# ---- block 1 ----
### Register map, names as in the netlist, block 1

Scale bar: 20 um. Other sequential cells in the stronger grey, the rest of the logic in the fainter grey.
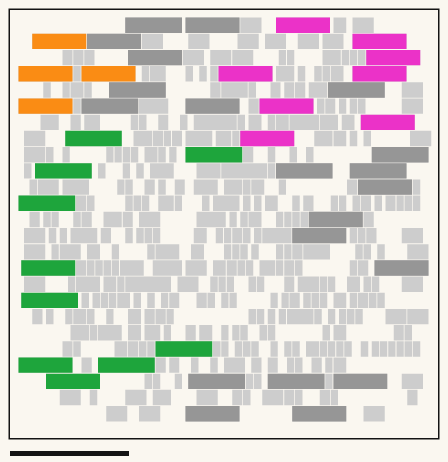

### src/rtl/vga_timing_pkg.sv
// vga_timing_pkg
// Shared constants and helpers for the raster timing generator.
// Provides the 640x480@60 default timing, the coordinate width and small helper
// functions used to derive totals and decode sync windows.
package vga_timing_pkg;

    localparam int unsigned COORD_W = 10;

    // 640x480@60 with a 25 MHz pixel rate derived from a 50 MHz clock
    localparam int unsigned DEF_H_ACTIVE   = 640;
    localparam int unsigned DEF_H_FP       = 16;
    localparam int unsigned DEF_H_SYNC     = 96;
    localparam int unsigned DEF_H_BP       = 48;
    localparam int unsigned DEF_V_ACTIVE   = 480;
    localparam int unsigned DEF_V_FP       = 10;
    localparam int unsigned DEF_V_SYNC     = 2;
    localparam int unsigned DEF_V_BP       = 33;
    localparam int unsigned DEF_CLK_DIV    = 2;
    localparam int unsigned DEF_PIPE_DELAY = 2;

    // Total period of one axis: active + front porch + sync + back porch.
    function automatic int unsigned axis_total(input int unsigned active, input int unsigned fp,
                                               input int unsigned sync, input int unsigned bp);
        return active + fp + sync + bp;
    endfunction

    // Sync level for a position: 'active' inside [start_pos, end_pos), inverted elsewhere.
    function automatic logic sync_level(input int unsigned pos, input int unsigned start_pos,
                                        input int unsigned end_pos, input logic active);
        return ((pos >= start_pos) && (pos < end_pos)) ? active : ~active;
    endfunction

endpackage

### src/rtl/sync_delay_line.sv
// sync_delay_line
// Shift register that delays a sync signal by DEPTH clocks; every stage resets
// asynchronously to RESET_VAL so no pending pulse survives a reset.
// Ports:
//   clk   - system clock
//   rst_n - asynchronous active-low reset
//   i_d   - raw sync in
//   o_q   - sync delayed by DEPTH clocks (i_d itself when DEPTH == 0)
module sync_delay_line #(
    parameter int unsigned DEPTH     = 2,
    parameter logic        RESET_VAL = 1'b1
) (
    input  logic clk,
    input  logic rst_n,
    input  logic i_d,
    output logic o_q
);

    if (DEPTH == 0) begin : g_bypass
        assign o_q = i_d;
    end else if (DEPTH == 1) begin : g_single
        logic r_stage;
        always_ff @(posedge clk or negedge rst_n) begin
            if (!rst_n) begin
                r_stage <= RESET_VAL;
            end else begin
                r_stage <= i_d;
            end
        end
        assign o_q = r_stage;
    end else begin : g_shift
        logic [DEPTH-1:0] r_stage;
        always_ff @(posedge clk or negedge rst_n) begin
            if (!rst_n) begin
                r_stage <= {DEPTH{RESET_VAL}};
            end else begin
                r_stage <= {r_stage[DEPTH-2:0], i_d};
            end
        end
        assign o_q = r_stage[DEPTH-1];
    end

endmodule

### src/rtl/vga_timing_gen.sv
// vga_timing_gen
// Raster timing stage: pixel-enable divider, horizontal/vertical counters,
// visible window, line/frame markers, frame counter and latency-matched syncs.
// Ports:
//   clk, rst_n         - system clock, asynchronous active-low reset
//   xOrd, yOrd         - current raster position
//   visible            - position lies inside the active window
//   pixEn              - one-clk pulse per pixel advance
//   hsync, vsync       - syncs delayed by PIPE_DELAY clocks
//   lineStart          - one-clk pulse on the first clk of each line
//   frameStart         - one-clk pulse on the first clk of each frame
//   frameCount         - number of frame starts seen, wrapping at 8 bits
module vga_timing_gen
    import vga_timing_pkg::*;
#(
    parameter int unsigned H_ACTIVE    = DEF_H_ACTIVE,
    parameter int unsigned H_FP        = DEF_H_FP,
    parameter int unsigned H_SYNC      = DEF_H_SYNC,
    parameter int unsigned H_BP        = DEF_H_BP,
    parameter int unsigned V_ACTIVE    = DEF_V_ACTIVE,
    parameter int unsigned V_FP        = DEF_V_FP,
    parameter int unsigned V_SYNC      = DEF_V_SYNC,
    parameter int unsigned V_BP        = DEF_V_BP,
    parameter logic        SYNC_ACTIVE = 1'b0,
    parameter int unsigned CLK_DIV     = DEF_CLK_DIV,
    parameter int unsigned PIPE_DELAY  = DEF_PIPE_DELAY
) (
    input  logic               clk,
    input  logic               rst_n,
    output logic [COORD_W-1:0] xOrd,
    output logic [COORD_W-1:0] yOrd,
    output logic               visible,
    output logic               pixEn,
    output logic               hsync,
    output logic               vsync,
    output logic               lineStart,
    output logic               frameStart,
    output logic [7:0]         frameCount
);

    localparam int unsigned H_TOTAL  = axis_total(H_ACTIVE, H_FP, H_SYNC, H_BP);
    localparam int unsigned V_TOTAL  = axis_total(V_ACTIVE, V_FP, V_SYNC, V_BP);
    localparam int unsigned HS_START = H_ACTIVE + H_FP;
    localparam int unsigned HS_END   = HS_START + H_SYNC;
    localparam int unsigned VS_START = V_ACTIVE + V_FP;
    localparam int unsigned VS_END   = VS_START + V_SYNC;

    localparam logic [COORD_W-1:0] X_LAST   = COORD_W'(H_TOTAL - 1);
    localparam logic [COORD_W-1:0] Y_LAST   = COORD_W'(V_TOTAL - 1);
    localparam logic [3:0]         DIV_LAST = 4'(CLK_DIV - 1);

    logic [3:0]         r_div_cnt;
    logic               r_pix_en;
    logic [COORD_W-1:0] r_x;
    logic [COORD_W-1:0] r_y;
    logic               r_visible;
    logic               r_line_start;
    logic               r_frame_start;
    logic [7:0]         r_frame_cnt;
    logic               r_hsync_raw;
    logic               r_vsync_raw;

    logic [COORD_W-1:0] w_x_next;
    logic [COORD_W-1:0] w_y_next;
    logic               w_at_origin;

    // Pixel divider; with CLK_DIV == 1 the compare is always true, so pixEn stays high.
    always_ff @(posedge clk or negedge rst_n) begin
        if (!rst_n) begin
            r_div_cnt <= '0;
            r_pix_en  <= 1'b0;
        end else begin
            r_pix_en  <= (r_div_cnt == DIV_LAST);
            r_div_cnt <= (r_div_cnt == DIV_LAST) ? '0 : r_div_cnt + 4'd1;
        end
    end

    always_comb begin
        w_x_next = r_x + COORD_W'(1);
        w_y_next = r_y;
        if (r_x == X_LAST) begin
            w_x_next = '0;
            w_y_next = (r_y == Y_LAST) ? '0 : r_y + COORD_W'(1);
        end
    end

    assign w_at_origin = (w_x_next == '0) && (w_y_next == '0);

    // Everything derived from position is registered from the next position on the
    // advancing edge, so it always matches xOrd/yOrd. Markers clear on every other edge.
    always_ff @(posedge clk or negedge rst_n) begin
        if (!rst_n) begin
            r_x           <= X_LAST;
            r_y           <= Y_LAST;
            r_visible     <= 1'b0;
            r_line_start  <= 1'b0;
            r_frame_start <= 1'b0;
            r_frame_cnt   <= '0;
            r_hsync_raw   <= ~SYNC_ACTIVE;
            r_vsync_raw   <= ~SYNC_ACTIVE;
        end else begin
            r_line_start  <= 1'b0;
            r_frame_start <= 1'b0;
            if (r_pix_en) begin
                r_x           <= w_x_next;
                r_y           <= w_y_next;
                r_visible     <= (32'(w_x_next) < H_ACTIVE) && (32'(w_y_next) < V_ACTIVE);
                r_line_start  <= (w_x_next == '0);
                r_frame_start <= w_at_origin;
                r_hsync_raw   <= sync_level(32'(w_x_next), HS_START, HS_END, SYNC_ACTIVE);
                r_vsync_raw   <= sync_level(32'(w_y_next), VS_START, VS_END, SYNC_ACTIVE);
                if (w_at_origin) begin
                    r_frame_cnt <= r_frame_cnt + 8'd1;
                end
            end
        end
    end

    sync_delay_line #(
        .DEPTH     (PIPE_DELAY),
        .RESET_VAL (~SYNC_ACTIVE)
    ) u_hsync_dly (
        .clk   (clk),
        .rst_n (rst_n),
        .i_d   (r_hsync_raw),
        .o_q   (hsync)
    );

    sync_delay_line #(
        .DEPTH     (PIPE_DELAY),
        .RESET_VAL (~SYNC_ACTIVE)
    ) u_vsync_dly (
        .clk   (clk),
        .rst_n (rst_n),
        .i_d   (r_vsync_raw),
        .o_q   (vsync)
    );

    assign xOrd       = r_x;
    assign yOrd       = r_y;
    assign visible    = r_visible;
    assign pixEn      = r_pix_en;
    assign lineStart  = r_line_start;
    assign frameStart = r_frame_start;
    assign frameCount = r_frame_cnt;

endmodule
### config.mk
export PLATFORM = sky130hd
export DESIGN_NAME = vga_timing_gen
export DESIGN_NICKNAME = d
export VERILOG_FILES = /design/src/rtl/vga_timing_pkg.sv /design/src/rtl/sync_delay_line.sv /design/src/rtl/vga_timing_gen.sv
export SDC_FILE = /design/constraint.sdc
export NUM_CORES = 1
export LEC_CHECK = 0
export ABC_AREA = 1
export CAP_MARGIN = 20
export CORE_UTILIZATION = 55
export DETAILED_ROUTE_END_ITERATION = 12
export PLACE_DENSITY_LB_ADDON = 0.12
export SLEW_MARGIN = 20
export SYNTH_ARGS = -nofsm -noshare
export SYNTH_HDL_FRONTEND = slang
export SYNTH_SLANG_ARGS = --single-unit
### constraint.sdc
create_clock -name clk -period 2.65 [get_ports clk]
set_input_delay 0.3975 -clock clk [delete_from_list [all_inputs] [get_ports clk]]
set_output_delay 0.3975 -clock clk [all_outputs]
set_load 0.005 [all_outputs]
# ---- block 2 ----
$ cat src/rtl/bird_ctrl.sv
// Vertical-motion controller for the bird sprite on the LED matrix.
// Rises on flap, falls on tick under gravity, dies on ground or pipe hit.
module bird_ctrl #(
    parameter int ROWS      = 8,
    parameter int START_ROW = 4,
    parameter int RISE_ROWS = 2
) (
    input  logic                    clk,
    input  logic                    reset,
    input  logic                    tick,
    input  logic                    flap,
    input  logic                    hit,
    input  logic                    restart,
    output logic [$clog2(ROWS)-1:0] pos,
    output logic                    moved,
    output logic                    flying,
    output logic                    dead
);

    localparam int PW = $clog2(ROWS);
    localparam int RW = $clog2(RISE_ROWS + 1);

    localparam logic [PW-1:0] START = PW'(START_ROW);
    localparam logic [PW-1:0] GROUND = PW'(ROWS - 1);
    localparam logic [RW-1:0] RLOAD = RW'(RISE_ROWS);

    typedef enum logic [1:0] {
        IDLE = 2'd0,
        RISE = 2'd1,
        FALL = 2'd2,
        DEAD = 2'd3
    } state_t;

    state_t        state, state_n;
    logic [PW-1:0] pos_n;
    logic [RW-1:0] rcnt, rcnt_n;
    logic          flying_n, dead_n;

    always_ff @(posedge clk) begin
        if (reset) begin
            state  <= IDLE;
            pos    <= START;
            rcnt   <= '0;
            moved  <= 1'b0;
            flying <= 1'b0;
            dead   <= 1'b0;
        end else begin
            state  <= state_n;
            pos    <= pos_n;
            rcnt   <= rcnt_n;
            moved  <= (pos_n != pos);
            flying <= flying_n;
            dead   <= dead_n;
        end
    end

    // hit outranks flap and tick; in FALL a flap discards a coincident tick
    always_comb begin
        state_n = state;
        pos_n   = pos;
        rcnt_n  = rcnt;
        unique case (state)
            IDLE: begin
                pos_n = START;
                if (flap) begin
                    state_n = RISE;
                    rcnt_n  = RLOAD;
                end
            end
            RISE: begin
                if (hit) begin
                    state_n = DEAD;
                end else if (tick) begin
                    pos_n = (pos == '0) ? '0 : pos - 1'b1;
                    if (flap) begin
                        rcnt_n = RLOAD;
                    end else begin
                        rcnt_n = (rcnt == '0) ? '0 : rcnt - 1'b1;
                        if (rcnt <= RW'(1))
                            state_n = FALL;
                    end
                end else if (flap) begin
                    rcnt_n = RLOAD;
                end
            end
            FALL: begin
                if (hit) begin
                    state_n = DEAD;
                end else if (flap) begin
                    state_n = RISE;
                    rcnt_n  = RLOAD;
                end else if (tick) begin
                    if (pos == GROUND)
                        state_n = DEAD;
                    else
                        pos_n = pos + 1'b1;
                end
            end
            DEAD: begin
                if (restart) begin
                    state_n = IDLE;
                    pos_n   = START;
                end
            end
            default: state_n = IDLE;
        endcase
    end

    always_comb begin
        flying_n = (state_n == RISE) || (state_n == FALL);
        dead_n   = (state_n == DEAD);
    end

endmodule

$ cat config.mk
export PLATFORM = sky130hd
export DESIGN_NAME = bird_ctrl
export DESIGN_NICKNAME = d
export VERILOG_FILES = /design/src/rtl/bird_ctrl.sv
export SDC_FILE = /design/constraint.sdc
export NUM_CORES = 1
export LEC_CHECK = 0
export ABC_AREA = 0
export CORE_MARGIN = 2
export CORE_UTILIZATION = 25
export DETAILED_ROUTE_END_ITERATION = 8
export GPL_TIMING_DRIVEN = 0
export PLACE_DENSITY_LB_ADDON = 0.3
export SLEW_MARGIN = 20
export SYNTH_ARGS = -nofsm -noshare
export SYNTH_HDL_FRONTEND = slang
export SYNTH_SLANG_ARGS = --single-unit
$ cat constraint.sdc
create_clock -name clk -period 1.78 [get_ports clk]
set_clock_uncertainty 0.1 [all_clocks]
set_input_delay 0.178 -clock clk [delete_from_list [all_inputs] [get_ports clk]]
set_output_delay 0.178 -clock clk [all_outputs]
set_load 0.02 [all_outputs]
# ---- block 3 ----
**src/rtl/adc_seq_pkg.sv**
```systemverilog
// Shared types and constants for the Fusion ADC sweep sequencer.
// The alarm logic imports this package too, so it decodes channels the same way.
package adc_seq_pkg;

  // Channel 31 is the on-die temperature sensor.
  localparam int CH_INT_TEMP = 31;
  // Number of analogue quads, each with a voltage, a current and a temperature input.
  localparam int NUM_QUADS   = 10;

  // Sequencer states.
  typedef enum logic [2:0] {
    CAL_WAIT,
    IDLE,
    SCAN,
    STROBE,
    START,
    CONVERT,
    DONE
  } seq_state_e;

  // The kind of monitor a channel is wired to, which selects its settle strobe.
  typedef enum logic [1:0] {
    NONE,
    CURRENT,
    TEMP,
    TEMP_INT
  } chan_kind_e;

  // Any channel other than a plain voltage or reference input needs a settle strobe.
  function automatic logic kind_has_strobe(input chan_kind_e kind);
    return kind != NONE;
  endfunction

endpackage

```
**src/rtl/adc_chan_decode.sv**
```systemverilog
// Pure channel-number decoder. It maps an ADC channel onto its monitor kind and
// quad index. Channel 0 is the direct/reference input. Quad q owns channels 3q+1
// (voltage), 3q+2 (current) and 3q+3 (temperature). Channel 31 is the internal
// temperature sensor.
module adc_chan_decode
  import adc_seq_pkg::*;
(
  input  logic [4:0] ch,
  output chan_kind_e kind,
  output logic [3:0] quad
);

  logic [4:0] offset;
  logic [4:0] slot;

  // Split (ch - 1) into a quad index and a position within the quad.
  always_comb begin
    offset = ch - 5'd1;
    slot   = offset % 5'd3;
    kind   = NONE;
    quad   = '0;
    if (ch == 5'(CH_INT_TEMP)) begin
      kind = TEMP_INT;
    end else if (ch != 5'd0) begin
      quad = 4'(offset / 5'd3);
      case (slot)
        5'd1:    kind = CURRENT;
        5'd2:    kind = TEMP;
        default: kind = NONE;
      endcase
    end
  end

endmodule

```
**src/rtl/adc_sequencer.sv**
```systemverilog
// Autonomous sweep controller for the Fusion ADC.
// It walks a latched 32-bit channel mask one channel per cycle. For each current
// or temperature channel it holds the matching monitor strobe for a settle period
// before the conversion. It then runs the ADC start/datavalid handshake, bounded
// by a timeout, and emits one tagged result per converted channel.
module adc_sequencer
  import adc_seq_pkg::*;
#(
  parameter int unsigned STROBE_CYCLES  = 1600,
  parameter int unsigned TIMEOUT_CYCLES = 65535
) (
  input  logic                 SYS_CLK,
  input  logic                 SYS_RST,
  input  logic                 enable,
  input  logic [31:0]          ch_mask,
  output logic                 ADC_START,
  output logic [4:0]           ADC_CHNUM,
  input  logic                 ADC_CALIBRATE,
  input  logic                 ADC_BUSY,
  input  logic                 ADC_DATAVALID,
  input  logic [11:0]          ADC_RESULT,
  output logic [NUM_QUADS-1:0] cmstrb,
  output logic [NUM_QUADS-1:0] tmstrb,
  output logic                 tmstrb_int,
  output logic                 res_valid,
  output logic [4:0]           res_ch,
  output logic [11:0]          res_data,
  output logic                 sweep_done,
  output logic                 timeout_err
);

  // Terminal counts. The cycle in which the counter equals one of these is the
  // last cycle spent in STROBE, or the last cycle CONVERT waits for DATAVALID.
  localparam logic [31:0] STROBE_LAST  = 32'(STROBE_CYCLES - 1);
  localparam logic [31:0] TIMEOUT_LAST = 32'(TIMEOUT_CYCLES - 1);

  seq_state_e state;
  seq_state_e state_next;

  logic [4:0]  ch;
  logic [31:0] mask;
  logic [31:0] cnt;

  chan_kind_e  kind;
  logic [3:0]  quad;

  logic ch_hit;
  logic last_ch;
  logic strobe_done;
  logic timeout_hit;
  logic conv_end;
  logic strobe_window;

  adc_chan_decode u_decode (
    .ch   (ch),
    .kind (kind),
    .quad (quad)
  );

  assign ch_hit      = mask[ch];
  assign last_ch     = (ch == 5'(CH_INT_TEMP));
  assign strobe_done = (cnt == STROBE_LAST);
  // When DATAVALID arrives in the same cycle the counter expires, the conversion
  // is treated as successful and no timeout is raised.
  assign timeout_hit = (state == CONVERT) && !ADC_DATAVALID && (cnt == TIMEOUT_LAST);
  assign conv_end    = (state == CONVERT) && (ADC_DATAVALID || timeout_hit);

  // State register.
  always_ff @(posedge SYS_CLK) begin
    if (SYS_RST) begin
      state <= CAL_WAIT;
    end else begin
      state <= state_next;
    end
  end

  // Next-state logic. Enable is checked only where a sweep may be abandoned
  // cleanly. Once START is reached, the conversion runs to completion.
  always_comb begin
    state_next = state;
    unique case (state)
      CAL_WAIT: begin
        if (!ADC_CALIBRATE) state_next = IDLE;
      end
      IDLE: begin
        if (enable && (ch_mask != '0)) state_next = SCAN;
      end
      SCAN: begin
        if (!enable) begin
          state_next = IDLE;
        end else if (ch_hit) begin
          state_next = kind_has_strobe(kind) ? STROBE : START;
        end else if (last_ch) begin
          state_next = DONE;
        end
      end
      STROBE: begin
        if (!enable) begin
          state_next = IDLE;
        end else if (strobe_done) begin
          state_next = START;
        end
      end
      START: begin
        if (!ADC_BUSY) state_next = CONVERT;
      end
      CONVERT: begin
        if (conv_end) begin
          if (!enable) begin
            state_next = IDLE;
          end else if (last_ch) begin
            state_next = DONE;
          end else begin
            state_next = SCAN;
          end
        end
      end
      DONE: begin
        state_next = IDLE;
      end
      default: begin
        state_next = CAL_WAIT;
      end
    endcase
  end

  // Channel pointer, latched mask, the shared settle/timeout counter and ADC_CHNUM.
  always_ff @(posedge SYS_CLK) begin
    if (SYS_RST) begin
      ch        <= '0;
      mask      <= '0;
      cnt       <= '0;
      ADC_CHNUM <= '0;
    end else begin
      unique case (state)
        IDLE: begin
          if (state_next == SCAN) begin
            mask <= ch_mask;
            ch   <= '0;
          end
        end
        SCAN: begin
          if ((state_next == STROBE) || (state_next == START)) begin
            ADC_CHNUM <= ch;
            cnt       <= '0;
          end else if (state_next == SCAN) begin
            ch <= ch + 5'd1;
          end
        end
        STROBE: begin
          cnt <= cnt + 32'd1;
        end
        START: begin
          cnt <= '0;
        end
        CONVERT: begin
          if (conv_end) begin
            cnt <= '0;
            if (state_next == SCAN) ch <= ch + 5'd1;
          end else begin
            cnt <= cnt + 32'd1;
          end
        end
        default: begin
          cnt <= '0;
        end
      endcase
    end
  end

  // Registered result and timeout pulses. res_ch and res_data hold between results.
  always_ff @(posedge SYS_CLK) begin
    if (SYS_RST) begin
      res_valid   <= 1'b0;
      res_ch      <= '0;
      res_data    <= '0;
      timeout_err <= 1'b0;
    end else begin
      res_valid   <= (state == CONVERT) && ADC_DATAVALID;
      timeout_err <= timeout_hit;
      if ((state == CONVERT) && ADC_DATAVALID) begin
        res_ch   <= ADC_CHNUM;
        res_data <= ADC_RESULT;
      end
    end
  end

  // State-decoded outputs. The strobe covers STROBE, START and CONVERT, and only
  // the one bit belonging to the current channel is ever set.
  always_comb begin
    ADC_START     = 1'b0;
    sweep_done    = 1'b0;
    cmstrb        = '0;
    tmstrb        = '0;
    tmstrb_int    = 1'b0;
    strobe_window = (state == STROBE) || (state == START) || (state == CONVERT);
    if ((state == START) && !ADC_BUSY) ADC_START = 1'b1;
    if (state == DONE) sweep_done = 1'b1;
    if (strobe_window) begin
      case (kind)
        CURRENT:  cmstrb[quad] = 1'b1;
        TEMP:     tmstrb[quad] = 1'b1;
        TEMP_INT: tmstrb_int   = 1'b1;
        default:  ;
      endcase
    end
  end

endmodule

```
**config.mk**
```make
export PLATFORM = sky130hd
export DESIGN_NAME = adc_sequencer
export DESIGN_NICKNAME = d
export VERILOG_FILES = /design/src/rtl/adc_seq_pkg.sv /design/src/rtl/adc_chan_decode.sv /design/src/rtl/adc_sequencer.sv
export SDC_FILE = /design/constraint.sdc
export NUM_CORES = 1
export LEC_CHECK = 0
export ABC_CLOCK_PERIOD_IN_PS = 6050
export CORE_ASPECT_RATIO = 0.7
export CORE_MARGIN = 2
export CORE_UTILIZATION = 49
export DETAILED_ROUTE_END_ITERATION = 16
export GPL_ROUTABILITY_DRIVEN = 0
export PLACE_DENSITY = 0.82
export SLEW_MARGIN = 40
export SYNTH_ARGS = -nofsm -noshare
export SYNTH_HDL_FRONTEND = slang
export SYNTH_SLANG_ARGS = --single-unit
```
**constraint.sdc**
```tcl
create_clock -name SYS_CLK -period 6.05 [get_ports SYS_CLK]
set_clock_uncertainty 0.1 [all_clocks]
set_input_delay 1.21 -clock SYS_CLK [delete_from_list [all_inputs] [get_ports SYS_CLK]]
set_output_delay 1.21 -clock SYS_CLK [all_outputs]
set_load 0.01 [all_outputs]
```
### Metal layers overlaid, block 3

Scale bar: 50 um.
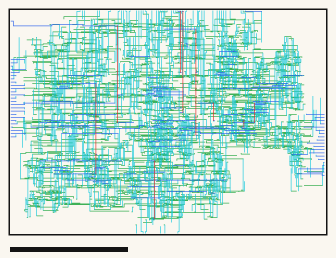
[red] metal 4 | wire length: 235 um
[green] metal 1 | wire length: 6,930 um
[cyan] metal 2 | wire length: 7,490 um
[blue] metal 3 | wire length: 1,130 um
final WL: 15,800 um
total global-route track usage: 24.6%
Vias: 5,846

==> out/results.txt, block 3 <==
Wire length on met1: 6930 um
Peak Freq: 0.171 GHz
Worst min-delay path class: register to register
Sequential share of power: 46.9%
CTS tree: done
Main synth FF type: dfxtp_1
Congestion Overflow GR: 0
Slowest stage delay, CP: 0.47 ns
Flop+latch power: 0.000648 W
Post-Syn Area per Cell: 7.86 um2
Post-synth top area share: 33.3%
GRT met3 Usage: 3.97%
Internal Pwr Total: 0.00104 W
Port Buf Inserts: 96
Critical Path End Type: output port
Yosys warns: 0
Wire length on met2: 7490 um
Reg area: 1930 um2
First-pass GRT wire length: 25,300 um
Crit path kind: register to output port
H-tree depth: 3
Seq/total area: 26.2%
Count of non-CTS buffers in the layout: 129
Clk latency of the worst-skew pair: 0.35 ns
Most instantiated logic cell after routing: nor2_1
Slowest-stage cell, CP: or4b_1
Top cells by count: nor2_1 (108), dfxtp_1 (96), nand2_1 (89), a21oi_1 (53), mux2i_1 (37)
Hold Crit Depth: 2
Status: finished, final reports clean
Final period utilization: 96.5%
Crit path arrival time: 4.53 ns
CTS Buf Count: 9
I/O pin total: 97
CP top delay family: simple AND/OR/NAND/NOR gates
Tool Warnings: 32
Final hold vios: 0
Top power group: registers
Post-synthesis xor/xnor area fraction: 1.67%
Clock Path Buffers: 2
Most common logic cells in the final layout: nor2_1 (103), dfxtp_1 (93), nand2_1 (89)
Diodes inserted: 0
Critical path endpoint: cmstrb[2]
Clock power frac: 43.2%
Largest net degree at the start of global routing: 66
Met1 GRT Util: 33.3%
AND-OR/OR-AND Cells, Area Fraction: 16.9%
FILL cells: 950
Tapcells: 157
Asr flop ratio synth: 0%
Syn Nets: 795
Mi-comb count: 575
Sw frac: 24.7%
Mapped Area: 5770 um2
Static leakage: 2.54 nW
Post-Synthesis Cells: 734
Total setup buffers inserted after CTS: 2
Reg clk slew, reported paths: 0.07 ns
Routed wire length on met3: 1130 um
Top routing layer used: met4
## block 3: tightest hold or removal path, delay by kind of cell (launching register included)
family / cells / cell delay, ns
AND/OR/NAND/NOR: 1 / 0.05
AND-OR/OR-AND: 1 / 0.05
flip-flops: 1 / 0.31
## block 3: stage by stage
step	instance area [um2]	setup TNS (ns)	instances	hold WS, ns	setup WS, ns
global placement	6950	0	967	0.342	0.187
detailed placement	6950	0	967	0.348	0.00197
CTS	7310	0	985	0.358	0.00164
floorplan	5800	0	734	0.352	0.00317
global route	7360	-0.0622	990	0.377	-0.0272
finish	7360	0	990	0.359	0.213
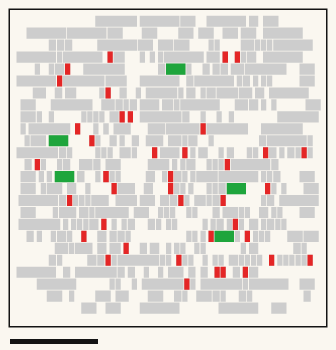
*Selected gate families, block 1*
Scale bar: 20 um.
[green] fa/ha/maj cells | cells: 5 | most used: ha_1
[red] inv cells | cells: 39 | most used: inv_1
Finished Layout Cells: 470
most instantiated logic cell after routing: nand2_1
combinational share of cell area: 45.0%

Notes on 'Register map, names as in the netlist' of block 1 above:
[magenta] frameCount | flops: 8 | where: north-east
[green] xOrd | flops: 10
[orange] r_div_cnt | flops: 4 | where: north-west

==> out/results.txt, block 1 <==
Status: finished, final reports clean
Count of non-CTS buffers in the layout: 37
Worst Tran Pin Value: 0.910 ns
DRC: 0
Core area: 4720 um2
Initial DRC count: 208
Critical path endpoint: frameCount[7]$_DFFE_PN0P_
Main synth FF type: dfrtp_1
Flop+latch power: 0.000642 W
Worst min-delay path class: primary input to asynchronous set/reset pin
Vias per inst: 5.23
Crit path depth: 12
# hold bufs at CTS: 0
Worst setup margin: 0.327 ns
Slowest-stage cell, CP: dfstp_2
Origin of the critical flop-to-flop path: xOrd[0]$_DFFE_PN1P_
Final instance area: 3180 um2
Synth flops: 42
Final WL: 5910 um
Peak Freq: 0.430 GHz
Post-place setup slack: 0.233 ns
Internal Pwr Total: 0.000827 W
Clock power frac: 39.2%
Final period utilization: 87.7%
CTS Buf Count: 5
Final Core Density: 67.4%
Slew HR: 39.3%
==> block 1: metal layers <==
layer  global-route usage (%)  routed length [um]  part of all wire, %  up-vias
li1                         -                   -                    -     1247
met1                     32.3                2720                   46     1147
met2                     40.4                2900                   49       54
met3                     4.72                 215                  3.6        8
met4                     6.97                  72                  1.2        0
met5                        0                   0                    0        -
==> block 1: cell usage in the layout, fill, tap and decap left out, drive strengths merged, types with 6 or more instances in the layout <==
cell type      count
clkdlybuf4s50     34
nand3             28
dfstp             16
o21ai             21
nor3               6
nand4             18
nor2              45
xor2               6
dfrtp             26
nand2            135
inv               38
### Close-up of the layout, block 2

Scale bar: 5 um. Window x 18 to 38, y 30 to 50 um. Cells in grey, sequential cells in the stronger grey; small squares are vias.
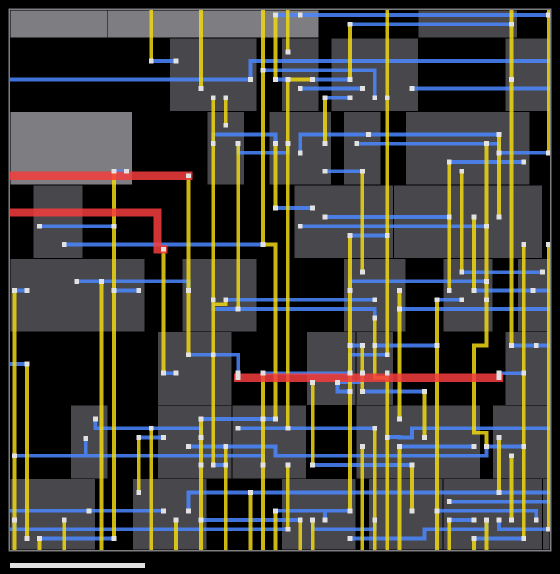
[red] metal 3
[blue] metal 1
[yellow] metal 2
netlist names of flops here include: state (1)
cells with their middle in the window: 30
most frequent: inv_1 (3)
sequential cells in the window: 1

==> out/results.txt, block 2 <==
Status: finished, final reports clean
Clock Path Buffers: 2
Final period utilization: 95.3%
Initial DRC count: 13
Max reg flops: 3
Post-DP HPWL: 1170 um
Cell Chain, Critical Path: inv_1 -> ha_4 -> ha_2 -> nor2b_1 -> o311a_2 -> a211oi_2 -> a31oi_1 -> o311ai_1
Final WL: 1690 um
Met2 Track Usage GR: 18.9%
Total global-route track usage: 12.0%
Vias: 667
Die Ht: 56.5 um
Congestion Overflow GR: 0
Die area: 3190 um2
Min Tclk post-route: 1.70 ns
Synth Seq Share: 29.0%
Vias in the first global route: 677
Origin of the critical flop-to-flop path: pos[0]$_SDFF_PP0_
Routed wire length on met3: 75 um
Layout area overhead: 38.5%
Multiplexer area fraction after synthesis: 2.90%
And+or+nand+nor area frac: 24.7%
I/O pin total: 12
GRT met3 Usage: 5.30%
Clock sinks: 10
Hold path start: rcnt[0]$_SDFFE_PP0P_
CTS Buf Count: 3
CP top delay family: AND-OR/OR-AND gates
Post-Syn Area per Cell: 8.51 um2
Max VDD drop: 0.000526 V
Wire length on met2: 826 um
Flop+latch power: 0.000250 W
Setup crit start: pos[0]$_SDFF_PP0_
Starting Density: 25.7%
R2R depth: 8
Bufs and invs on worst path: 1
Hold Crit Depth: 2
Fin Setup TNS: 0 ns
Max-Cap Viols: 0
Wire length on met1: 790 um
Top power group: registers
Sw frac: 29.2%
Internal Pwr Total: 0.000455 W
Worst Tran Pin Value: 0.257 ns
Critical Path End Type: register
Vias per inst: 5.09
Peak Freq: 0.589 GHz
DRC: 0
Sequential share of power: 38.9%
Initial antenna violation count: 0
Comb pwr share: 28.7%
Yosys stat cell total: 81
Ranking of synthesized cells by area: dfxtp_1 (29%), ha_1 (9.1%), nor2b_1 (4.5%)
Psw: 0.000188 W
Tool Warnings: 29
Post-place setup slack: -0.179 ns
Yosys warns: 0
Post-synthesis xor/xnor area fraction: 0%
Worst-path fanout max: 3
Worst Setup Start Kind: register
-- block 2: timing repair --
item                       4_1_cts  5_1_grt
buffers inserted                 2        2
setup endpoints to repair        2        4
resized                          5        8
pin swaps                        0        3
-- block 2: cell type report --
class | count | area [um2] | area share, %
buffer | 3 | 27.5 | 2.88
clock buffer | 4 | 36.3 | 3.80
inverter | 6 | 22.5 | 2.36
multi-input combinational | 62 | 480 | 50.3
sequential | 10 | 209 | 21.9
tap | 31 | 38.8 | 4.06
timing repair buffer | 15 | 140 | 14.7

# ---- block 4 ----
### Register map, names as in the netlist, block 4

Scale bar: 20 um. Other sequential cells in the stronger grey, the rest of the logic in the fainter grey.
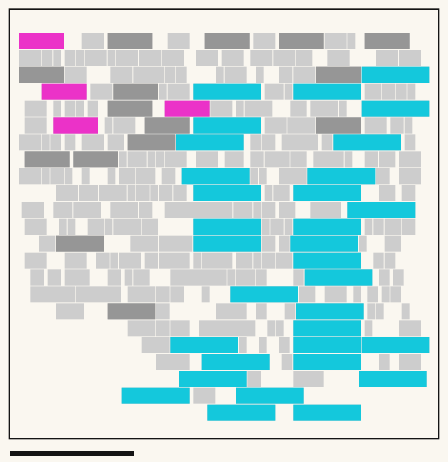

**src/rtl/nclic_pkg.sv**
```systemverilog
// Shared types and default sizing for the interrupt controller slice.
// The upstream priority tree uses the same prio_t / irq_idx_t.
package nclic_pkg;

  localparam int DefNumIrq     = 16;
  localparam int DefPrioW      = 4;
  localparam int DefStackDepth = 8;
  localparam int DefIdxW       = $clog2(DefNumIrq);

  typedef logic [DefPrioW-1:0] prio_t;
  typedef logic [DefIdxW-1:0]  irq_idx_t;

  typedef enum logic {
    IDLE,
    REQ
  } dispatch_state_e;

endpackage

```
**src/rtl/prio_stack.sv**
```systemverilog
// LIFO of active {prio, id} entries.
// When pop and push happen in the same cycle, the pop goes first, so the top entry is replaced.
module prio_stack
  import nclic_pkg::*;
#(
  parameter int Width = 8,
  parameter int Depth = DefStackDepth,
  localparam int DepthW = $clog2(Depth + 1)
) (
  input  logic              clk,
  input  logic              reset,
  input  logic              push,
  input  logic              pop,
  input  logic [Width-1:0]  push_data,
  output logic [Width-1:0]  top,
  output logic [DepthW-1:0] depth,
  output logic              full,
  output logic              empty
);

  logic [Width-1:0]  mem [Depth];
  logic [DepthW-1:0] cnt_q;
  logic [DepthW-1:0] base;
  logic              do_pop;
  logic              do_push;

  assign empty   = (cnt_q == '0);
  assign full    = (cnt_q == DepthW'(Depth));
  assign depth   = cnt_q;
  assign do_pop  = pop && !empty;
  assign base    = do_pop ? cnt_q - DepthW'(1) : cnt_q;
  assign do_push = push && (do_pop || !full);

  always_ff @(posedge clk) begin
    if (reset) begin
      cnt_q <= '0;
    end else begin
      cnt_q <= do_push ? base + DepthW'(1) : base;
    end
  end

  // Entry storage needs no reset; the count alone decides what is visible.
  always_ff @(posedge clk) begin
    for (int i = 0; i < Depth; i++) begin
      if (do_push && (base == DepthW'(i))) begin
        mem[i] <= push_data;
      end
    end
  end

  always_comb begin
    top = '0;
    for (int i = 0; i < Depth; i++) begin
      if (cnt_q == DepthW'(i + 1)) begin
        top = mem[i];
      end
    end
  end

endmodule

```
**src/rtl/nclic_dispatch.sv**
```systemverilog
// Dispatch and nesting stage: compares the tree winner with the running threshold,
// performs the req/ack handshake with the core, and tracks nesting on a priority stack.
module nclic_dispatch
  import nclic_pkg::*;
#(
  parameter int NumIrq     = DefNumIrq,
  parameter int PrioW      = DefPrioW,
  parameter int StackDepth = DefStackDepth,
  localparam int IdxW   = $clog2(NumIrq),
  localparam int DepthW = $clog2(StackDepth + 1)
) (
  input  logic              clk,
  input  logic              reset,
  input  logic              win_valid,
  input  logic [IdxW-1:0]   win_id,
  input  logic [PrioW-1:0]  win_prio,
  output logic              irq_req,
  output logic [IdxW-1:0]   irq_id,
  output logic [PrioW-1:0]  irq_prio,
  input  logic              irq_ack,
  input  logic              irq_ret,
  output logic              clr_valid,
  output logic [IdxW-1:0]   clr_id,
  output logic [PrioW-1:0]  cur_prio,
  output logic [DepthW-1:0] depth,
  output logic              err_underflow
);

  localparam int EntryW = PrioW + IdxW;

  dispatch_state_e   state_q;
  dispatch_state_e   state_d;
  logic              latch;
  logic              push;
  logic              eligible;
  logic              full;
  logic              empty;
  logic [EntryW-1:0] top_entry;
  logic              unused_top_id;

  assign cur_prio      = top_entry[EntryW-1 -: PrioW];
  assign unused_top_id = ^top_entry[IdxW-1:0];
  assign eligible      = win_valid && (win_prio > cur_prio) && !full;
  assign irq_req       = (state_q == REQ);

  // A newer winner during REQ never replaces the latched request; it is re-evaluated after the ack.
  always_comb begin
    state_d = state_q;
    latch   = 1'b0;
    push    = 1'b0;
    case (state_q)
      IDLE: begin
        if (eligible) begin
          latch   = 1'b1;
          state_d = REQ;
        end
      end
      REQ: begin
        if (irq_ack) begin
          push    = 1'b1;
          state_d = IDLE;
        end else if (!win_valid) begin
          state_d = IDLE;
        end
      end
      default: state_d = IDLE;
    endcase
  end

  always_ff @(posedge clk) begin
    if (reset) begin
      state_q       <= IDLE;
      irq_id        <= '0;
      irq_prio      <= '0;
      clr_valid     <= 1'b0;
      clr_id        <= '0;
      err_underflow <= 1'b0;
    end else begin
      state_q   <= state_d;
      clr_valid <= push;
      if (latch) begin
        irq_id   <= win_id;
        irq_prio <= win_prio;
      end
      if (push) begin
        clr_id <= irq_id;
      end
      if (irq_ret && empty) begin
        err_underflow <= 1'b1;
      end
    end
  end

  prio_stack #(
    .Width (EntryW),
    .Depth (StackDepth)
  ) u_stack (
    .clk       (clk),
    .reset     (reset),
    .push      (push),
    .pop       (irq_ret),
    .push_data ({irq_prio, irq_id}),
    .top       (top_entry),
    .depth     (depth),
    .full      (full),
    .empty     (empty)
  );

endmodule

```
**config.mk**
```make
export PLATFORM = sky130hd
export DESIGN_NAME = nclic_dispatch
export DESIGN_NICKNAME = d
export VERILOG_FILES = /design/src/rtl/nclic_pkg.sv /design/src/rtl/prio_stack.sv /design/src/rtl/nclic_dispatch.sv
export SDC_FILE = /design/constraint.sdc
export NUM_CORES = 1
export LEC_CHECK = 0
export CORE_UTILIZATION = 55
export CTS_BUF_LIST = sky130_fd_sc_hd__clkbuf_4 sky130_fd_sc_hd__clkbuf_8
export CTS_CLUSTER_DIAMETER = 150
export DETAILED_ROUTE_END_ITERATION = 8
export GPL_TIMING_DRIVEN = 1
export MAX_ROUTING_LAYER = met4
export PLACE_DENSITY = 0.89
export REMOVE_ABC_BUFFERS = 1
export SYNTH_ARGS = -nofsm -noshare
export SYNTH_HDL_FRONTEND = slang
export SYNTH_SLANG_ARGS = --single-unit
```
**constraint.sdc**
```tcl
create_clock -name clk -period 3 [get_ports clk]
set_input_delay 0.3 -clock clk [delete_from_list [all_inputs] [get_ports clk]]
set_output_delay 0.3 -clock clk [all_outputs]
set_load 0.01 [all_outputs]
```
# ---- block 5 ----
$ cat src/rtl/ofm_readback_pkg.sv
// Shared definitions for the OFM readback path: geometry helpers and FSM state encoding.
package ofm_readback_pkg;

    typedef enum logic [1:0] {
        ST_IDLE  = 2'd0,
        ST_RUN   = 2'd1,
        ST_DRAIN = 2'd2,
        ST_DONE  = 2'd3
    } state_t;

    function automatic int clog2(input int value);
        int r;
        r = 0;
        while ((1 << r) < value) begin
            r = r + 1;
        end
        return r;
    endfunction

    function automatic int elems_per_word(input int data_width, input int inout_width);
        return inout_width / (2 * data_width);
    endfunction

    function automatic int total_elems(input int ofm_size, input int no_filter);
        return ofm_size * ofm_size * no_filter;
    endfunction

endpackage

$ cat src/rtl/ofm_rd_fifo.sv
// Two-entry skid FIFO between the DPRAM read port and the output stream.
module ofm_rd_fifo #(
    parameter int WIDTH = 128
) (
    input  logic             clk,
    input  logic             rst_n,
    input  logic             push,
    input  logic [WIDTH-1:0] push_data,
    input  logic             pop,
    output logic [WIDTH-1:0] head_data,
    output logic [1:0]       count
);
    logic [WIDTH-1:0] mem_reg [2];
    logic             wr_ptr_reg;
    logic             rd_ptr_reg;
    logic [1:0]       count_reg;
    logic             do_push;
    logic             do_pop;

    // A push into a full FIFO is legal only when the head leaves in the same cycle.
    assign do_push   = push && ((count_reg != 2'd2) || pop);
    assign do_pop    = pop && (count_reg != 2'd0);
    assign head_data = mem_reg[rd_ptr_reg];
    assign count     = count_reg;

    always_ff @(posedge clk) begin
        if (!rst_n) begin
            for (int i = 0; i < 2; i++) begin
                mem_reg[i] <= '0;
            end
            wr_ptr_reg <= 1'b0;
            rd_ptr_reg <= 1'b0;
            count_reg  <= 2'd0;
        end else begin
            if (do_push) begin
                mem_reg[wr_ptr_reg] <= push_data;
                wr_ptr_reg          <= ~wr_ptr_reg;
            end
            if (do_pop) begin
                rd_ptr_reg <= ~rd_ptr_reg;
            end
            case ({do_push, do_pop})
                2'b10:   count_reg <= count_reg + 2'd1;
                2'b01:   count_reg <= count_reg - 2'd1;
                default: count_reg <= count_reg;
            endcase
        end
    end

endmodule

$ cat src/rtl/ofm_readback.sv
// Streams the finished OFM out of the DPRAM second port as a valid/ready beat stream
// with a last marker, reading words linearly in write order.
module ofm_readback #(
    parameter int DATA_WIDTH  = 8,
    parameter int INOUT_WIDTH = 128,
    parameter int OFM_SIZE    = 26,
    parameter int NO_FILTER   = 128,
    parameter int ADDR_WIDTH  = 14
) (
    input  logic                   clk,
    input  logic                   rst_n,
    input  logic                   start,
    output logic                   rd_en,
    output logic [ADDR_WIDTH-1:0]  rd_addr,
    input  logic [INOUT_WIDTH-1:0] rd_data,
    output logic [INOUT_WIDTH-1:0] m_data,
    output logic                   m_valid,
    input  logic                   m_ready,
    output logic                   m_last,
    output logic                   busy,
    output logic                   done
);
    import ofm_readback_pkg::*;

    localparam int ELEMS_PER_WORD = elems_per_word(DATA_WIDTH, INOUT_WIDTH);
    localparam int TOTAL_ELEMS    = total_elems(OFM_SIZE, NO_FILTER);
    localparam int TOTAL_WORDS    = TOTAL_ELEMS / ELEMS_PER_WORD;
    localparam int CNT_W          = clog2(TOTAL_WORDS + 1);
    localparam logic [CNT_W-1:0] END_CNT   = CNT_W'(TOTAL_WORDS);
    localparam logic [CNT_W-1:0] LAST_BEAT = CNT_W'(TOTAL_WORDS - 1);

    if ((TOTAL_ELEMS % ELEMS_PER_WORD) != 0) begin : g_bad_geometry
        $error("ofm_readback: OFM element count is not a whole number of words");
    end
    if ((64'd1 << ADDR_WIDTH) < 64'(TOTAL_WORDS)) begin : g_bad_addr
        $error("ofm_readback: ADDR_WIDTH too small for the OFM word count");
    end

    state_t           state_reg;
    state_t           state_next;
    logic [CNT_W-1:0] rd_cnt_reg;
    logic [CNT_W-1:0] beat_cnt_reg;
    logic             inflight_reg;
    logic [1:0]       fifo_count;
    logic [2:0]       occupancy;
    logic             pop;

    assign pop     = m_valid && m_ready;
    // Words held or already requested, net of the beat leaving this cycle.
    assign occupancy = 3'(fifo_count) + 3'(inflight_reg) - 3'(pop);
    assign rd_addr = ADDR_WIDTH'(rd_cnt_reg);
    assign m_valid = (fifo_count != 2'd0);
    assign m_last  = m_valid && (beat_cnt_reg == LAST_BEAT);

    ofm_rd_fifo #(
        .WIDTH(INOUT_WIDTH)
    ) u_fifo (
        .clk       (clk),
        .rst_n     (rst_n),
        .push      (inflight_reg),
        .push_data (rd_data),
        .pop       (pop),
        .head_data (m_data),
        .count     (fifo_count)
    );

    always_comb begin
        state_next = state_reg;
        rd_en      = 1'b0;
        busy       = 1'b0;
        done       = 1'b0;
        case (state_reg)
            ST_IDLE: begin
                if (start) begin
                    state_next = ST_RUN;
                end
            end
            ST_RUN: begin
                busy = 1'b1;
                if (rd_cnt_reg == END_CNT) begin
                    state_next = ST_DRAIN;
                end else if (occupancy < 3'd2) begin
                    rd_en = 1'b1;
                end
            end
            ST_DRAIN: begin
                busy = 1'b1;
                // All reads are issued; the accepted last beat leaves nothing behind.
                if (pop && m_last) begin
                    state_next = ST_DONE;
                end
            end
            ST_DONE: begin
                done       = 1'b1;
                state_next = ST_IDLE;
            end
            default: state_next = ST_IDLE;
        endcase
    end

    always_ff @(posedge clk) begin
        if (!rst_n) begin
            state_reg    <= ST_IDLE;
            rd_cnt_reg   <= '0;
            beat_cnt_reg <= '0;
            inflight_reg <= 1'b0;
        end else begin
            state_reg    <= state_next;
            inflight_reg <= rd_en;
            if ((state_reg == ST_IDLE) && start) begin
                rd_cnt_reg   <= '0;
                beat_cnt_reg <= '0;
            end else begin
                if (rd_en) begin
                    rd_cnt_reg <= rd_cnt_reg + CNT_W'(1);
                end
                if (pop) begin
                    beat_cnt_reg <= beat_cnt_reg + CNT_W'(1);
                end
            end
        end
    end

endmodule

$ cat config.mk
export PLATFORM = sky130hd
export DESIGN_NAME = ofm_readback
export DESIGN_NICKNAME = d
export VERILOG_FILES = /design/src/rtl/ofm_readback_pkg.sv /design/src/rtl/ofm_rd_fifo.sv /design/src/rtl/ofm_readback.sv
export SDC_FILE = /design/constraint.sdc
export NUM_CORES = 1
export LEC_CHECK = 0
export CAP_MARGIN = 25
export CORE_MARGIN = 2
export CORE_UTILIZATION = 51
export CTS_BUF_LIST = sky130_fd_sc_hd__clkbuf_16
export CTS_CLUSTER_DIAMETER = 80
export DETAILED_ROUTE_END_ITERATION = 8
export GPL_ROUTABILITY_DRIVEN = 0
export PLACE_DENSITY = 0.8
export SYNTH_ARGS = -nofsm -noshare
export SYNTH_HDL_FRONTEND = slang
export SYNTH_SLANG_ARGS = --single-unit
$ cat constraint.sdc
create_clock -name clk -period 15.3 [get_ports clk]
set_clock_uncertainty 0.15 [all_clocks]
set_input_delay 3.06 -clock clk [delete_from_list [all_inputs] [get_ports clk]]
set_output_delay 3.06 -clock clk [all_outputs]
set_load 0.01 [all_outputs]
# ---- block 6 ----
**config.mk**
```make
export PLATFORM = sky130hd
export DESIGN_NAME = ook_pattern_rx
export DESIGN_NICKNAME = d
export VERILOG_FILES = /design/src/rtl/ook_pkg.sv /design/src/rtl/ook_sync_filter.sv /design/src/rtl/ook_pattern_rx.sv
export SDC_FILE = /design/constraint.sdc
export NUM_CORES = 1
export LEC_CHECK = 0
export CAP_MARGIN = 15
export CORE_UTILIZATION = 59
export CTS_BUF_LIST = sky130_fd_sc_hd__clkbuf_16
export CTS_CLUSTER_SIZE = 8
export DETAILED_ROUTE_END_ITERATION = 6
export PLACE_DENSITY = 0.88
export SYNTH_ARGS = -nofsm -noshare
export SYNTH_HDL_FRONTEND = slang
export SYNTH_SLANG_ARGS = --single-unit
export TNS_END_PERCENT = 1
```
**constraint.sdc**
```tcl
create_clock -name CLK -period 3.7 [get_ports CLK]
set_clock_uncertainty 0.15 [all_clocks]
set_input_delay 0.74 -clock CLK [delete_from_list [all_inputs] [get_ports CLK]]
set_output_delay 0.74 -clock CLK [all_outputs]
set_load 0.05 [all_outputs]
```
**src/rtl/ook_pkg.sv**
```systemverilog
// Shared definitions for the OOK blink-pattern transmitter and receiver.
package ook_pkg;

    typedef enum logic [1:0] {
        IDLE,
        HUNT,
        RX
    } ook_state_e;

    localparam logic [31:0] OOK_PATTERN  = 32'h05477715;
    localparam int unsigned OOK_GAP_BITS = 5;

    function automatic logic ook_maj3(input logic a, input logic b, input logic c);
        return (a & b) | (a & c) | (b & c);
    endfunction

endpackage

```
**src/rtl/ook_sync_filter.sv**
```systemverilog
// Input synchronizer, optional 3-tap majority glitch filter and edge detect for the OOK receiver.
// Filter enabled by defining OOK_RX_GLITCH_FILTER_EN.
module ook_sync_filter
    import ook_pkg::*;
(
    input  logic clk_i,
    input  logic rst_ni,
    input  logic rx_i,
    output logic rx_s_o,
    output logic rise_o,
    output logic fall_o
);

    logic [1:0] sync_q;
    logic       prev_q;

`ifdef OOK_RX_GLITCH_FILTER_EN
    logic [1:0] hist_q;
    logic       filt_q;

    // Majority is registered, so a step needs two agreeing taps plus one flop: +2 cycles.
    always_ff @(posedge clk_i or negedge rst_ni) begin
        if (!rst_ni) begin
            sync_q <= '0;
            hist_q <= '0;
            filt_q <= 1'b0;
        end else begin
            sync_q <= {sync_q[0], rx_i};
            hist_q <= {hist_q[0], sync_q[1]};
            filt_q <= ook_maj3(sync_q[1], hist_q[0], hist_q[1]);
        end
    end

    assign rx_s_o = filt_q;
`else
    always_ff @(posedge clk_i or negedge rst_ni) begin
        if (!rst_ni) begin
            sync_q <= '0;
        end else begin
            sync_q <= {sync_q[0], rx_i};
        end
    end

    assign rx_s_o = sync_q[1];
`endif

    always_ff @(posedge clk_i or negedge rst_ni) begin
        if (!rst_ni) begin
            prev_q <= 1'b0;
        end else begin
            prev_q <= rx_s_o;
        end
    end

    assign rise_o = rx_s_o & ~prev_q;
    assign fall_o = ~rx_s_o & prev_q;

endmodule

```
**src/rtl/ook_pattern_rx.sv**
```systemverilog
// OOK blink-pattern receiver: recovers bit timing from edges and reassembles gap-delimited frames.
// Define OOK_RX_GLITCH_FILTER_EN to insert a majority glitch filter after the synchronizer.
module ook_pattern_rx
    import ook_pkg::*;
#(
    parameter int unsigned            BIT_CYCLES = 2097152,
    parameter int unsigned            GAP_BITS   = OOK_GAP_BITS,
    parameter int unsigned            FRAME_BITS = 32,
    parameter logic [FRAME_BITS-1:0]  EXPECTED   = OOK_PATTERN
) (
    input  logic                         CLK,
    input  logic                         RESETB,
    input  logic                         RX_IN,
    output logic                         FRAME_VALID,
    output logic [FRAME_BITS-1:0]        FRAME_DATA,
    output logic [$clog2(FRAME_BITS):0]  FRAME_LEN,
    output logic                         FRAME_MATCH,
    output logic                         FRAME_ERR
);

    localparam int unsigned PH_W       = $clog2(BIT_CYCLES);
    localparam int unsigned GAP_CYCLES = GAP_BITS * BIT_CYCLES;
    localparam int unsigned GC_W       = $clog2(GAP_CYCLES);
    localparam int unsigned CNT_W      = $clog2(FRAME_BITS) + 1;
    localparam int unsigned IDX_W      = $clog2(FRAME_BITS);
    localparam int unsigned ZR_W       = $clog2(GAP_BITS + 1);

    localparam logic [PH_W-1:0]  SAMPLE_PH = PH_W'(BIT_CYCLES / 2 - 1);
    localparam logic [GC_W-1:0]  GAP_LAST  = GC_W'(GAP_CYCLES - 1);
    localparam logic [CNT_W-1:0] BIT_LAST  = CNT_W'(FRAME_BITS - 1);
    localparam logic [ZR_W-1:0]  ZR_LAST   = ZR_W'(GAP_BITS - 1);

    logic rx_s;
    logic rise;
    logic fall;

    ook_sync_filter u_sync (
        .clk_i  (CLK),
        .rst_ni (RESETB),
        .rx_i   (RX_IN),
        .rx_s_o (rx_s),
        .rise_o (rise),
        .fall_o (fall)
    );

    ook_state_e             state_q;
    logic [GC_W-1:0]        gap_cnt_q;
    logic [PH_W-1:0]        phase_q;
    logic [CNT_W-1:0]       bitcnt_q;
    logic [ZR_W-1:0]        zrun_q;
    logic [FRAME_BITS-1:0]  data_q;
    logic [CNT_W-1:0]       len_q;

    logic                   valid_q;
    logic [FRAME_BITS-1:0]  frame_data_q;
    logic [CNT_W-1:0]       frame_len_q;
    logic                   match_q;
    logic                   err_q;

    logic                   sample_hit;
    logic                   frame_done;
    logic                   overflow;
    logic [FRAME_BITS-1:0]  data_d;

    // A resync edge suppresses the sample that would otherwise land in the same cycle.
    always_comb begin
        sample_hit = (state_q == RX) && !(rise || fall) && (phase_q == SAMPLE_PH);
        frame_done = sample_hit && !rx_s && (zrun_q == ZR_LAST);
        overflow   = sample_hit && (bitcnt_q == BIT_LAST) && !frame_done;
        data_d     = data_q;
        data_d[bitcnt_q[IDX_W-1:0]] = rx_s;
    end

    always_ff @(posedge CLK or negedge RESETB) begin
        if (!RESETB) begin
            state_q      <= IDLE;
            gap_cnt_q    <= '0;
            phase_q      <= '0;
            bitcnt_q     <= '0;
            zrun_q       <= '0;
            data_q       <= '0;
            len_q        <= '0;
            valid_q      <= 1'b0;
            frame_data_q <= '0;
            frame_len_q  <= '0;
            match_q      <= 1'b0;
            err_q        <= 1'b0;
        end else begin
            valid_q <= 1'b0;
            err_q   <= 1'b0;
            case (state_q)
                IDLE: begin
                    if (rx_s) begin
                        gap_cnt_q <= '0;
                    end else if (gap_cnt_q == GAP_LAST) begin
                        state_q   <= HUNT;
                        gap_cnt_q <= '0;
                        phase_q   <= '0;
                        bitcnt_q  <= '0;
                        zrun_q    <= '0;
                        data_q    <= '0;
                        len_q     <= '0;
                    end else begin
                        gap_cnt_q <= gap_cnt_q + 1'b1;
                    end
                end
                HUNT: begin
                    if (rise) begin
                        state_q  <= RX;
                        phase_q  <= '0;
                        bitcnt_q <= '0;
                        zrun_q   <= '0;
                        data_q   <= '0;
                        len_q    <= '0;
                    end
                end
                RX: begin
                    if (rise || fall) begin
                        phase_q <= '0;
                    end else begin
                        phase_q <= phase_q + 1'b1;
                    end
                    if (sample_hit) begin
                        data_q   <= data_d;
                        bitcnt_q <= bitcnt_q + 1'b1;
                        if (rx_s) begin
                            zrun_q <= '0;
                            len_q  <= bitcnt_q + 1'b1;
                        end else begin
                            zrun_q <= zrun_q + 1'b1;
                        end
                    end
                    // Completion wins over overflow when both land on the last sample slot.
                    if (frame_done) begin
                        state_q      <= HUNT;
                        valid_q      <= 1'b1;
                        frame_data_q <= data_q;
                        frame_len_q  <= len_q;
                        match_q      <= (data_q == EXPECTED) && (len_q != '0);
                        phase_q      <= '0;
                        bitcnt_q     <= '0;
                        zrun_q       <= '0;
                        data_q       <= '0;
                        len_q        <= '0;
                    end else if (overflow) begin
                        state_q   <= IDLE;
                        err_q     <= 1'b1;
                        gap_cnt_q <= '0;
                        data_q    <= '0;
                        len_q     <= '0;
                    end
                end
                default: begin
                    state_q <= IDLE;
                end
            endcase
        end
    end

    assign FRAME_VALID = valid_q;
    assign FRAME_DATA  = frame_data_q;
    assign FRAME_LEN   = frame_len_q;
    assign FRAME_MATCH = match_q;
    assign FRAME_ERR   = err_q;

endmodule

```

## Gallery

Metal layers overlaid.
picture 1
Scale bar: 20 um.
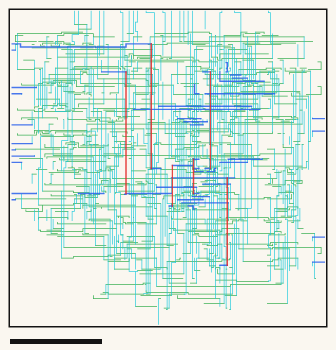
picture 2
Scale bar: 20 um.
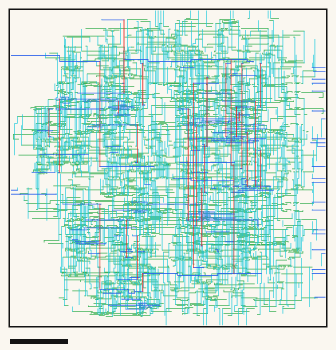
picture 3
Scale bar: 50 um.
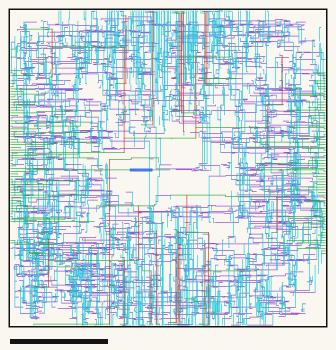
Block 5 is picture 3.
Block 4 is picture 1.
Block 6 is picture 2.
The one with the most wire is picture 3.

### Close-up of the layout, block 5

Scale bar: 5 um. Window x 71 to 91, y 103 to 123 um. Cells in grey, sequential cells in the stronger grey; small squares are vias.
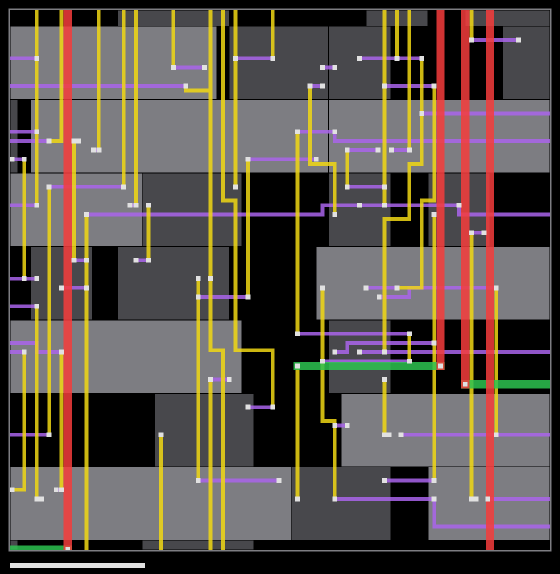
[purple] metal 1
[yellow] metal 2
[red] metal 4
[green] metal 3
netlist names of flops here include: u_fifo.mem_reg (7)
cells with their middle in the window: 17
sequential cells in the window: 7
most frequent: edfxtp_1 (7), and2_1 (5), clkdlybuf4s50_1 (4)

### Selected gate families, block 5

Scale bar: 50 um.
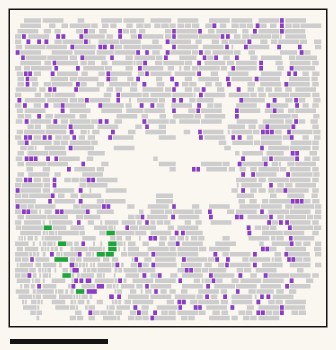
[green] fa/ha/maj cells | cells: 10 | most used: ha_1 | where: south-west
[purple] and/or cells | cells: 277 | most used: and2_1 | where: widely spread
combinational share of cell area: 24.5%
most instantiated logic cell after routing: clkdlybuf4s50_1
Finished Layout Cells: 1,513

==> out/results.txt, block 5 <==
Peak Freq: 0.109 GHz
CTS root buf: clkbuf_16
Yosys warns: 0
Sequential share of power: 44.2%
GRT Max-Usage Layer: met2
Met1 GRT Util: 24.7%
Sw frac: 26.2%
GRT met3 Usage: 5.23%
Max reg flops: 256
Yosys stat cell total: 891
DRC: 0
Routed wire length on met3: 2080 um
CTS resizes: 0
Synth Seq Share: 66.2%
Count of non-CTS buffers in the layout: 288
Final Core Density: 68.7%
Area reported by Yosys stat: 12,700 um2
Tool Warnings: 31
WHS Endpoint: state_reg[1]$_SDFFE_PN0P_
Slowest-stage cell, CP: clkdlybuf4s50_1
Area post-placement: 15,800 um2
Cell Chain, Critical Path: clkdlybuf4s50_1 -> o21ai_1 -> nor2_1 -> o21ai_0 -> fa_1 -> xnor2_1 -> nand2_1 -> nor2_1 -> clkdlybuf4s50_1
Top routing layer used: met5
Mi-comb count: 542
FILL cells: 1,691
Post-place setup slack: 6.19 ns
Final WL: 27,400 um
Crit path kind: primary input to output port
Worst EP required: 12.09 ns
Combinational gate area: 4110 um2
Final period utilization: 59.9%
CP top delay family: buffers and inverters
Diodes inserted: 1
Layout area overhead: 32.0%
Top cell category: flip-flops and latches
Final hold slack: 0.359 ns
Total power: 0.00234 W
Post-Synthesis Cells: 891
Post-synth top area share: 60.5%
# rows: 57
Starting Density: 52.1%
Asr flop ratio synth: 0%
Worst Tran Pin Value: 0.961 ns
Hold Crit Depth: 2
Largest net degree at the start of global routing: 81
Slew HR: 35.9%
Max VDD drop: 0.000113 V
Hold path start: state_reg[1]$_SDFFE_PN0P_
Cell variety after synth: 43
Initial antenna violation count: 2
Setup crit start: m_ready
Initial DRC count: 558
Top power group: registers
Share of cells above drive strength 1: 15.7%
Clk latency of the worst-skew pair: 0.53 ns
Post-synth EDFFs: 256
Vias: 7,808
Remaining antenna violation count after routing: 0
Status: finished, final reports clean
First-pass GRT wire length: 42,300 um
Static leakage: 6.16 nW
Max-Cap Viols: 0
CTS tree: done
Total global-route track usage: 20.4%
Comb pwr share: 27.6%
==> block 5: logic make-up after synthesis <==
family,after synthesis,share of synthesized area [%]
buffers and inverters,57,1.69
muxes,129,11.4
adders and majority gates,10,1.04
DFF,292,66.2
AOI/OAI and AO/OA,25,1.29
xor gates and xnor gates,26,1.79
and+or+nand+nor,352,16.5
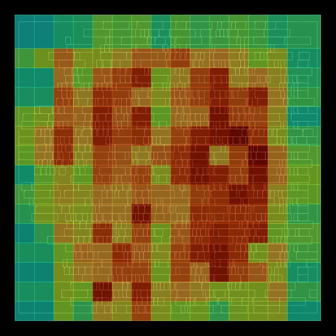
*Routing congestion, block 6*
GRT met3 Usage: 7.59%
total global-route track usage: 29.6%

### Selected gate families, block 6

Scale bar: 20 um.
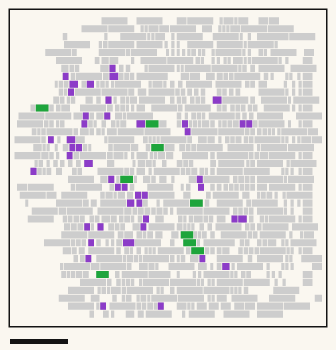
[purple] and/or cells | cells: 45 | most used: and3_1
[green] fa/ha/maj cells | cells: 9 | most used: ha_1
combinational share of cell area: 38.7%
Finished Layout Cells: 945
most instantiated logic cell after routing: nand2_1

==> out/results.txt, block 6 <==
FILL cells: 771
Most used standard cell by instance count after synthesis: nand2_1
Combinational gate power: 0.0000544 W
Top cells by count: nand2_1 (162), dfrtp_1 (138), o21ai_0 (132), a21oi_1 (44), nor2_1 (37)
Remaining antenna violation count after routing: 0
Psw: 0.000718 W
Mi-comb count: 573
Clk latency of the worst-skew pair: 0.43 ns
DRT Pass-1 Iters: 5
Flop+latch power: 0.00152 W
Initial antenna violation count: 0
Status: finished, final reports clean
I/O pin total: 44
Peak Freq: 0.330 GHz
Tapcells: 140
Crit path arrival time: 3.24 ns
Top routing layer used: met4
Combinational gate area: 3030 um2
Critical Path End Type: register
Mapped Area: 6680 um2
Final WL: 16,200 um
Largest net degree at the start of global routing: 99
Yosys warns: 0
Fin Setup TNS: 0 ns
RSZ-0062 raised after global routing: false
Reg clk slew, reported paths: 0.06 ns
Final Core Density: 71.5%
Internal reg-to-reg setup slack: 0.67 ns
Area post-placement: 7200 um2
Worst EP required: 3.90 ns
Buffer share of cell area: 6.30%
Top power group: clock
Synth Seq Share: 51.7%
Slew HR: 41.6%
Multiplexer area fraction after synthesis: 0.150%
Congestion Overflow GR: 0
Clock Path Buffers: 2
Port Buf Inserts: 43
[block 6: flip-flops by register name, indices dropped and copies added, names as in the netlist]
name / cells
u_sync.prev_q: 1
state_q: 2
gap_cnt_q: 24
zrun_q: 3
data_q: 32
FRAME_DATA: 32
u_sync.sync_q: 2
FRAME_MATCH: 1
FRAME_LEN: 6
FRAME_VALID: 1
FRAME_ERR: 1
phase_q: 21
len_q: 6
bitcnt_q: 6
[block 6: worst max-delay path: stages (launching register included)]
cell and delay [ns]:
dfrtp_1 0.40, ha_1 0.22, nand3_2 0.17, or4_4 0.63
or2_0 0.25, o311a_2 0.37, or3_1 0.58, o21ai_1 0.18
### Selected gate families, block 4

Scale bar: 20 um.
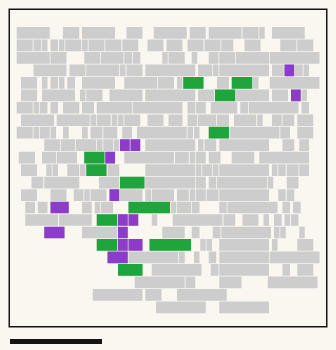
[purple] and/or cells | cells: 14 | most used: and3_1
[green] fa/ha/maj cells | cells: 12 | most used: ha_1
most instantiated logic cell after routing: clkdlybuf4s50_1
Finished Layout Cells: 313
combinational share of cell area: 35.3%

Notes on 'Register map, names as in the netlist' of block 4 above:
[cyan] u_stack.mem | flops: 32
[magenta] clr_id | flops: 4 | where: north-west
not coloured: 15
Seq/total area: 44.2%
Final Core Density: 73.4%

==> out/results.txt, block 4 <==
Inverters: 11
Largest net degree at the start of global routing: 20
Yosys warns: 0
Vias in the first global route: 1,724
Final WL: 5800 um
Clock Path Buffers: 2
Asr flop ratio synth: 0%
Total power: 0.00272 W
Most used standard cell by instance count after synthesis: edfxtp_1
Clock sinks: 51
R2R Path End: irq_prio[1]$_SDFFE_PP0P_
Clk latency of the worst-skew pair: 0.30 ns
Worst Setup Start Kind: register
Yosys stat cell total: 223
Post-Synthesis Cells: 223
Slowest-stage cell, CP: dfxtp_2
Die area: 4750 um2
Crit path arrival time: 3.06 ns
Pwr per Cell Area: 894 nW/um2
Post-place setup slack: -0.0964 ns
Die width: 68.9 um
Top cell category: flip-flops and latches
Post-synth top area share: 39.0%
Post-synth EDFFs: 32
Worst EP required: 3.17 ns
Vias: 1,894
Setup violators final: 0
DRC: 0
Synth flops: 51
Share of cells above drive strength 1: 12.9%
# nets final: 287
Status: finished, final reports clean
CP top delay family: AND-OR/OR-AND gates
CTS Buf Count: 5
Max reg flops: 32
Peak Freq: 0.346 GHz
Area post-placement: 2870 um2
Count of non-CTS buffers in the layout: 42
Most common logic cells in the final layout: clkdlybuf4s50_1 (35), edfxtp_1 (32), nand2_1 (22)
First-pass GRT wire length: 8330 um
Reg clk slew, reported paths: 0.09 ns
CTS root buf: clkbuf_8
Starting Density: 59.5%
Post-DP HPWL: 3850 um
And+or+nand+nor area frac: 18.2%
Worst-path fanout max: 17
Mapped Area: 2460 um2
CTS tree: done
DR WL/cell: 18.5 um
Clock skew: 0.00750 ns
Static leakage: 1.12 nW
Origin of the critical flop-to-flop path: u_stack.depth[0]$_SDFF_PP0_
Worst min-delay path class: register to register
==> block 4: per-layer routing <==
metal  share of wire (%)  wire [um]  track usage (%)  vias up
met5                   0          0                -        -
met4                 1.9        110             11.5        0
met3                 4.7        274             5.10       13
met2                  52       2990             43.3       74
met1                  42       2430             31.1      926
li1                    -          -                -      881
==> block 4: report_power, final <==
group	switching [W]	internal (W)
Combinational	0.000649	0.000612
Sequential	0.000122	0.000851
Clock	0.000218	0.000270

# ---- block 7 ----
### Metal layers overlaid, block 7

Scale bar: 20 um.
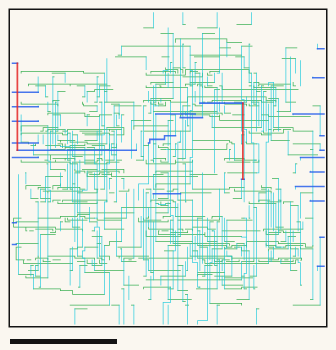

==> config.mk <==
export PLATFORM = sky130hd
export DESIGN_NAME = reg_pipe
export DESIGN_NICKNAME = d
export VERILOG_FILES = /design/src/rtl/reg_pipe.sv
export SDC_FILE = /design/constraint.sdc
export NUM_CORES = 1
export LEC_CHECK = 0
export ABC_AREA = 1
export CORE_UTILIZATION = 51
export DETAILED_ROUTE_END_ITERATION = 16
export PLACE_DENSITY = 0.82
export SLEW_MARGIN = 30
export SYNTH_ARGS = -nofsm -noshare
export SYNTH_HDL_FRONTEND = slang
export SYNTH_SLANG_ARGS = --single-unit
==> constraint.sdc <==
create_clock -name clk -period 2.6 [get_ports clk]
set_clock_uncertainty 0.15 [all_clocks]
set_input_delay 0.39 -clock clk [delete_from_list [all_inputs] [get_ports clk]]
set_output_delay 0.39 -clock clk [all_outputs]
set_load 0.01 [all_outputs]
==> src/rtl/reg_pipe.sv <==
// reg_pipe: WIDTH-bit input-capture pipeline of DEPTH stages with per-stage valid,
// run-time PASS/HOLD/FLUSH/XACC modes, and a saturating out_data change counter.
// Define REG_PIPE_PARITY_EN to get a registered even-parity output.
module reg_pipe #(
  parameter int               WIDTH     = 8,
  parameter int               DEPTH     = 2,
  parameter logic [WIDTH-1:0] RESET_VAL = '0
) (
  input  logic             clk,
  input  logic             rst,
  input  logic             ena,
  input  logic [1:0]       mode,
  input  logic [WIDTH-1:0] in_data,
  input  logic             in_valid,
  input  logic             clr_cnt,
  output logic [WIDTH-1:0] out_data,
  output logic             out_valid,
  output logic [7:0]       chg_cnt,
  output logic             out_parity
);

  typedef enum logic [1:0] {
    MODE_PASS  = 2'b00,
    MODE_HOLD  = 2'b01,
    MODE_FLUSH = 2'b10,
    MODE_XACC  = 2'b11
  } mode_e;

  logic [WIDTH-1:0] data_q  [DEPTH];
  logic             valid_q [DEPTH];
  logic [7:0]       cnt_q;

  logic             shift;
  logic [WIDTH-1:0] head_data;
  logic             head_valid;
  logic [WIDTH-1:0] next_out;

  // NOTE: every always_comb output gets a default first so no path can infer a latch.
  always_comb begin
    shift      = 1'b0;
    head_data  = RESET_VAL;
    head_valid = 1'b0;
    unique case (mode_e'(mode))
      MODE_PASS: begin
        shift      = 1'b1;
        head_data  = in_valid ? in_data : RESET_VAL;
        head_valid = in_valid;
      end
      MODE_HOLD:  shift = 1'b0;
      MODE_FLUSH: shift = 1'b1;
      MODE_XACC: begin
        shift      = 1'b1;
        head_data  = data_q[0] ^ (in_valid ? in_data : '0);
        head_valid = valid_q[0] | in_valid;
      end
    endcase
  end

  // Value the last stage will take on a shifting edge.
  if (DEPTH == 1) begin : g_single
    assign next_out = head_data;
  end else begin : g_multi
    assign next_out = data_q[DEPTH-2];
  end

  // NOTE: sequential state uses non-blocking assignments so all stages shift on the old values.
  // NOTE: the stage array is reset explicitly because bubbles must read back as RESET_VAL.
  always_ff @(posedge clk) begin
    if (rst) begin
      for (int k = 0; k < DEPTH; k++) begin
        data_q[k]  <= RESET_VAL;
        valid_q[k] <= 1'b0;
      end
    end else if (ena && shift) begin
      data_q[0]  <= head_data;
      valid_q[0] <= head_valid;
      for (int k = 1; k < DEPTH; k++) begin
        data_q[k]  <= data_q[k-1];
        valid_q[k] <= valid_q[k-1];
      end
    end
  end

  // clr_cnt bypasses ena and beats a same-edge increment.
  always_ff @(posedge clk) begin
    if (rst || clr_cnt) begin
      cnt_q <= '0;
    end else if (ena && shift && (next_out != data_q[DEPTH-1]) && (cnt_q != 8'hFF)) begin
      cnt_q <= cnt_q + 8'd1;
    end
  end

`ifdef REG_PIPE_PARITY_EN
  logic parity_q;

  always_ff @(posedge clk) begin
    if (rst) begin
      parity_q <= ^RESET_VAL;
    end else if (ena && shift) begin
      parity_q <= ^next_out;
    end
  end

  assign out_parity = parity_q;
`else
  assign out_parity = 1'b0;
`endif

  assign out_data  = data_q[DEPTH-1];
  assign out_valid = valid_q[DEPTH-1];
  assign chg_cnt   = cnt_q;

endmodule

# ---- block 8 ----
**src/rtl/mem_access.sv**
```systemverilog
// ---------------------------------------------------------------------------
// mem_access -- MEM pipeline stage with a request/acknowledge data-memory port
//
// Turns an EX/MEM load or store into exactly one data-memory request, stalls
// the upstream pipeline while the access is outstanding, and loads the MEM/WB
// pipeline register. Misaligned or read+write accesses are dropped as bubbles.
// Accesses with no acknowledge within TIMEOUT WAIT cycles are also dropped as
// bubbles. Both cases set a sticky error flag.
//
// Parameters
//   TIMEOUT       maximum WAIT cycles before an access is abandoned (1..255)
//
// Ports
//   clk_i         clock, all state changes on the rising edge
//   rst_i         synchronous reset, active low
//   wb_i          EX/MEM writeback controls {RegWrite, MemtoReg}
//   memread_i     load request
//   memwrite_i    store request
//   addr_i        ALU result / byte address
//   wdata_i       store data
//   writeaddr_i   destination register
//   dmem_req_o    data-memory request (held until ack or timeout)
//   dmem_we_o     data-memory write enable
//   dmem_addr_o   data-memory address
//   dmem_wdata_o  data-memory store data
//   dmem_rdata_i  data-memory load data
//   dmem_ack_i    one-cycle completion pulse
//   stall_o       hold EX/MEM and all upstream stages (combinational)
//   wb_o          MEM/WB writeback controls
//   result_o      MEM/WB ALU result
//   rdata_o       MEM/WB load data (0 for non-loads)
//   writeaddr_o   MEM/WB destination register
//   err_o         sticky error flag, cleared only by reset
// ---------------------------------------------------------------------------
module mem_access #(
  parameter int unsigned TIMEOUT = 16
) (
  input  logic        clk_i,
  input  logic        rst_i,
  input  logic [1:0]  wb_i,
  input  logic        memread_i,
  input  logic        memwrite_i,
  input  logic [31:0] addr_i,
  input  logic [31:0] wdata_i,
  input  logic [4:0]  writeaddr_i,
  output logic        dmem_req_o,
  output logic        dmem_we_o,
  output logic [31:0] dmem_addr_o,
  output logic [31:0] dmem_wdata_o,
  input  logic [31:0] dmem_rdata_i,
  input  logic        dmem_ack_i,
  output logic        stall_o,
  output logic [1:0]  wb_o,
  output logic [31:0] result_o,
  output logic [31:0] rdata_o,
  output logic [4:0]  writeaddr_o,
  output logic        err_o
);

  typedef enum logic [1:0] {
    S_IDLE = 2'd0,
    S_WAIT = 2'd1,
    S_RESP = 2'd2
  } state_t;

  // Counter value seen during the final permitted WAIT cycle.
  localparam logic [7:0] LAST_CNT = 8'(TIMEOUT - 1);

  state_t      r_state;
  state_t      w_next;
  logic        w_stall;

  logic [7:0]  r_cnt;
  logic        r_timed_out;
  logic [31:0] r_rdata_cap;

  logic        r_dmem_req;
  logic        r_dmem_we;
  logic [31:0] r_dmem_addr;
  logic [31:0] r_dmem_wdata;

  logic [1:0]  r_wb;
  logic [31:0] r_result;
  logic [31:0] r_rdata;
  logic [4:0]  r_writeaddr;
  logic        r_err;

  logic        w_memop;
  logic        w_illegal;
  logic        w_last;

  assign w_memop   = memread_i | memwrite_i;
  assign w_illegal = (memread_i & memwrite_i) |
                     (w_memop & (addr_i[1:0] != 2'b00));
  assign w_last    = (r_cnt == LAST_CNT);

  // -------------------------------------------------------------------------
  // FSM state register
  // -------------------------------------------------------------------------
  always_ff @(posedge clk_i) begin
    if (!rst_i) begin
      r_state <= S_IDLE;
    end else begin
      r_state <= w_next;
    end
  end

  // -------------------------------------------------------------------------
  // Next state and stall
  // -------------------------------------------------------------------------
  always_comb begin
    w_next  = r_state;
    w_stall = 1'b0;
    unique case (r_state)
      S_IDLE: begin
        if (w_memop && !w_illegal) begin
          w_next  = S_WAIT;
          w_stall = 1'b1;
        end
      end
      S_WAIT: begin
        w_stall = 1'b1;
        // An ack on the last permitted cycle still completes normally.
        if (dmem_ack_i || w_last) begin
          w_next = S_RESP;
        end
      end
      S_RESP: begin
        w_next = S_IDLE;
      end
      default: begin
        w_next = S_IDLE;
      end
    endcase
    if (!rst_i) begin
      w_stall = 1'b0;
    end
  end

  assign stall_o = w_stall;

  // -------------------------------------------------------------------------
  // Memory port, timeout counter and MEM/WB register
  // -------------------------------------------------------------------------
  always_ff @(posedge clk_i) begin
    if (!rst_i) begin
      r_cnt        <= '0;
      r_timed_out  <= 1'b0;
      r_rdata_cap  <= '0;
      r_dmem_req   <= 1'b0;
      r_dmem_we    <= 1'b0;
      r_dmem_addr  <= '0;
      r_dmem_wdata <= '0;
      r_wb         <= '0;
      r_result     <= '0;
      r_rdata      <= '0;
      r_writeaddr  <= '0;
      r_err        <= 1'b0;
    end else begin
      unique case (r_state)
        S_IDLE: begin
          if (w_illegal) begin
            // Dropped instruction: retire as a bubble and flag it.
            r_wb        <= 2'b00;
            r_result    <= addr_i;
            r_rdata     <= '0;
            r_writeaddr <= writeaddr_i;
            r_err       <= 1'b1;
          end else if (w_memop) begin
            r_dmem_req   <= 1'b1;
            r_dmem_we    <= memwrite_i;
            r_dmem_addr  <= addr_i;
            r_dmem_wdata <= wdata_i;
            r_cnt        <= '0;
            r_timed_out  <= 1'b0;
            r_rdata_cap  <= '0;
            r_wb         <= 2'b00;
          end else begin
            r_wb        <= wb_i;
            r_result    <= addr_i;
            r_rdata     <= '0;
            r_writeaddr <= writeaddr_i;
          end
        end
        S_WAIT: begin
          r_wb  <= 2'b00;
          r_cnt <= r_cnt + 8'd1;
          if (dmem_ack_i) begin
            r_dmem_req  <= 1'b0;
            r_dmem_we   <= 1'b0;
            r_rdata_cap <= r_dmem_we ? '0 : dmem_rdata_i;
          end else if (w_last) begin
            r_dmem_req  <= 1'b0;
            r_dmem_we   <= 1'b0;
            r_timed_out <= 1'b1;
            r_err       <= 1'b1;
          end
        end
        S_RESP: begin
          // EX/MEM still holds the instruction that made the access.
          r_wb        <= r_timed_out ? 2'b00 : wb_i;
          r_result    <= addr_i;
          r_rdata     <= r_rdata_cap;
          r_writeaddr <= writeaddr_i;
          r_cnt       <= '0;
          r_timed_out <= 1'b0;
        end
        default: begin
          r_cnt <= '0;
        end
      endcase
    end
  end

  assign dmem_req_o   = r_dmem_req;
  assign dmem_we_o    = r_dmem_we;
  assign dmem_addr_o  = r_dmem_addr;
  assign dmem_wdata_o = r_dmem_wdata;
  assign wb_o         = r_wb;
  assign result_o     = r_result;
  assign rdata_o      = r_rdata;
  assign writeaddr_o  = r_writeaddr;
  assign err_o        = r_err;

endmodule
```
**config.mk**
```make
export PLATFORM = sky130hd
export DESIGN_NAME = mem_access
export DESIGN_NICKNAME = d
export VERILOG_FILES = /design/src/rtl/mem_access.sv
export SDC_FILE = /design/constraint.sdc
export NUM_CORES = 1
export LEC_CHECK = 0
export ABC_AREA = 1
export CAP_MARGIN = 10
export CORE_AREA = 2 2 120 122
export CTS_BUF_LIST = sky130_fd_sc_hd__clkbuf_2 sky130_fd_sc_hd__clkbuf_4 sky130_fd_sc_hd__clkbuf_8
export DETAILED_ROUTE_END_ITERATION = 10
export DIE_AREA = 0 0 122 124
export GPL_TIMING_DRIVEN = 0
export HOLD_SLACK_MARGIN = 0.12
export PLACE_DENSITY_LB_ADDON = 0.3
export SKIP_LAST_GASP = 1
export SLEW_MARGIN = 20
export SYNTH_ARGS = -nofsm -noshare
export SYNTH_HDL_FRONTEND = slang
export SYNTH_SLANG_ARGS = --single-unit
```
**constraint.sdc**
```tcl
create_clock -name clk_i -period 2.6 [get_ports clk_i]
set_clock_uncertainty 0.15 [all_clocks]
set_input_delay 0.26 -clock clk_i [delete_from_list [all_inputs] [get_ports clk_i]]
set_output_delay 0.26 -clock clk_i [all_outputs]
set_load 0.03 [all_outputs]
```
# ---- block 9 ----
[config.mk]
export PLATFORM = sky130hd
export DESIGN_NAME = dmem_arbiter
export DESIGN_NICKNAME = d
export VERILOG_FILES = /design/src/rtl/dmem_arb_pkg.sv /design/src/rtl/dmem_be_merge.sv /design/src/rtl/dmem_arbiter.sv
export SDC_FILE = /design/constraint.sdc
export NUM_CORES = 1
export LEC_CHECK = 0
export ABC_AREA = 1
export CAP_MARGIN = 10
export CORE_MARGIN = 3
export CORE_UTILIZATION = 35
export CTS_CLUSTER_SIZE = 14
export DETAILED_ROUTE_END_ITERATION = 10
export GPL_TIMING_DRIVEN = 0
export MAX_ROUTING_LAYER = met4
export PLACE_DENSITY = 0.78
export SYNTH_ARGS = -nofsm -noshare
export SYNTH_HDL_FRONTEND = slang
export SYNTH_SLANG_ARGS = --single-unit
[constraint.sdc]
create_clock -name clk -period 4 [get_ports clk]
set_input_delay 0.8 -clock clk [delete_from_list [all_inputs] [get_ports clk]]
set_output_delay 0.8 -clock clk [all_outputs]
set_load 0.02 [all_outputs]
[src/rtl/dmem_arb_pkg.sv]
// Shared types for the DataMemory arbiter: FSM states, port select, request bundle.
// Word-address helper strips the byte offset that DataMemory does not decode.
package dmem_arb_pkg;

    localparam int unsigned DMEM_ADDR_W = 32;
    localparam int unsigned DMEM_DATA_W = 32;
    localparam int unsigned DMEM_BE_W   = DMEM_DATA_W / 8;

    localparam logic [DMEM_BE_W-1:0] BE_FULL = '1;

    typedef enum logic [0:0] {
        IDLE   = 1'b0,
        RMW_WR = 1'b1
    } arb_state_e;

    typedef enum logic [0:0] {
        PORT_C = 1'b0,
        PORT_D = 1'b1
    } port_sel_e;

    typedef struct packed {
        logic                   we;
        logic [DMEM_ADDR_W-1:0] addr;
        logic [DMEM_DATA_W-1:0] wdata;
        logic [DMEM_BE_W-1:0]   be;
    } dmem_req_t;

    function automatic logic [DMEM_ADDR_W-1:0] word_addr(input logic [DMEM_ADDR_W-1:0] a);
        return {a[DMEM_ADDR_W-1:2], 2'b00};
    endfunction

endpackage

[src/rtl/dmem_be_merge.sv]
// Per-byte-lane merge of a new store into the old memory word.
// Lanes with be set take the new data, the rest keep the old data.
module dmem_be_merge #(
    parameter int unsigned DATA_W = 32
) (
    input  logic [DATA_W-1:0]   old_data_i,
    input  logic [DATA_W-1:0]   new_data_i,
    input  logic [DATA_W/8-1:0] be_i,
    output logic [DATA_W-1:0]   merged_o
);

    always_comb begin
        merged_o = old_data_i;
        for (int i = 0; i < int'(DATA_W / 8); i++) begin
            if (be_i[i]) begin
                merged_o[8*i +: 8] = new_data_i[8*i +: 8];
            end
        end
    end

endmodule

[src/rtl/dmem_arbiter.sv]
// Two-port arbiter in front of the single-port DataMemory: fixed priority to the core
// port with starvation relief for the debug port, and RMW sequencing of partial stores.
module dmem_arbiter
    import dmem_arb_pkg::*;
#(
    parameter int unsigned ADDR_W     = 32,
    parameter int unsigned DATA_W     = 32,
    parameter int unsigned STARVE_MAX = 4
) (
    input  logic                clk,
    input  logic                rst,

    input  logic                c_req,
    input  logic                c_we,
    input  logic [ADDR_W-1:0]   c_addr,
    input  logic [DATA_W-1:0]   c_wdata,
    input  logic [DATA_W/8-1:0] c_be,
    output logic                c_gnt,
    output logic                c_rvalid,
    output logic [DATA_W-1:0]   c_rdata,

    input  logic                d_req,
    input  logic                d_we,
    input  logic [ADDR_W-1:0]   d_addr,
    input  logic [DATA_W-1:0]   d_wdata,
    input  logic [DATA_W/8-1:0] d_be,
    output logic                d_gnt,
    output logic                d_rvalid,
    output logic [DATA_W-1:0]   d_rdata,

    output logic [ADDR_W-1:0]   mem_address,
    output logic [DATA_W-1:0]   mem_write_data,
    output logic                mem_write_enable,
    output logic                mem_read_enable,
    input  logic [DATA_W-1:0]   mem_read_data
);

    localparam int unsigned STARVE_W = $clog2(STARVE_MAX + 1);
    localparam logic [STARVE_W-1:0] STARVE_LIMIT = STARVE_W'(STARVE_MAX);

    arb_state_e          state_q, state_d;
    logic [STARVE_W-1:0] starve_q, starve_d;
    logic                c_rvalid_q, c_rvalid_d;
    logic                d_rvalid_q, d_rvalid_d;
    logic [DATA_W-1:0]   c_rdata_q, c_rdata_d;
    logic [DATA_W-1:0]   d_rdata_q, d_rdata_d;
    logic [ADDR_W-1:0]   rmw_addr_q, rmw_addr_d;
    logic [DATA_W-1:0]   rmw_data_q, rmw_data_d;

    logic                gnt_c, gnt_d, any_gnt;
    port_sel_e           sel_port;
    dmem_req_t           sel_req;
    logic                is_read, is_full_wr, is_part_wr;
    logic [DATA_W-1:0]   merged;

    // Grants are suppressed while reset is sampled so nothing is accepted into a reset edge.
    always_comb begin
        gnt_c = 1'b0;
        gnt_d = 1'b0;
        if (!rst && state_q == IDLE) begin
            if (d_req && (!c_req || starve_q == STARVE_LIMIT)) begin
                gnt_d = 1'b1;
            end else if (c_req) begin
                gnt_c = 1'b1;
            end
        end
    end

    assign any_gnt  = gnt_c | gnt_d;
    assign sel_port = gnt_d ? PORT_D : PORT_C;
    assign c_gnt    = gnt_c;
    assign d_gnt    = gnt_d;

    always_comb begin
        sel_req = '{we: c_we, addr: c_addr, wdata: c_wdata, be: c_be};
        unique case (sel_port)
            PORT_C: sel_req = '{we: c_we, addr: c_addr, wdata: c_wdata, be: c_be};
            PORT_D: sel_req = '{we: d_we, addr: d_addr, wdata: d_wdata, be: d_be};
        endcase
    end

    assign is_read    = any_gnt && !sel_req.we;
    assign is_full_wr = any_gnt && sel_req.we && (sel_req.be == BE_FULL);
    assign is_part_wr = any_gnt && sel_req.we && (sel_req.be != BE_FULL) && (sel_req.be != '0);

    dmem_be_merge #(
        .DATA_W (DATA_W)
    ) u_be_merge (
        .old_data_i (mem_read_data),
        .new_data_i (sel_req.wdata),
        .be_i       (sel_req.be),
        .merged_o   (merged)
    );

    always_ff @(posedge clk) begin
        if (rst) begin
            state_q    <= IDLE;
            starve_q   <= '0;
            c_rvalid_q <= 1'b0;
            d_rvalid_q <= 1'b0;
            c_rdata_q  <= '0;
            d_rdata_q  <= '0;
            rmw_addr_q <= '0;
            rmw_data_q <= '0;
        end else begin
            state_q    <= state_d;
            starve_q   <= starve_d;
            c_rvalid_q <= c_rvalid_d;
            d_rvalid_q <= d_rvalid_d;
            c_rdata_q  <= c_rdata_d;
            d_rdata_q  <= d_rdata_d;
            rmw_addr_q <= rmw_addr_d;
            rmw_data_q <= rmw_data_d;
        end
    end

    always_comb begin
        state_d = state_q;
        unique case (state_q)
            IDLE:    if (is_part_wr) state_d = RMW_WR;
            RMW_WR:  state_d = IDLE;
            default: state_d = IDLE;
        endcase
    end

    always_comb begin
        starve_d = starve_q;
        if (!d_req || gnt_d) begin
            starve_d = '0;
        end else if (gnt_c && starve_q != STARVE_LIMIT) begin
            starve_d = starve_q + STARVE_W'(1);
        end

        c_rvalid_d = gnt_c && is_read;
        d_rvalid_d = gnt_d && is_read;
        c_rdata_d  = c_rvalid_d ? mem_read_data : c_rdata_q;
        d_rdata_d  = d_rvalid_d ? mem_read_data : d_rdata_q;

        rmw_addr_d = is_part_wr ? word_addr(sel_req.addr) : rmw_addr_q;
        rmw_data_d = is_part_wr ? merged : rmw_data_q;
    end

    always_comb begin
        mem_address      = '0;
        mem_write_data   = '0;
        mem_write_enable = 1'b0;
        mem_read_enable  = 1'b0;
        if (!rst) begin
            unique case (state_q)
                IDLE: begin
                    if (any_gnt) begin
                        mem_address      = word_addr(sel_req.addr);
                        mem_read_enable  = is_read | is_part_wr;
                        mem_write_enable = is_full_wr;
                        if (is_full_wr) begin
                            mem_write_data = sel_req.wdata;
                        end
                    end
                end
                RMW_WR: begin
                    mem_address      = rmw_addr_q;
                    mem_write_data   = rmw_data_q;
                    mem_write_enable = 1'b1;
                end
                default: ;
            endcase
        end
    end

    assign c_rvalid = c_rvalid_q;
    assign d_rvalid = d_rvalid_q;
    assign c_rdata  = c_rdata_q;
    assign d_rdata  = d_rdata_q;

endmodule

# ---- block 10 ----
## src/rtl/tm_master_multislave_tagged.sv

```systemverilog
// Multi-slave credit regulator: per-slave tagged slots plus a global credit pool.
// Optional statistics counters are enabled by defining TM_STATS_EN.
module tm_master_multislave_tagged #(
    parameter int unsigned NUM_CREDITS      = 32,
    parameter int unsigned SLAVE_CREDITS    = 8,
    parameter int unsigned MAX_ACTIVE       = 4,
    parameter int unsigned ADDRESS_WIDTH    = 4,
    parameter int unsigned VC_ADDRESS_WIDTH = 2
) (
    input  logic                                      clk,
    input  logic                                      rst,
    input  logic                                      send_valid,
    input  logic [ADDRESS_WIDTH-1:0]                  send_dest,
    input  logic [VC_ADDRESS_WIDTH-1:0]               send_vc,
    input  logic                                      send_ready_in,
    output logic                                      send_ready_out,
    input  logic                                      receive_valid,
    input  logic [ADDRESS_WIDTH+VC_ADDRESS_WIDTH-1:0] receive_src,
    output logic [$clog2(NUM_CREDITS+1)-1:0]          num_outstanding,
    output logic [$clog2(MAX_ACTIVE+1)-1:0]           active_slots,
`ifdef TM_STATS_EN
    output logic [31:0]                               stall_cycles,
    output logic [31:0]                               switch_count,
`endif
    output logic                                      err
);

    localparam int unsigned TagW     = ADDRESS_WIDTH + VC_ADDRESS_WIDTH;
    localparam int unsigned CntW     = $clog2(NUM_CREDITS + 1);
    localparam int unsigned SlotCntW = $clog2(SLAVE_CREDITS + 1);
    localparam int unsigned ActW     = $clog2(MAX_ACTIVE + 1);
    localparam int unsigned IdxW     = (MAX_ACTIVE > 1) ? $clog2(MAX_ACTIVE) : 1;

    logic [MAX_ACTIVE-1:0] active_q, active_d;
    logic [TagW-1:0]       tag_q [MAX_ACTIVE];
    logic [TagW-1:0]       tag_d [MAX_ACTIVE];
    logic [SlotCntW-1:0]   cnt_q [MAX_ACTIVE];
    logic [SlotCntW-1:0]   cnt_d [MAX_ACTIVE];
    logic [CntW-1:0]       outst_q, outst_d;
    logic                  err_q, err_d;

    logic [TagW-1:0] send_tag;
    logic            hit, free_any, rx_hit, hit_room;
    logic [IdxW-1:0] hit_idx, free_idx, rx_idx;
    logic            xfer, rx_ok;
    logic [ActW-1:0] act_cnt;

    assign send_tag = {send_dest, send_vc};

    // Lookups run on registered state only, so a slot freed this cycle is not reusable yet.
    always_comb begin
        hit      = 1'b0;
        hit_idx  = '0;
        free_any = 1'b0;
        free_idx = '0;
        rx_hit   = 1'b0;
        rx_idx   = '0;
        act_cnt  = '0;
        for (int i = int'(MAX_ACTIVE) - 1; i >= 0; i--) begin
            if (active_q[i] && tag_q[i] == send_tag) begin
                hit     = 1'b1;
                hit_idx = IdxW'(i);
            end
            if (!active_q[i]) begin
                free_any = 1'b1;
                free_idx = IdxW'(i);
            end
            if (active_q[i] && tag_q[i] == receive_src) begin
                rx_hit = 1'b1;
                rx_idx = IdxW'(i);
            end
            act_cnt = act_cnt + ActW'(active_q[i]);
        end
    end

    assign hit_room       = cnt_q[hit_idx] < SlotCntW'(SLAVE_CREDITS);
    assign send_ready_out = rst & send_ready_in & (outst_q < CntW'(NUM_CREDITS)) &
                            (hit ? hit_room : free_any);
    assign xfer           = send_valid & send_ready_out;
    assign rx_ok          = receive_valid & rx_hit & (outst_q != '0);
    assign err_d          = err_q | (receive_valid & ~rx_ok);

    always_comb begin
        active_d = active_q;
        tag_d    = tag_q;
        cnt_d    = cnt_q;
        for (int i = 0; i < int'(MAX_ACTIVE); i++) begin
            if (xfer && !hit && free_idx == IdxW'(i)) begin
                active_d[i] = 1'b1;
                tag_d[i]    = send_tag;
                cnt_d[i]    = SlotCntW'(1);
            end else if (xfer && hit && hit_idx == IdxW'(i)) begin
                // Same-slot send and reply cancel out; the slot stays ACTIVE.
                if (!(rx_ok && rx_idx == IdxW'(i))) begin
                    cnt_d[i] = cnt_q[i] + 1'b1;
                end
            end else if (rx_ok && rx_idx == IdxW'(i)) begin
                cnt_d[i] = cnt_q[i] - 1'b1;
                if (cnt_q[i] == SlotCntW'(1)) begin
                    active_d[i] = 1'b0;
                end
            end
        end
    end

    always_comb begin
        outst_d = outst_q;
        unique case ({xfer, rx_ok})
            2'b10:   outst_d = outst_q + 1'b1;
            2'b01:   outst_d = outst_q - 1'b1;
            default: outst_d = outst_q;
        endcase
    end

    always_ff @(posedge clk or negedge rst) begin
        if (!rst) begin
            active_q <= '0;
            outst_q  <= '0;
            err_q    <= 1'b0;
            for (int i = 0; i < int'(MAX_ACTIVE); i++) begin
                tag_q[i] <= '0;
                cnt_q[i] <= '0;
            end
        end else begin
            active_q <= active_d;
            outst_q  <= outst_d;
            err_q    <= err_d;
            for (int i = 0; i < int'(MAX_ACTIVE); i++) begin
                tag_q[i] <= tag_d[i];
                cnt_q[i] <= cnt_d[i];
            end
        end
    end

    assign num_outstanding = outst_q;
    assign active_slots    = act_cnt;
    assign err             = err_q;

`ifdef TM_STATS_EN
    logic [31:0]     stall_q, switch_q;
    logic [TagW-1:0] last_tag_q;
    logic            seen_q;

    // The very first transfer after reset has no predecessor and is not a switch.
    always_ff @(posedge clk or negedge rst) begin
        if (!rst) begin
            stall_q    <= '0;
            switch_q   <= '0;
            last_tag_q <= '0;
            seen_q     <= 1'b0;
        end else begin
            if (send_valid && !send_ready_out && !(&stall_q)) begin
                stall_q <= stall_q + 1'b1;
            end
            if (xfer) begin
                last_tag_q <= send_tag;
                seen_q     <= 1'b1;
                if (seen_q && last_tag_q != send_tag && !(&switch_q)) begin
                    switch_q <= switch_q + 1'b1;
                end
            end
        end
    end

    assign stall_cycles = stall_q;
    assign switch_count = switch_q;
`endif

endmodule

```

## config.mk

```make
export PLATFORM = sky130hd
export DESIGN_NAME = tm_master_multislave_tagged
export DESIGN_NICKNAME = d
export VERILOG_FILES = /design/src/rtl/tm_master_multislave_tagged.sv
export SDC_FILE = /design/constraint.sdc
export NUM_CORES = 1
export LEC_CHECK = 0
export CAP_MARGIN = 10
export CORE_MARGIN = 4
export CORE_UTILIZATION = 60
export DETAILED_ROUTE_END_ITERATION = 6
export PLACE_DENSITY_LB_ADDON = 0.08
export SYNTH_ARGS = -nofsm -noshare
export SYNTH_HDL_FRONTEND = slang
export SYNTH_SLANG_ARGS = --single-unit
export TNS_END_PERCENT = 1
```

## constraint.sdc

```tcl
create_clock -name clk -period 7.27 [get_ports clk]
set_input_delay 2.181 -clock clk [delete_from_list [all_inputs] [get_ports clk]]
set_output_delay 2.181 -clock clk [all_outputs]
set_load 0.02 [all_outputs]
```

### Register map, names as in the netlist, block 9

Scale bar: 50 um. Other sequential cells in the stronger grey, the rest of the logic in the fainter grey.
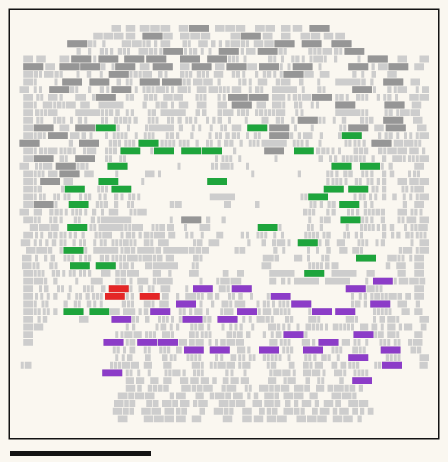
[green] rmw_data_q | flops: 32
[purple] rmw_addr_q | flops: 30
[red] starve_q | flops: 3
not coloured: 67
Reg area: 2640 um2
Final Core Density: 55.0%
Seq/total area: 23.3%
Flop+latch power: 0.00142 W

### Close-up of the layout, block 9

Scale bar: 5 um. Window x 66 to 86, y 96 to 116 um. Cells in grey, sequential cells in the stronger grey; small squares are vias.
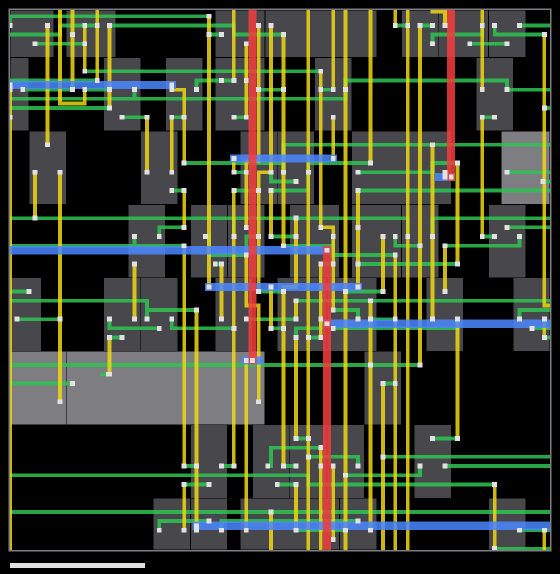
[red] metal 4
[blue] metal 3
[yellow] metal 2
[green] metal 1
most frequent: nand2_1 (23), a21oi_1 (5)
cells with their middle in the window: 45
netlist names of flops here include: rmw_data_q (1)
sequential cells in the window: 1

==> out/results.txt, block 9 <==
Post-DP HPWL: 22,000 um
Buffer share of cell area: 29.3%
Total setup buffers inserted after CTS: 1
Total global-route track usage: 24.5%
Crit path kind: primary input to output port
Worst min-delay path class: register to register
Final hold slack: 0.463 ns
Top cells by count: nand2_1 (507), dfxtp_1 (132), nor2_1 (129), inv_1 (113), a21oi_1 (99)
DRC: 0
Bufs and invs on worst path: 5
Worst-path fanout max: 10
Finished Layout Cells: 1,846
Status: finished, final reports clean
Most common logic cells in the final layout: nand2_1 (496), clkdlybuf4s50_1 (236), dfxtp_1 (132)
Worst Setup Start Kind: primary input
First-pass GRT wire length: 44,800 um
Static leakage: 5.09 nW
Final WL: 28,900 um
[block 9: power groups by stage]
stage	sequential [W]	combinational, W	clock, W
2_1_floorplan	0.00146	0.000427	0
3_3_place_gp	0.00144	0.000824	0
3_5_place_dp	0.00145	0.000834	0
4_1_cts	0.00142	0.000835	0.00149
5_1_grt	0.00143	0.000917	0.00155
6_report	0.00142	0.000836	0.00147
[block 9: registers in the layout, indices dropped and copies added (netlist names)]
register / flops
rmw_addr_q: 30
c_rdata: 32
d_rvalid: 1
d_rdata: 32
state_q: 1
rmw_data_q: 32
starve_q: 3
c_rvalid: 1
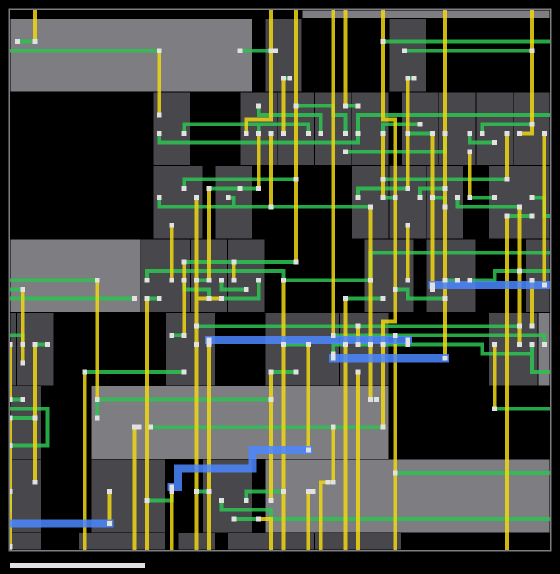
*Close-up of the layout, block 7*
Scale bar: 5 um. Window x 20 to 40, y 32 to 52 um. Cells in grey, sequential cells in the stronger grey; small squares are vias.
[yellow] metal 2
[blue] metal 3
[green] metal 1
netlist names of flops here include: data_q (2)
sequential cells in the window: 4
most frequent: nand2_1 (11), nand3_1 (7)
cells with their middle in the window: 35

About 'Metal layers overlaid' of block 7:
[blue] metal 3 | wire length: 107 um
[green] metal 1 | wire length: 1,470 um
[cyan] metal 2 | wire length: 1,630 um
[red] metal 4 | wire length: 30.6 um
DR WL/cell: 11.3 um
Vias: 1,392

==> out/results.txt, block 7 <==
Most common logic cells in the final layout: nand2_1 (54), clkdlybuf4s50_1 (31), nor2_1 (30)
Total global-route track usage: 20.9%
Worst-path fanout max: 10
Combinational share of cell area: 37.8%
Post-place setup slack: 0.218 ns
Mapped Area: 1670 um2
FILL cells: 295
Die area: 3520 um2
Initial DRC count: 54
Sequential share of power: 59.2%
Setup crit start: mode[1]
Met1 GRT Util: 26.2%
Tapcells: 44
CTS root buf: clkbuf_4
Final WL: 3240 um
Cell variety after synth: 27
CTS resizes: 0
I/O pin total: 33
Vias in the first global route: 1,313
And+or+nand+nor area frac: 34.2%
Tool Warnings: 28
Min Tclk post-route: 2.04 ns
Hold path start: chg_cnt[1]$_SDFFE_PP0P_
R2R Path End: chg_cnt[3]$_SDFFE_PP0P_
Area post-placement: 1950 um2
CP top delay family: buffers and inverters
Vias per inst: 4.85
Reg area: 701 um2
Status: finished, final reports clean
Wire length on met2: 1630 um
Slowest stage delay, CP: 0.48 ns
Bufs and invs on worst path: 3
Most flops, register: data_q
==> block 7: synthesized netlist by cell type, types with 2 or more instances <==
master	n	area [um2]
nor2_2	12	75.1
ha_1	4	50.1
nor2_1	30	113
inv_2	8	30.0
nand3_2	2	20.0
clkinv_1	2	7.51
buf_2	3	15.0
a21oi_1	5	25.0
a31oi_1	5	31.3
nand3_1	16	80.1
nand2_1	54	203
dfxtp_1	8	160
or2_1	2	12.5
buf_4	9	67.6
clkbuf_1	2	7.51
xnor2_1	3	26.3
edfxtp_1	18	541
nand4_1	4	25.0
a21oi_2	4	35.0
inv_1	23	86.3
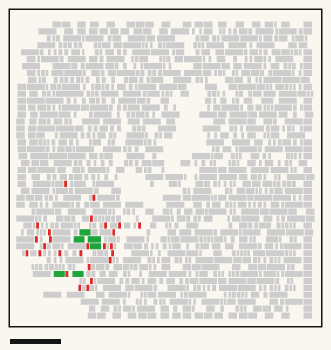
*Selected gate families, block 8*
Scale bar: 20 um.
[green] fa/ha/maj cells | cells: 6 | most used: ha_1 | where: south-west
[red] inv cells | cells: 26 | most used: inv_1 | where: south-west

==> out/results.txt, block 8 <==
DR WL/cell: 15.5 um
# nets final: 1,230
Wire length on met2: 9750 um
Post-synthesis xor/xnor area fraction: 0.256%
Area reported by Yosys stat: 6840 um2
Static leakage: 3.88 nW
Post-DP HPWL: 15,400 um
Main synth FF type: dfxtp_1
Ranking of synthesized cells by area: dfxtp_1 (53%), nor2_1 (12%), a21oi_1 (7.1%)
Combinational gate area: 2790 um2
Crit path arrival time: 1.92 ns
Origin of the critical flop-to-flop path: r_state[0]$_SDFFE_PN0P_
Comb pwr share: 42.9%
# hold bufs at CTS: 0
Combinational share of cell area: 28.1%
Status: finished, final reports clean
Asr flop ratio synth: 0%
Initial antenna violation count: 1
I/O pin total: 247
CTS resizes: 6
Reg clk slew, reported paths: 0.09 ns
Post-place setup slack: -0.349 ns
R2R depth: 8
Max-Cap Viols: 0
Die width: 122 um
Fin Setup TNS: 0 ns
Synth Area in Adders: 1.10%
Reg area: 3620 um2
Top routing layer used: met4
Worst setup margin: 0.270 ns
Clock group: 0.00190 W
Clock buffers: 22
Starting Density: 49.9%
Worst EP required: 2.19 ns
CTS Buf Count: 17
Met2 Track Usage GR: 44.4%
Yosys warns: 0
RePlAce Congestion: 0.871
Remaining antenna violation count after routing: 0
Sw frac: 39.9%
Core area: 13,700 um2
Count of non-CTS buffers in the layout: 304
Logic family by area: simple AND/OR/NAND/NOR gates
Tapcells: 180
Synth Seq Share: 53.0%
FF+latch count: 181
R2R Path End: dmem_addr_o[15]$_SDFFE_PN0P_
Largest net degree at the start of global routing: 20
Post-synth EDFFs: 0
Congestion Overflow GR: 0
Initial DRC count: 342
Critical Path End Type: output port
Inverters: 26
Final hold vios: 0
Finished Layout Cells: 1,310
Total global-route track usage: 26.5%
Internal Pwr Total: 0.00588 W
Hold path start: writeaddr_i[2]
CTS root buf: clkbuf_8
[block 8: cells by family (layout without fill, tap and decap cells)]
group | Yosys count | after routing
buffers and inverters | 86 | 362
flip-flops | 181 | 181
other | 0 | 1
AND/OR/NAND/NOR | 362 | 362
adder cells (fa/ha/maj) | 6 | 6
AND-OR/OR-AND | 216 | 216
XOR/XNOR | 2 | 2
[block 8: state kept, by name, indices dropped and copies added (netlist names), 2 cells and up]
signal and count:
result_o 32, wb_o 2, dmem_addr_o 32, rdata_o 32, r_rdata_cap 32, r_cnt 8, dmem_wdata_o 32, writeaddr_o 5
r_state 2
### Selected gate families, block 10

Scale bar: 20 um.
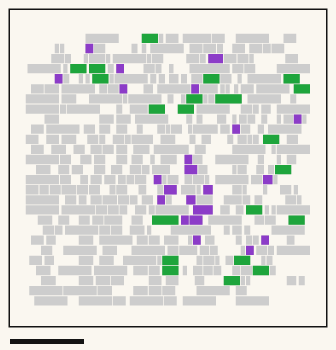
[green] fa/ha/maj cells | cells: 21 | most used: ha_1 | where: widely spread
[purple] and/or cells | cells: 22 | most used: and3_1

### Routing congestion, block 10

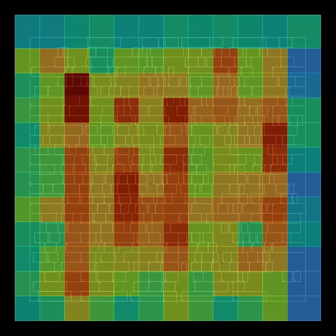
DR WL/cell: 18.0 um
GRT met3 Usage: 3.40%
Final Core Density: 70.9%
met1 GRT Util: 32.2%
total global-route track usage: 23.7%

==> out/results.txt, block 10 <==
Slowest-stage cell, CP: clkdlybuf4s50_1
Die area: 7250 um2
Remaining antenna violation count after routing: 0
Setup violators final: 0
Buffer share of cell area: 7.38%
Die width: 85.2 um
Post-place setup slack: 0.363 ns
DRT Pass-1 Iters: 4
# hold bufs at CTS: 0
Most flops, register: tag_q
Area reported by Yosys stat: 3570 um2
Die Ht: 85.2 um
Clk cell area share: 3.31%
Placed Cells: 438
Origin of the critical flop-to-flop path: active_q[3]$_DFFE_PN0P_
FILL cells: 459
Post-DP HPWL: 6220 um
R2R Path End: num_outstanding[5]$_DFFE_PN0P_
Count of non-CTS buffers in the layout: 31
Worst Tran Pin Value: 0.685 ns
Inverters: 24
Total power: 0.00145 W
Hold Crit Depth: 1
Reg clk slew, reported paths: 0.10 ns
Total setup buffers inserted after CTS: 0
Final period utilization: 95.9%
Post-Syn Area per Cell: 10.2 um2
Seq/total area: 31.9%
DRC: 0
Reg area: 1280 um2
Post-synth top area share: 35.7%
Main synth FF type: dfrtp_1
Worst min-delay path class: register to register
Initial antenna violation count: 0
Count of final max-slew check failures: 0
Bufs and invs on worst path: 2
Max-Cap Viols: 0
Layout area overhead: 12.0%
Clock sinks: 51
Final hold slack: 0.538 ns
Clock Path Buffers: 2
Post-synthesis xor/xnor area fraction: 14.7%
Ranking of synthesized cells by area: dfrtp_1 (36%), xnor2_1 (8.8%), ha_1 (6.7%)
Vias: 2,666
Worst setup margin: 0.295 ns
Area post-placement: 3870 um2
Static leakage: 1.75 nW
Clock buffers: 6
Status: finished, final reports clean
Finished Layout Cells: 446
Internal reg-to-reg setup slack: 3.35 ns
And+or+nand+nor area frac: 16.2%
Crit path kind: primary input to output port
Diodes inserted: 0
Crit path depth: 9
Peak Freq: 0.143 GHz
Congestion Overflow GR: 0
Combinational share of cell area: 52.9%
Synth Area in Adders: 7.77%
Pwr per Cell Area: 362 nW/um2
Most used standard cell by instance count after synthesis: dfrtp_1
==> block 10: metal layers <==
| metal | vias to the layer above | part of all wire, % | global-route usage [%] |
|---|---|---|---|
| met5 | - | 0 | 0 |
| met3 | 8 | 3.1 | 3.40 |
| li1 | 1279 | - | - |
| met2 | 49 | 52 | 39.7 |
| met1 | 1330 | 44 | 32.2 |
| met4 | 0 | 1.2 | 6.33 |
==> block 10: report_power, final <==
part	switching (W)	internal, W
logic	0.000327	0.000335
clock network	0.0000996	0.000138
registers	0.000155	0.000395
total	0.000581	0.000868


==> layout pictures side by side <==
Selected gate families.
Plate I
Scale bar: 20 um.
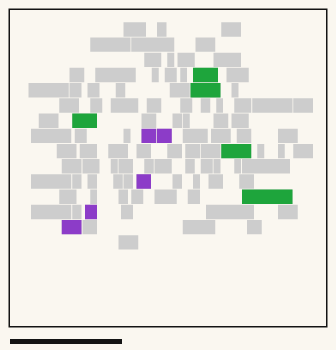
Plate II
Scale bar: 20 um.
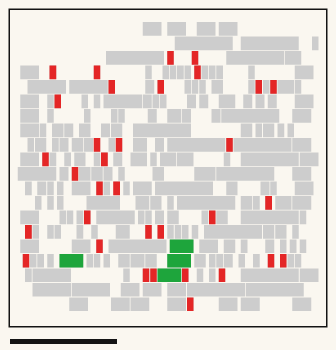
Plate III
Scale bar: 50 um.
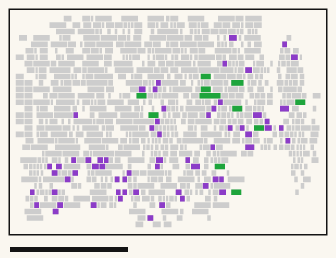
Plate IV
Scale bar: 50 um.
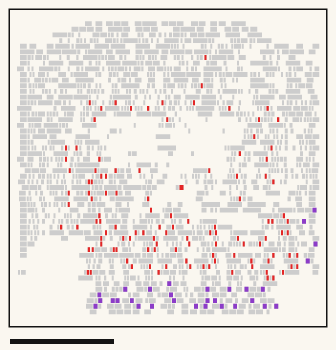
| from | picture |
|---|---|
| block 2 | Plate I |
| block 7 | Plate II |
| block 3 | Plate III |
| block 9 | Plate IV |
- most cells: Plate IV
- fewest cells: Plate I

Key to Plate II:
[red] inv cells | cells: 33 | most used: inv_1 | where: widely spread
[green] fa/ha/maj cells | cells: 4 | most used: ha_1 | where: south


==> gallery <==
Close-up of the layout.
panel A
Scale bar: 5 um. Window x 24 to 44, y 38 to 58 um. Cells in grey, sequential cells in the stronger grey; small squares are vias.
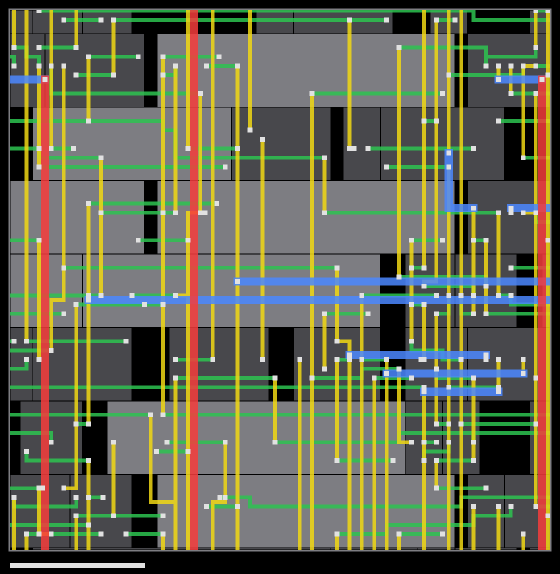
panel B
Scale bar: 5 um. Window x 26 to 46, y 40 to 60 um. Cells in grey, sequential cells in the stronger grey; small squares are vias.
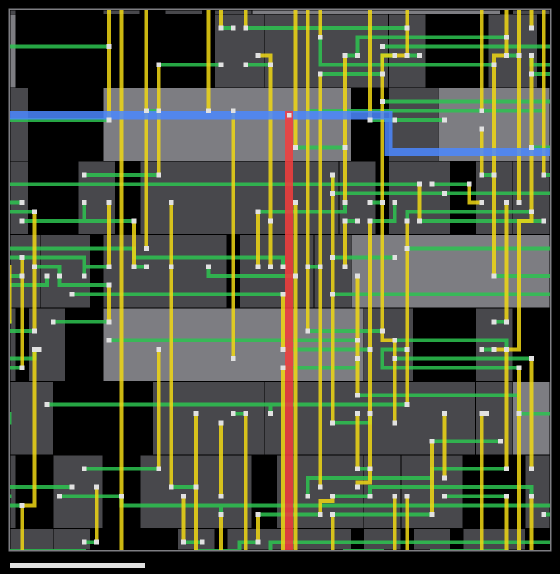
panel C
Scale bar: 5 um. Window x 44 to 64, y 66 to 86 um. Cells in grey, sequential cells in the stronger grey; small squares are vias.
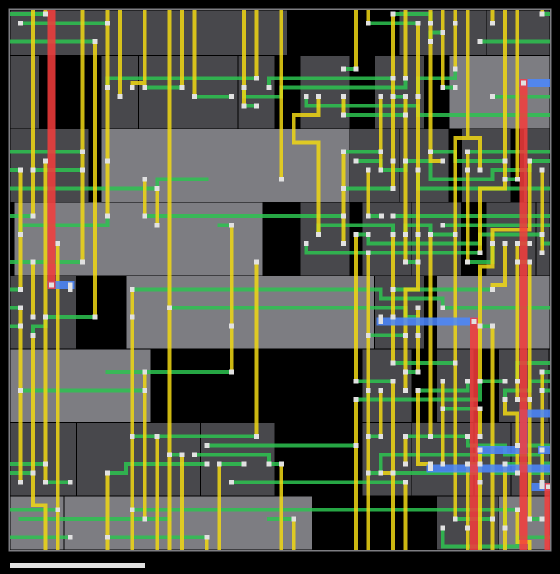
panel D
Scale bar: 5 um. Window x 33 to 53, y 50 to 70 um. Cells in grey, sequential cells in the stronger grey; small squares are vias.
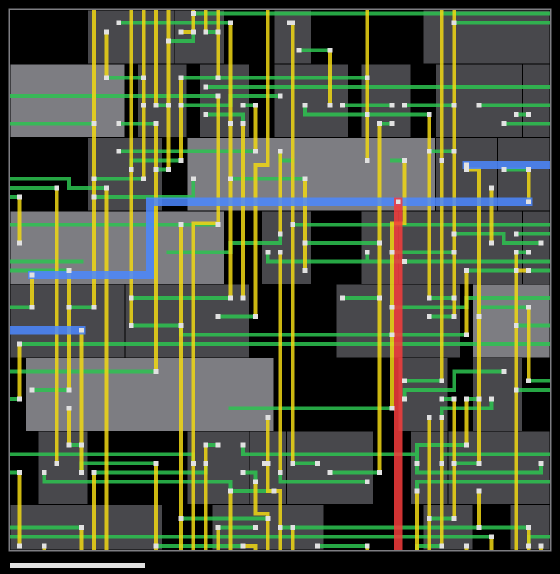
panel E
Scale bar: 5 um. Window x 51 to 71, y 77 to 97 um. Cells in grey, sequential cells in the stronger grey; small squares are vias.
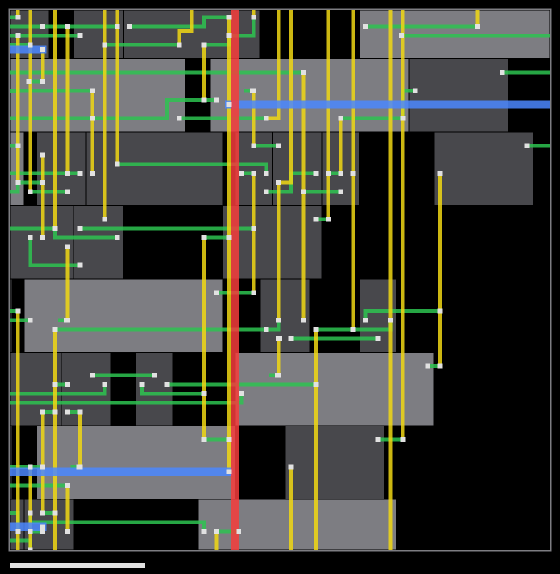
panel F
Scale bar: 5 um. Window x 57 to 77, y 56 to 76 um. Cells in grey, sequential cells in the stronger grey; small squares are vias.
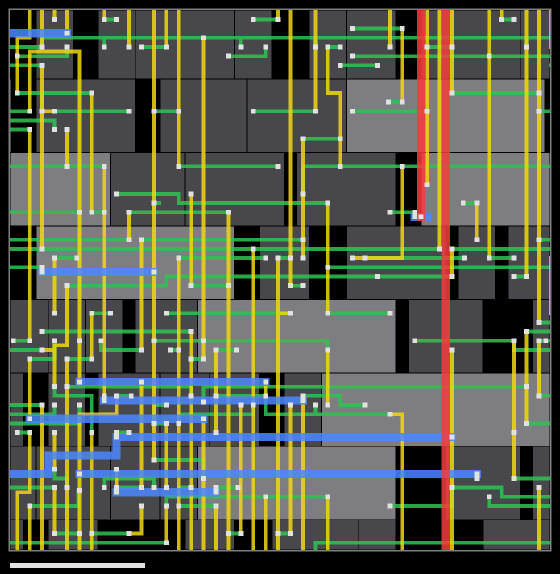
| picture | from |
|---|---|
| panel B | block 1 |
| panel E | block 8 |
| panel A | block 4 |
| panel D | block 10 |
| panel C | block 6 |
| panel F | block 3 |
- largest die: panel E

No activity file was given, so power comes from the tool's default toggle rates.
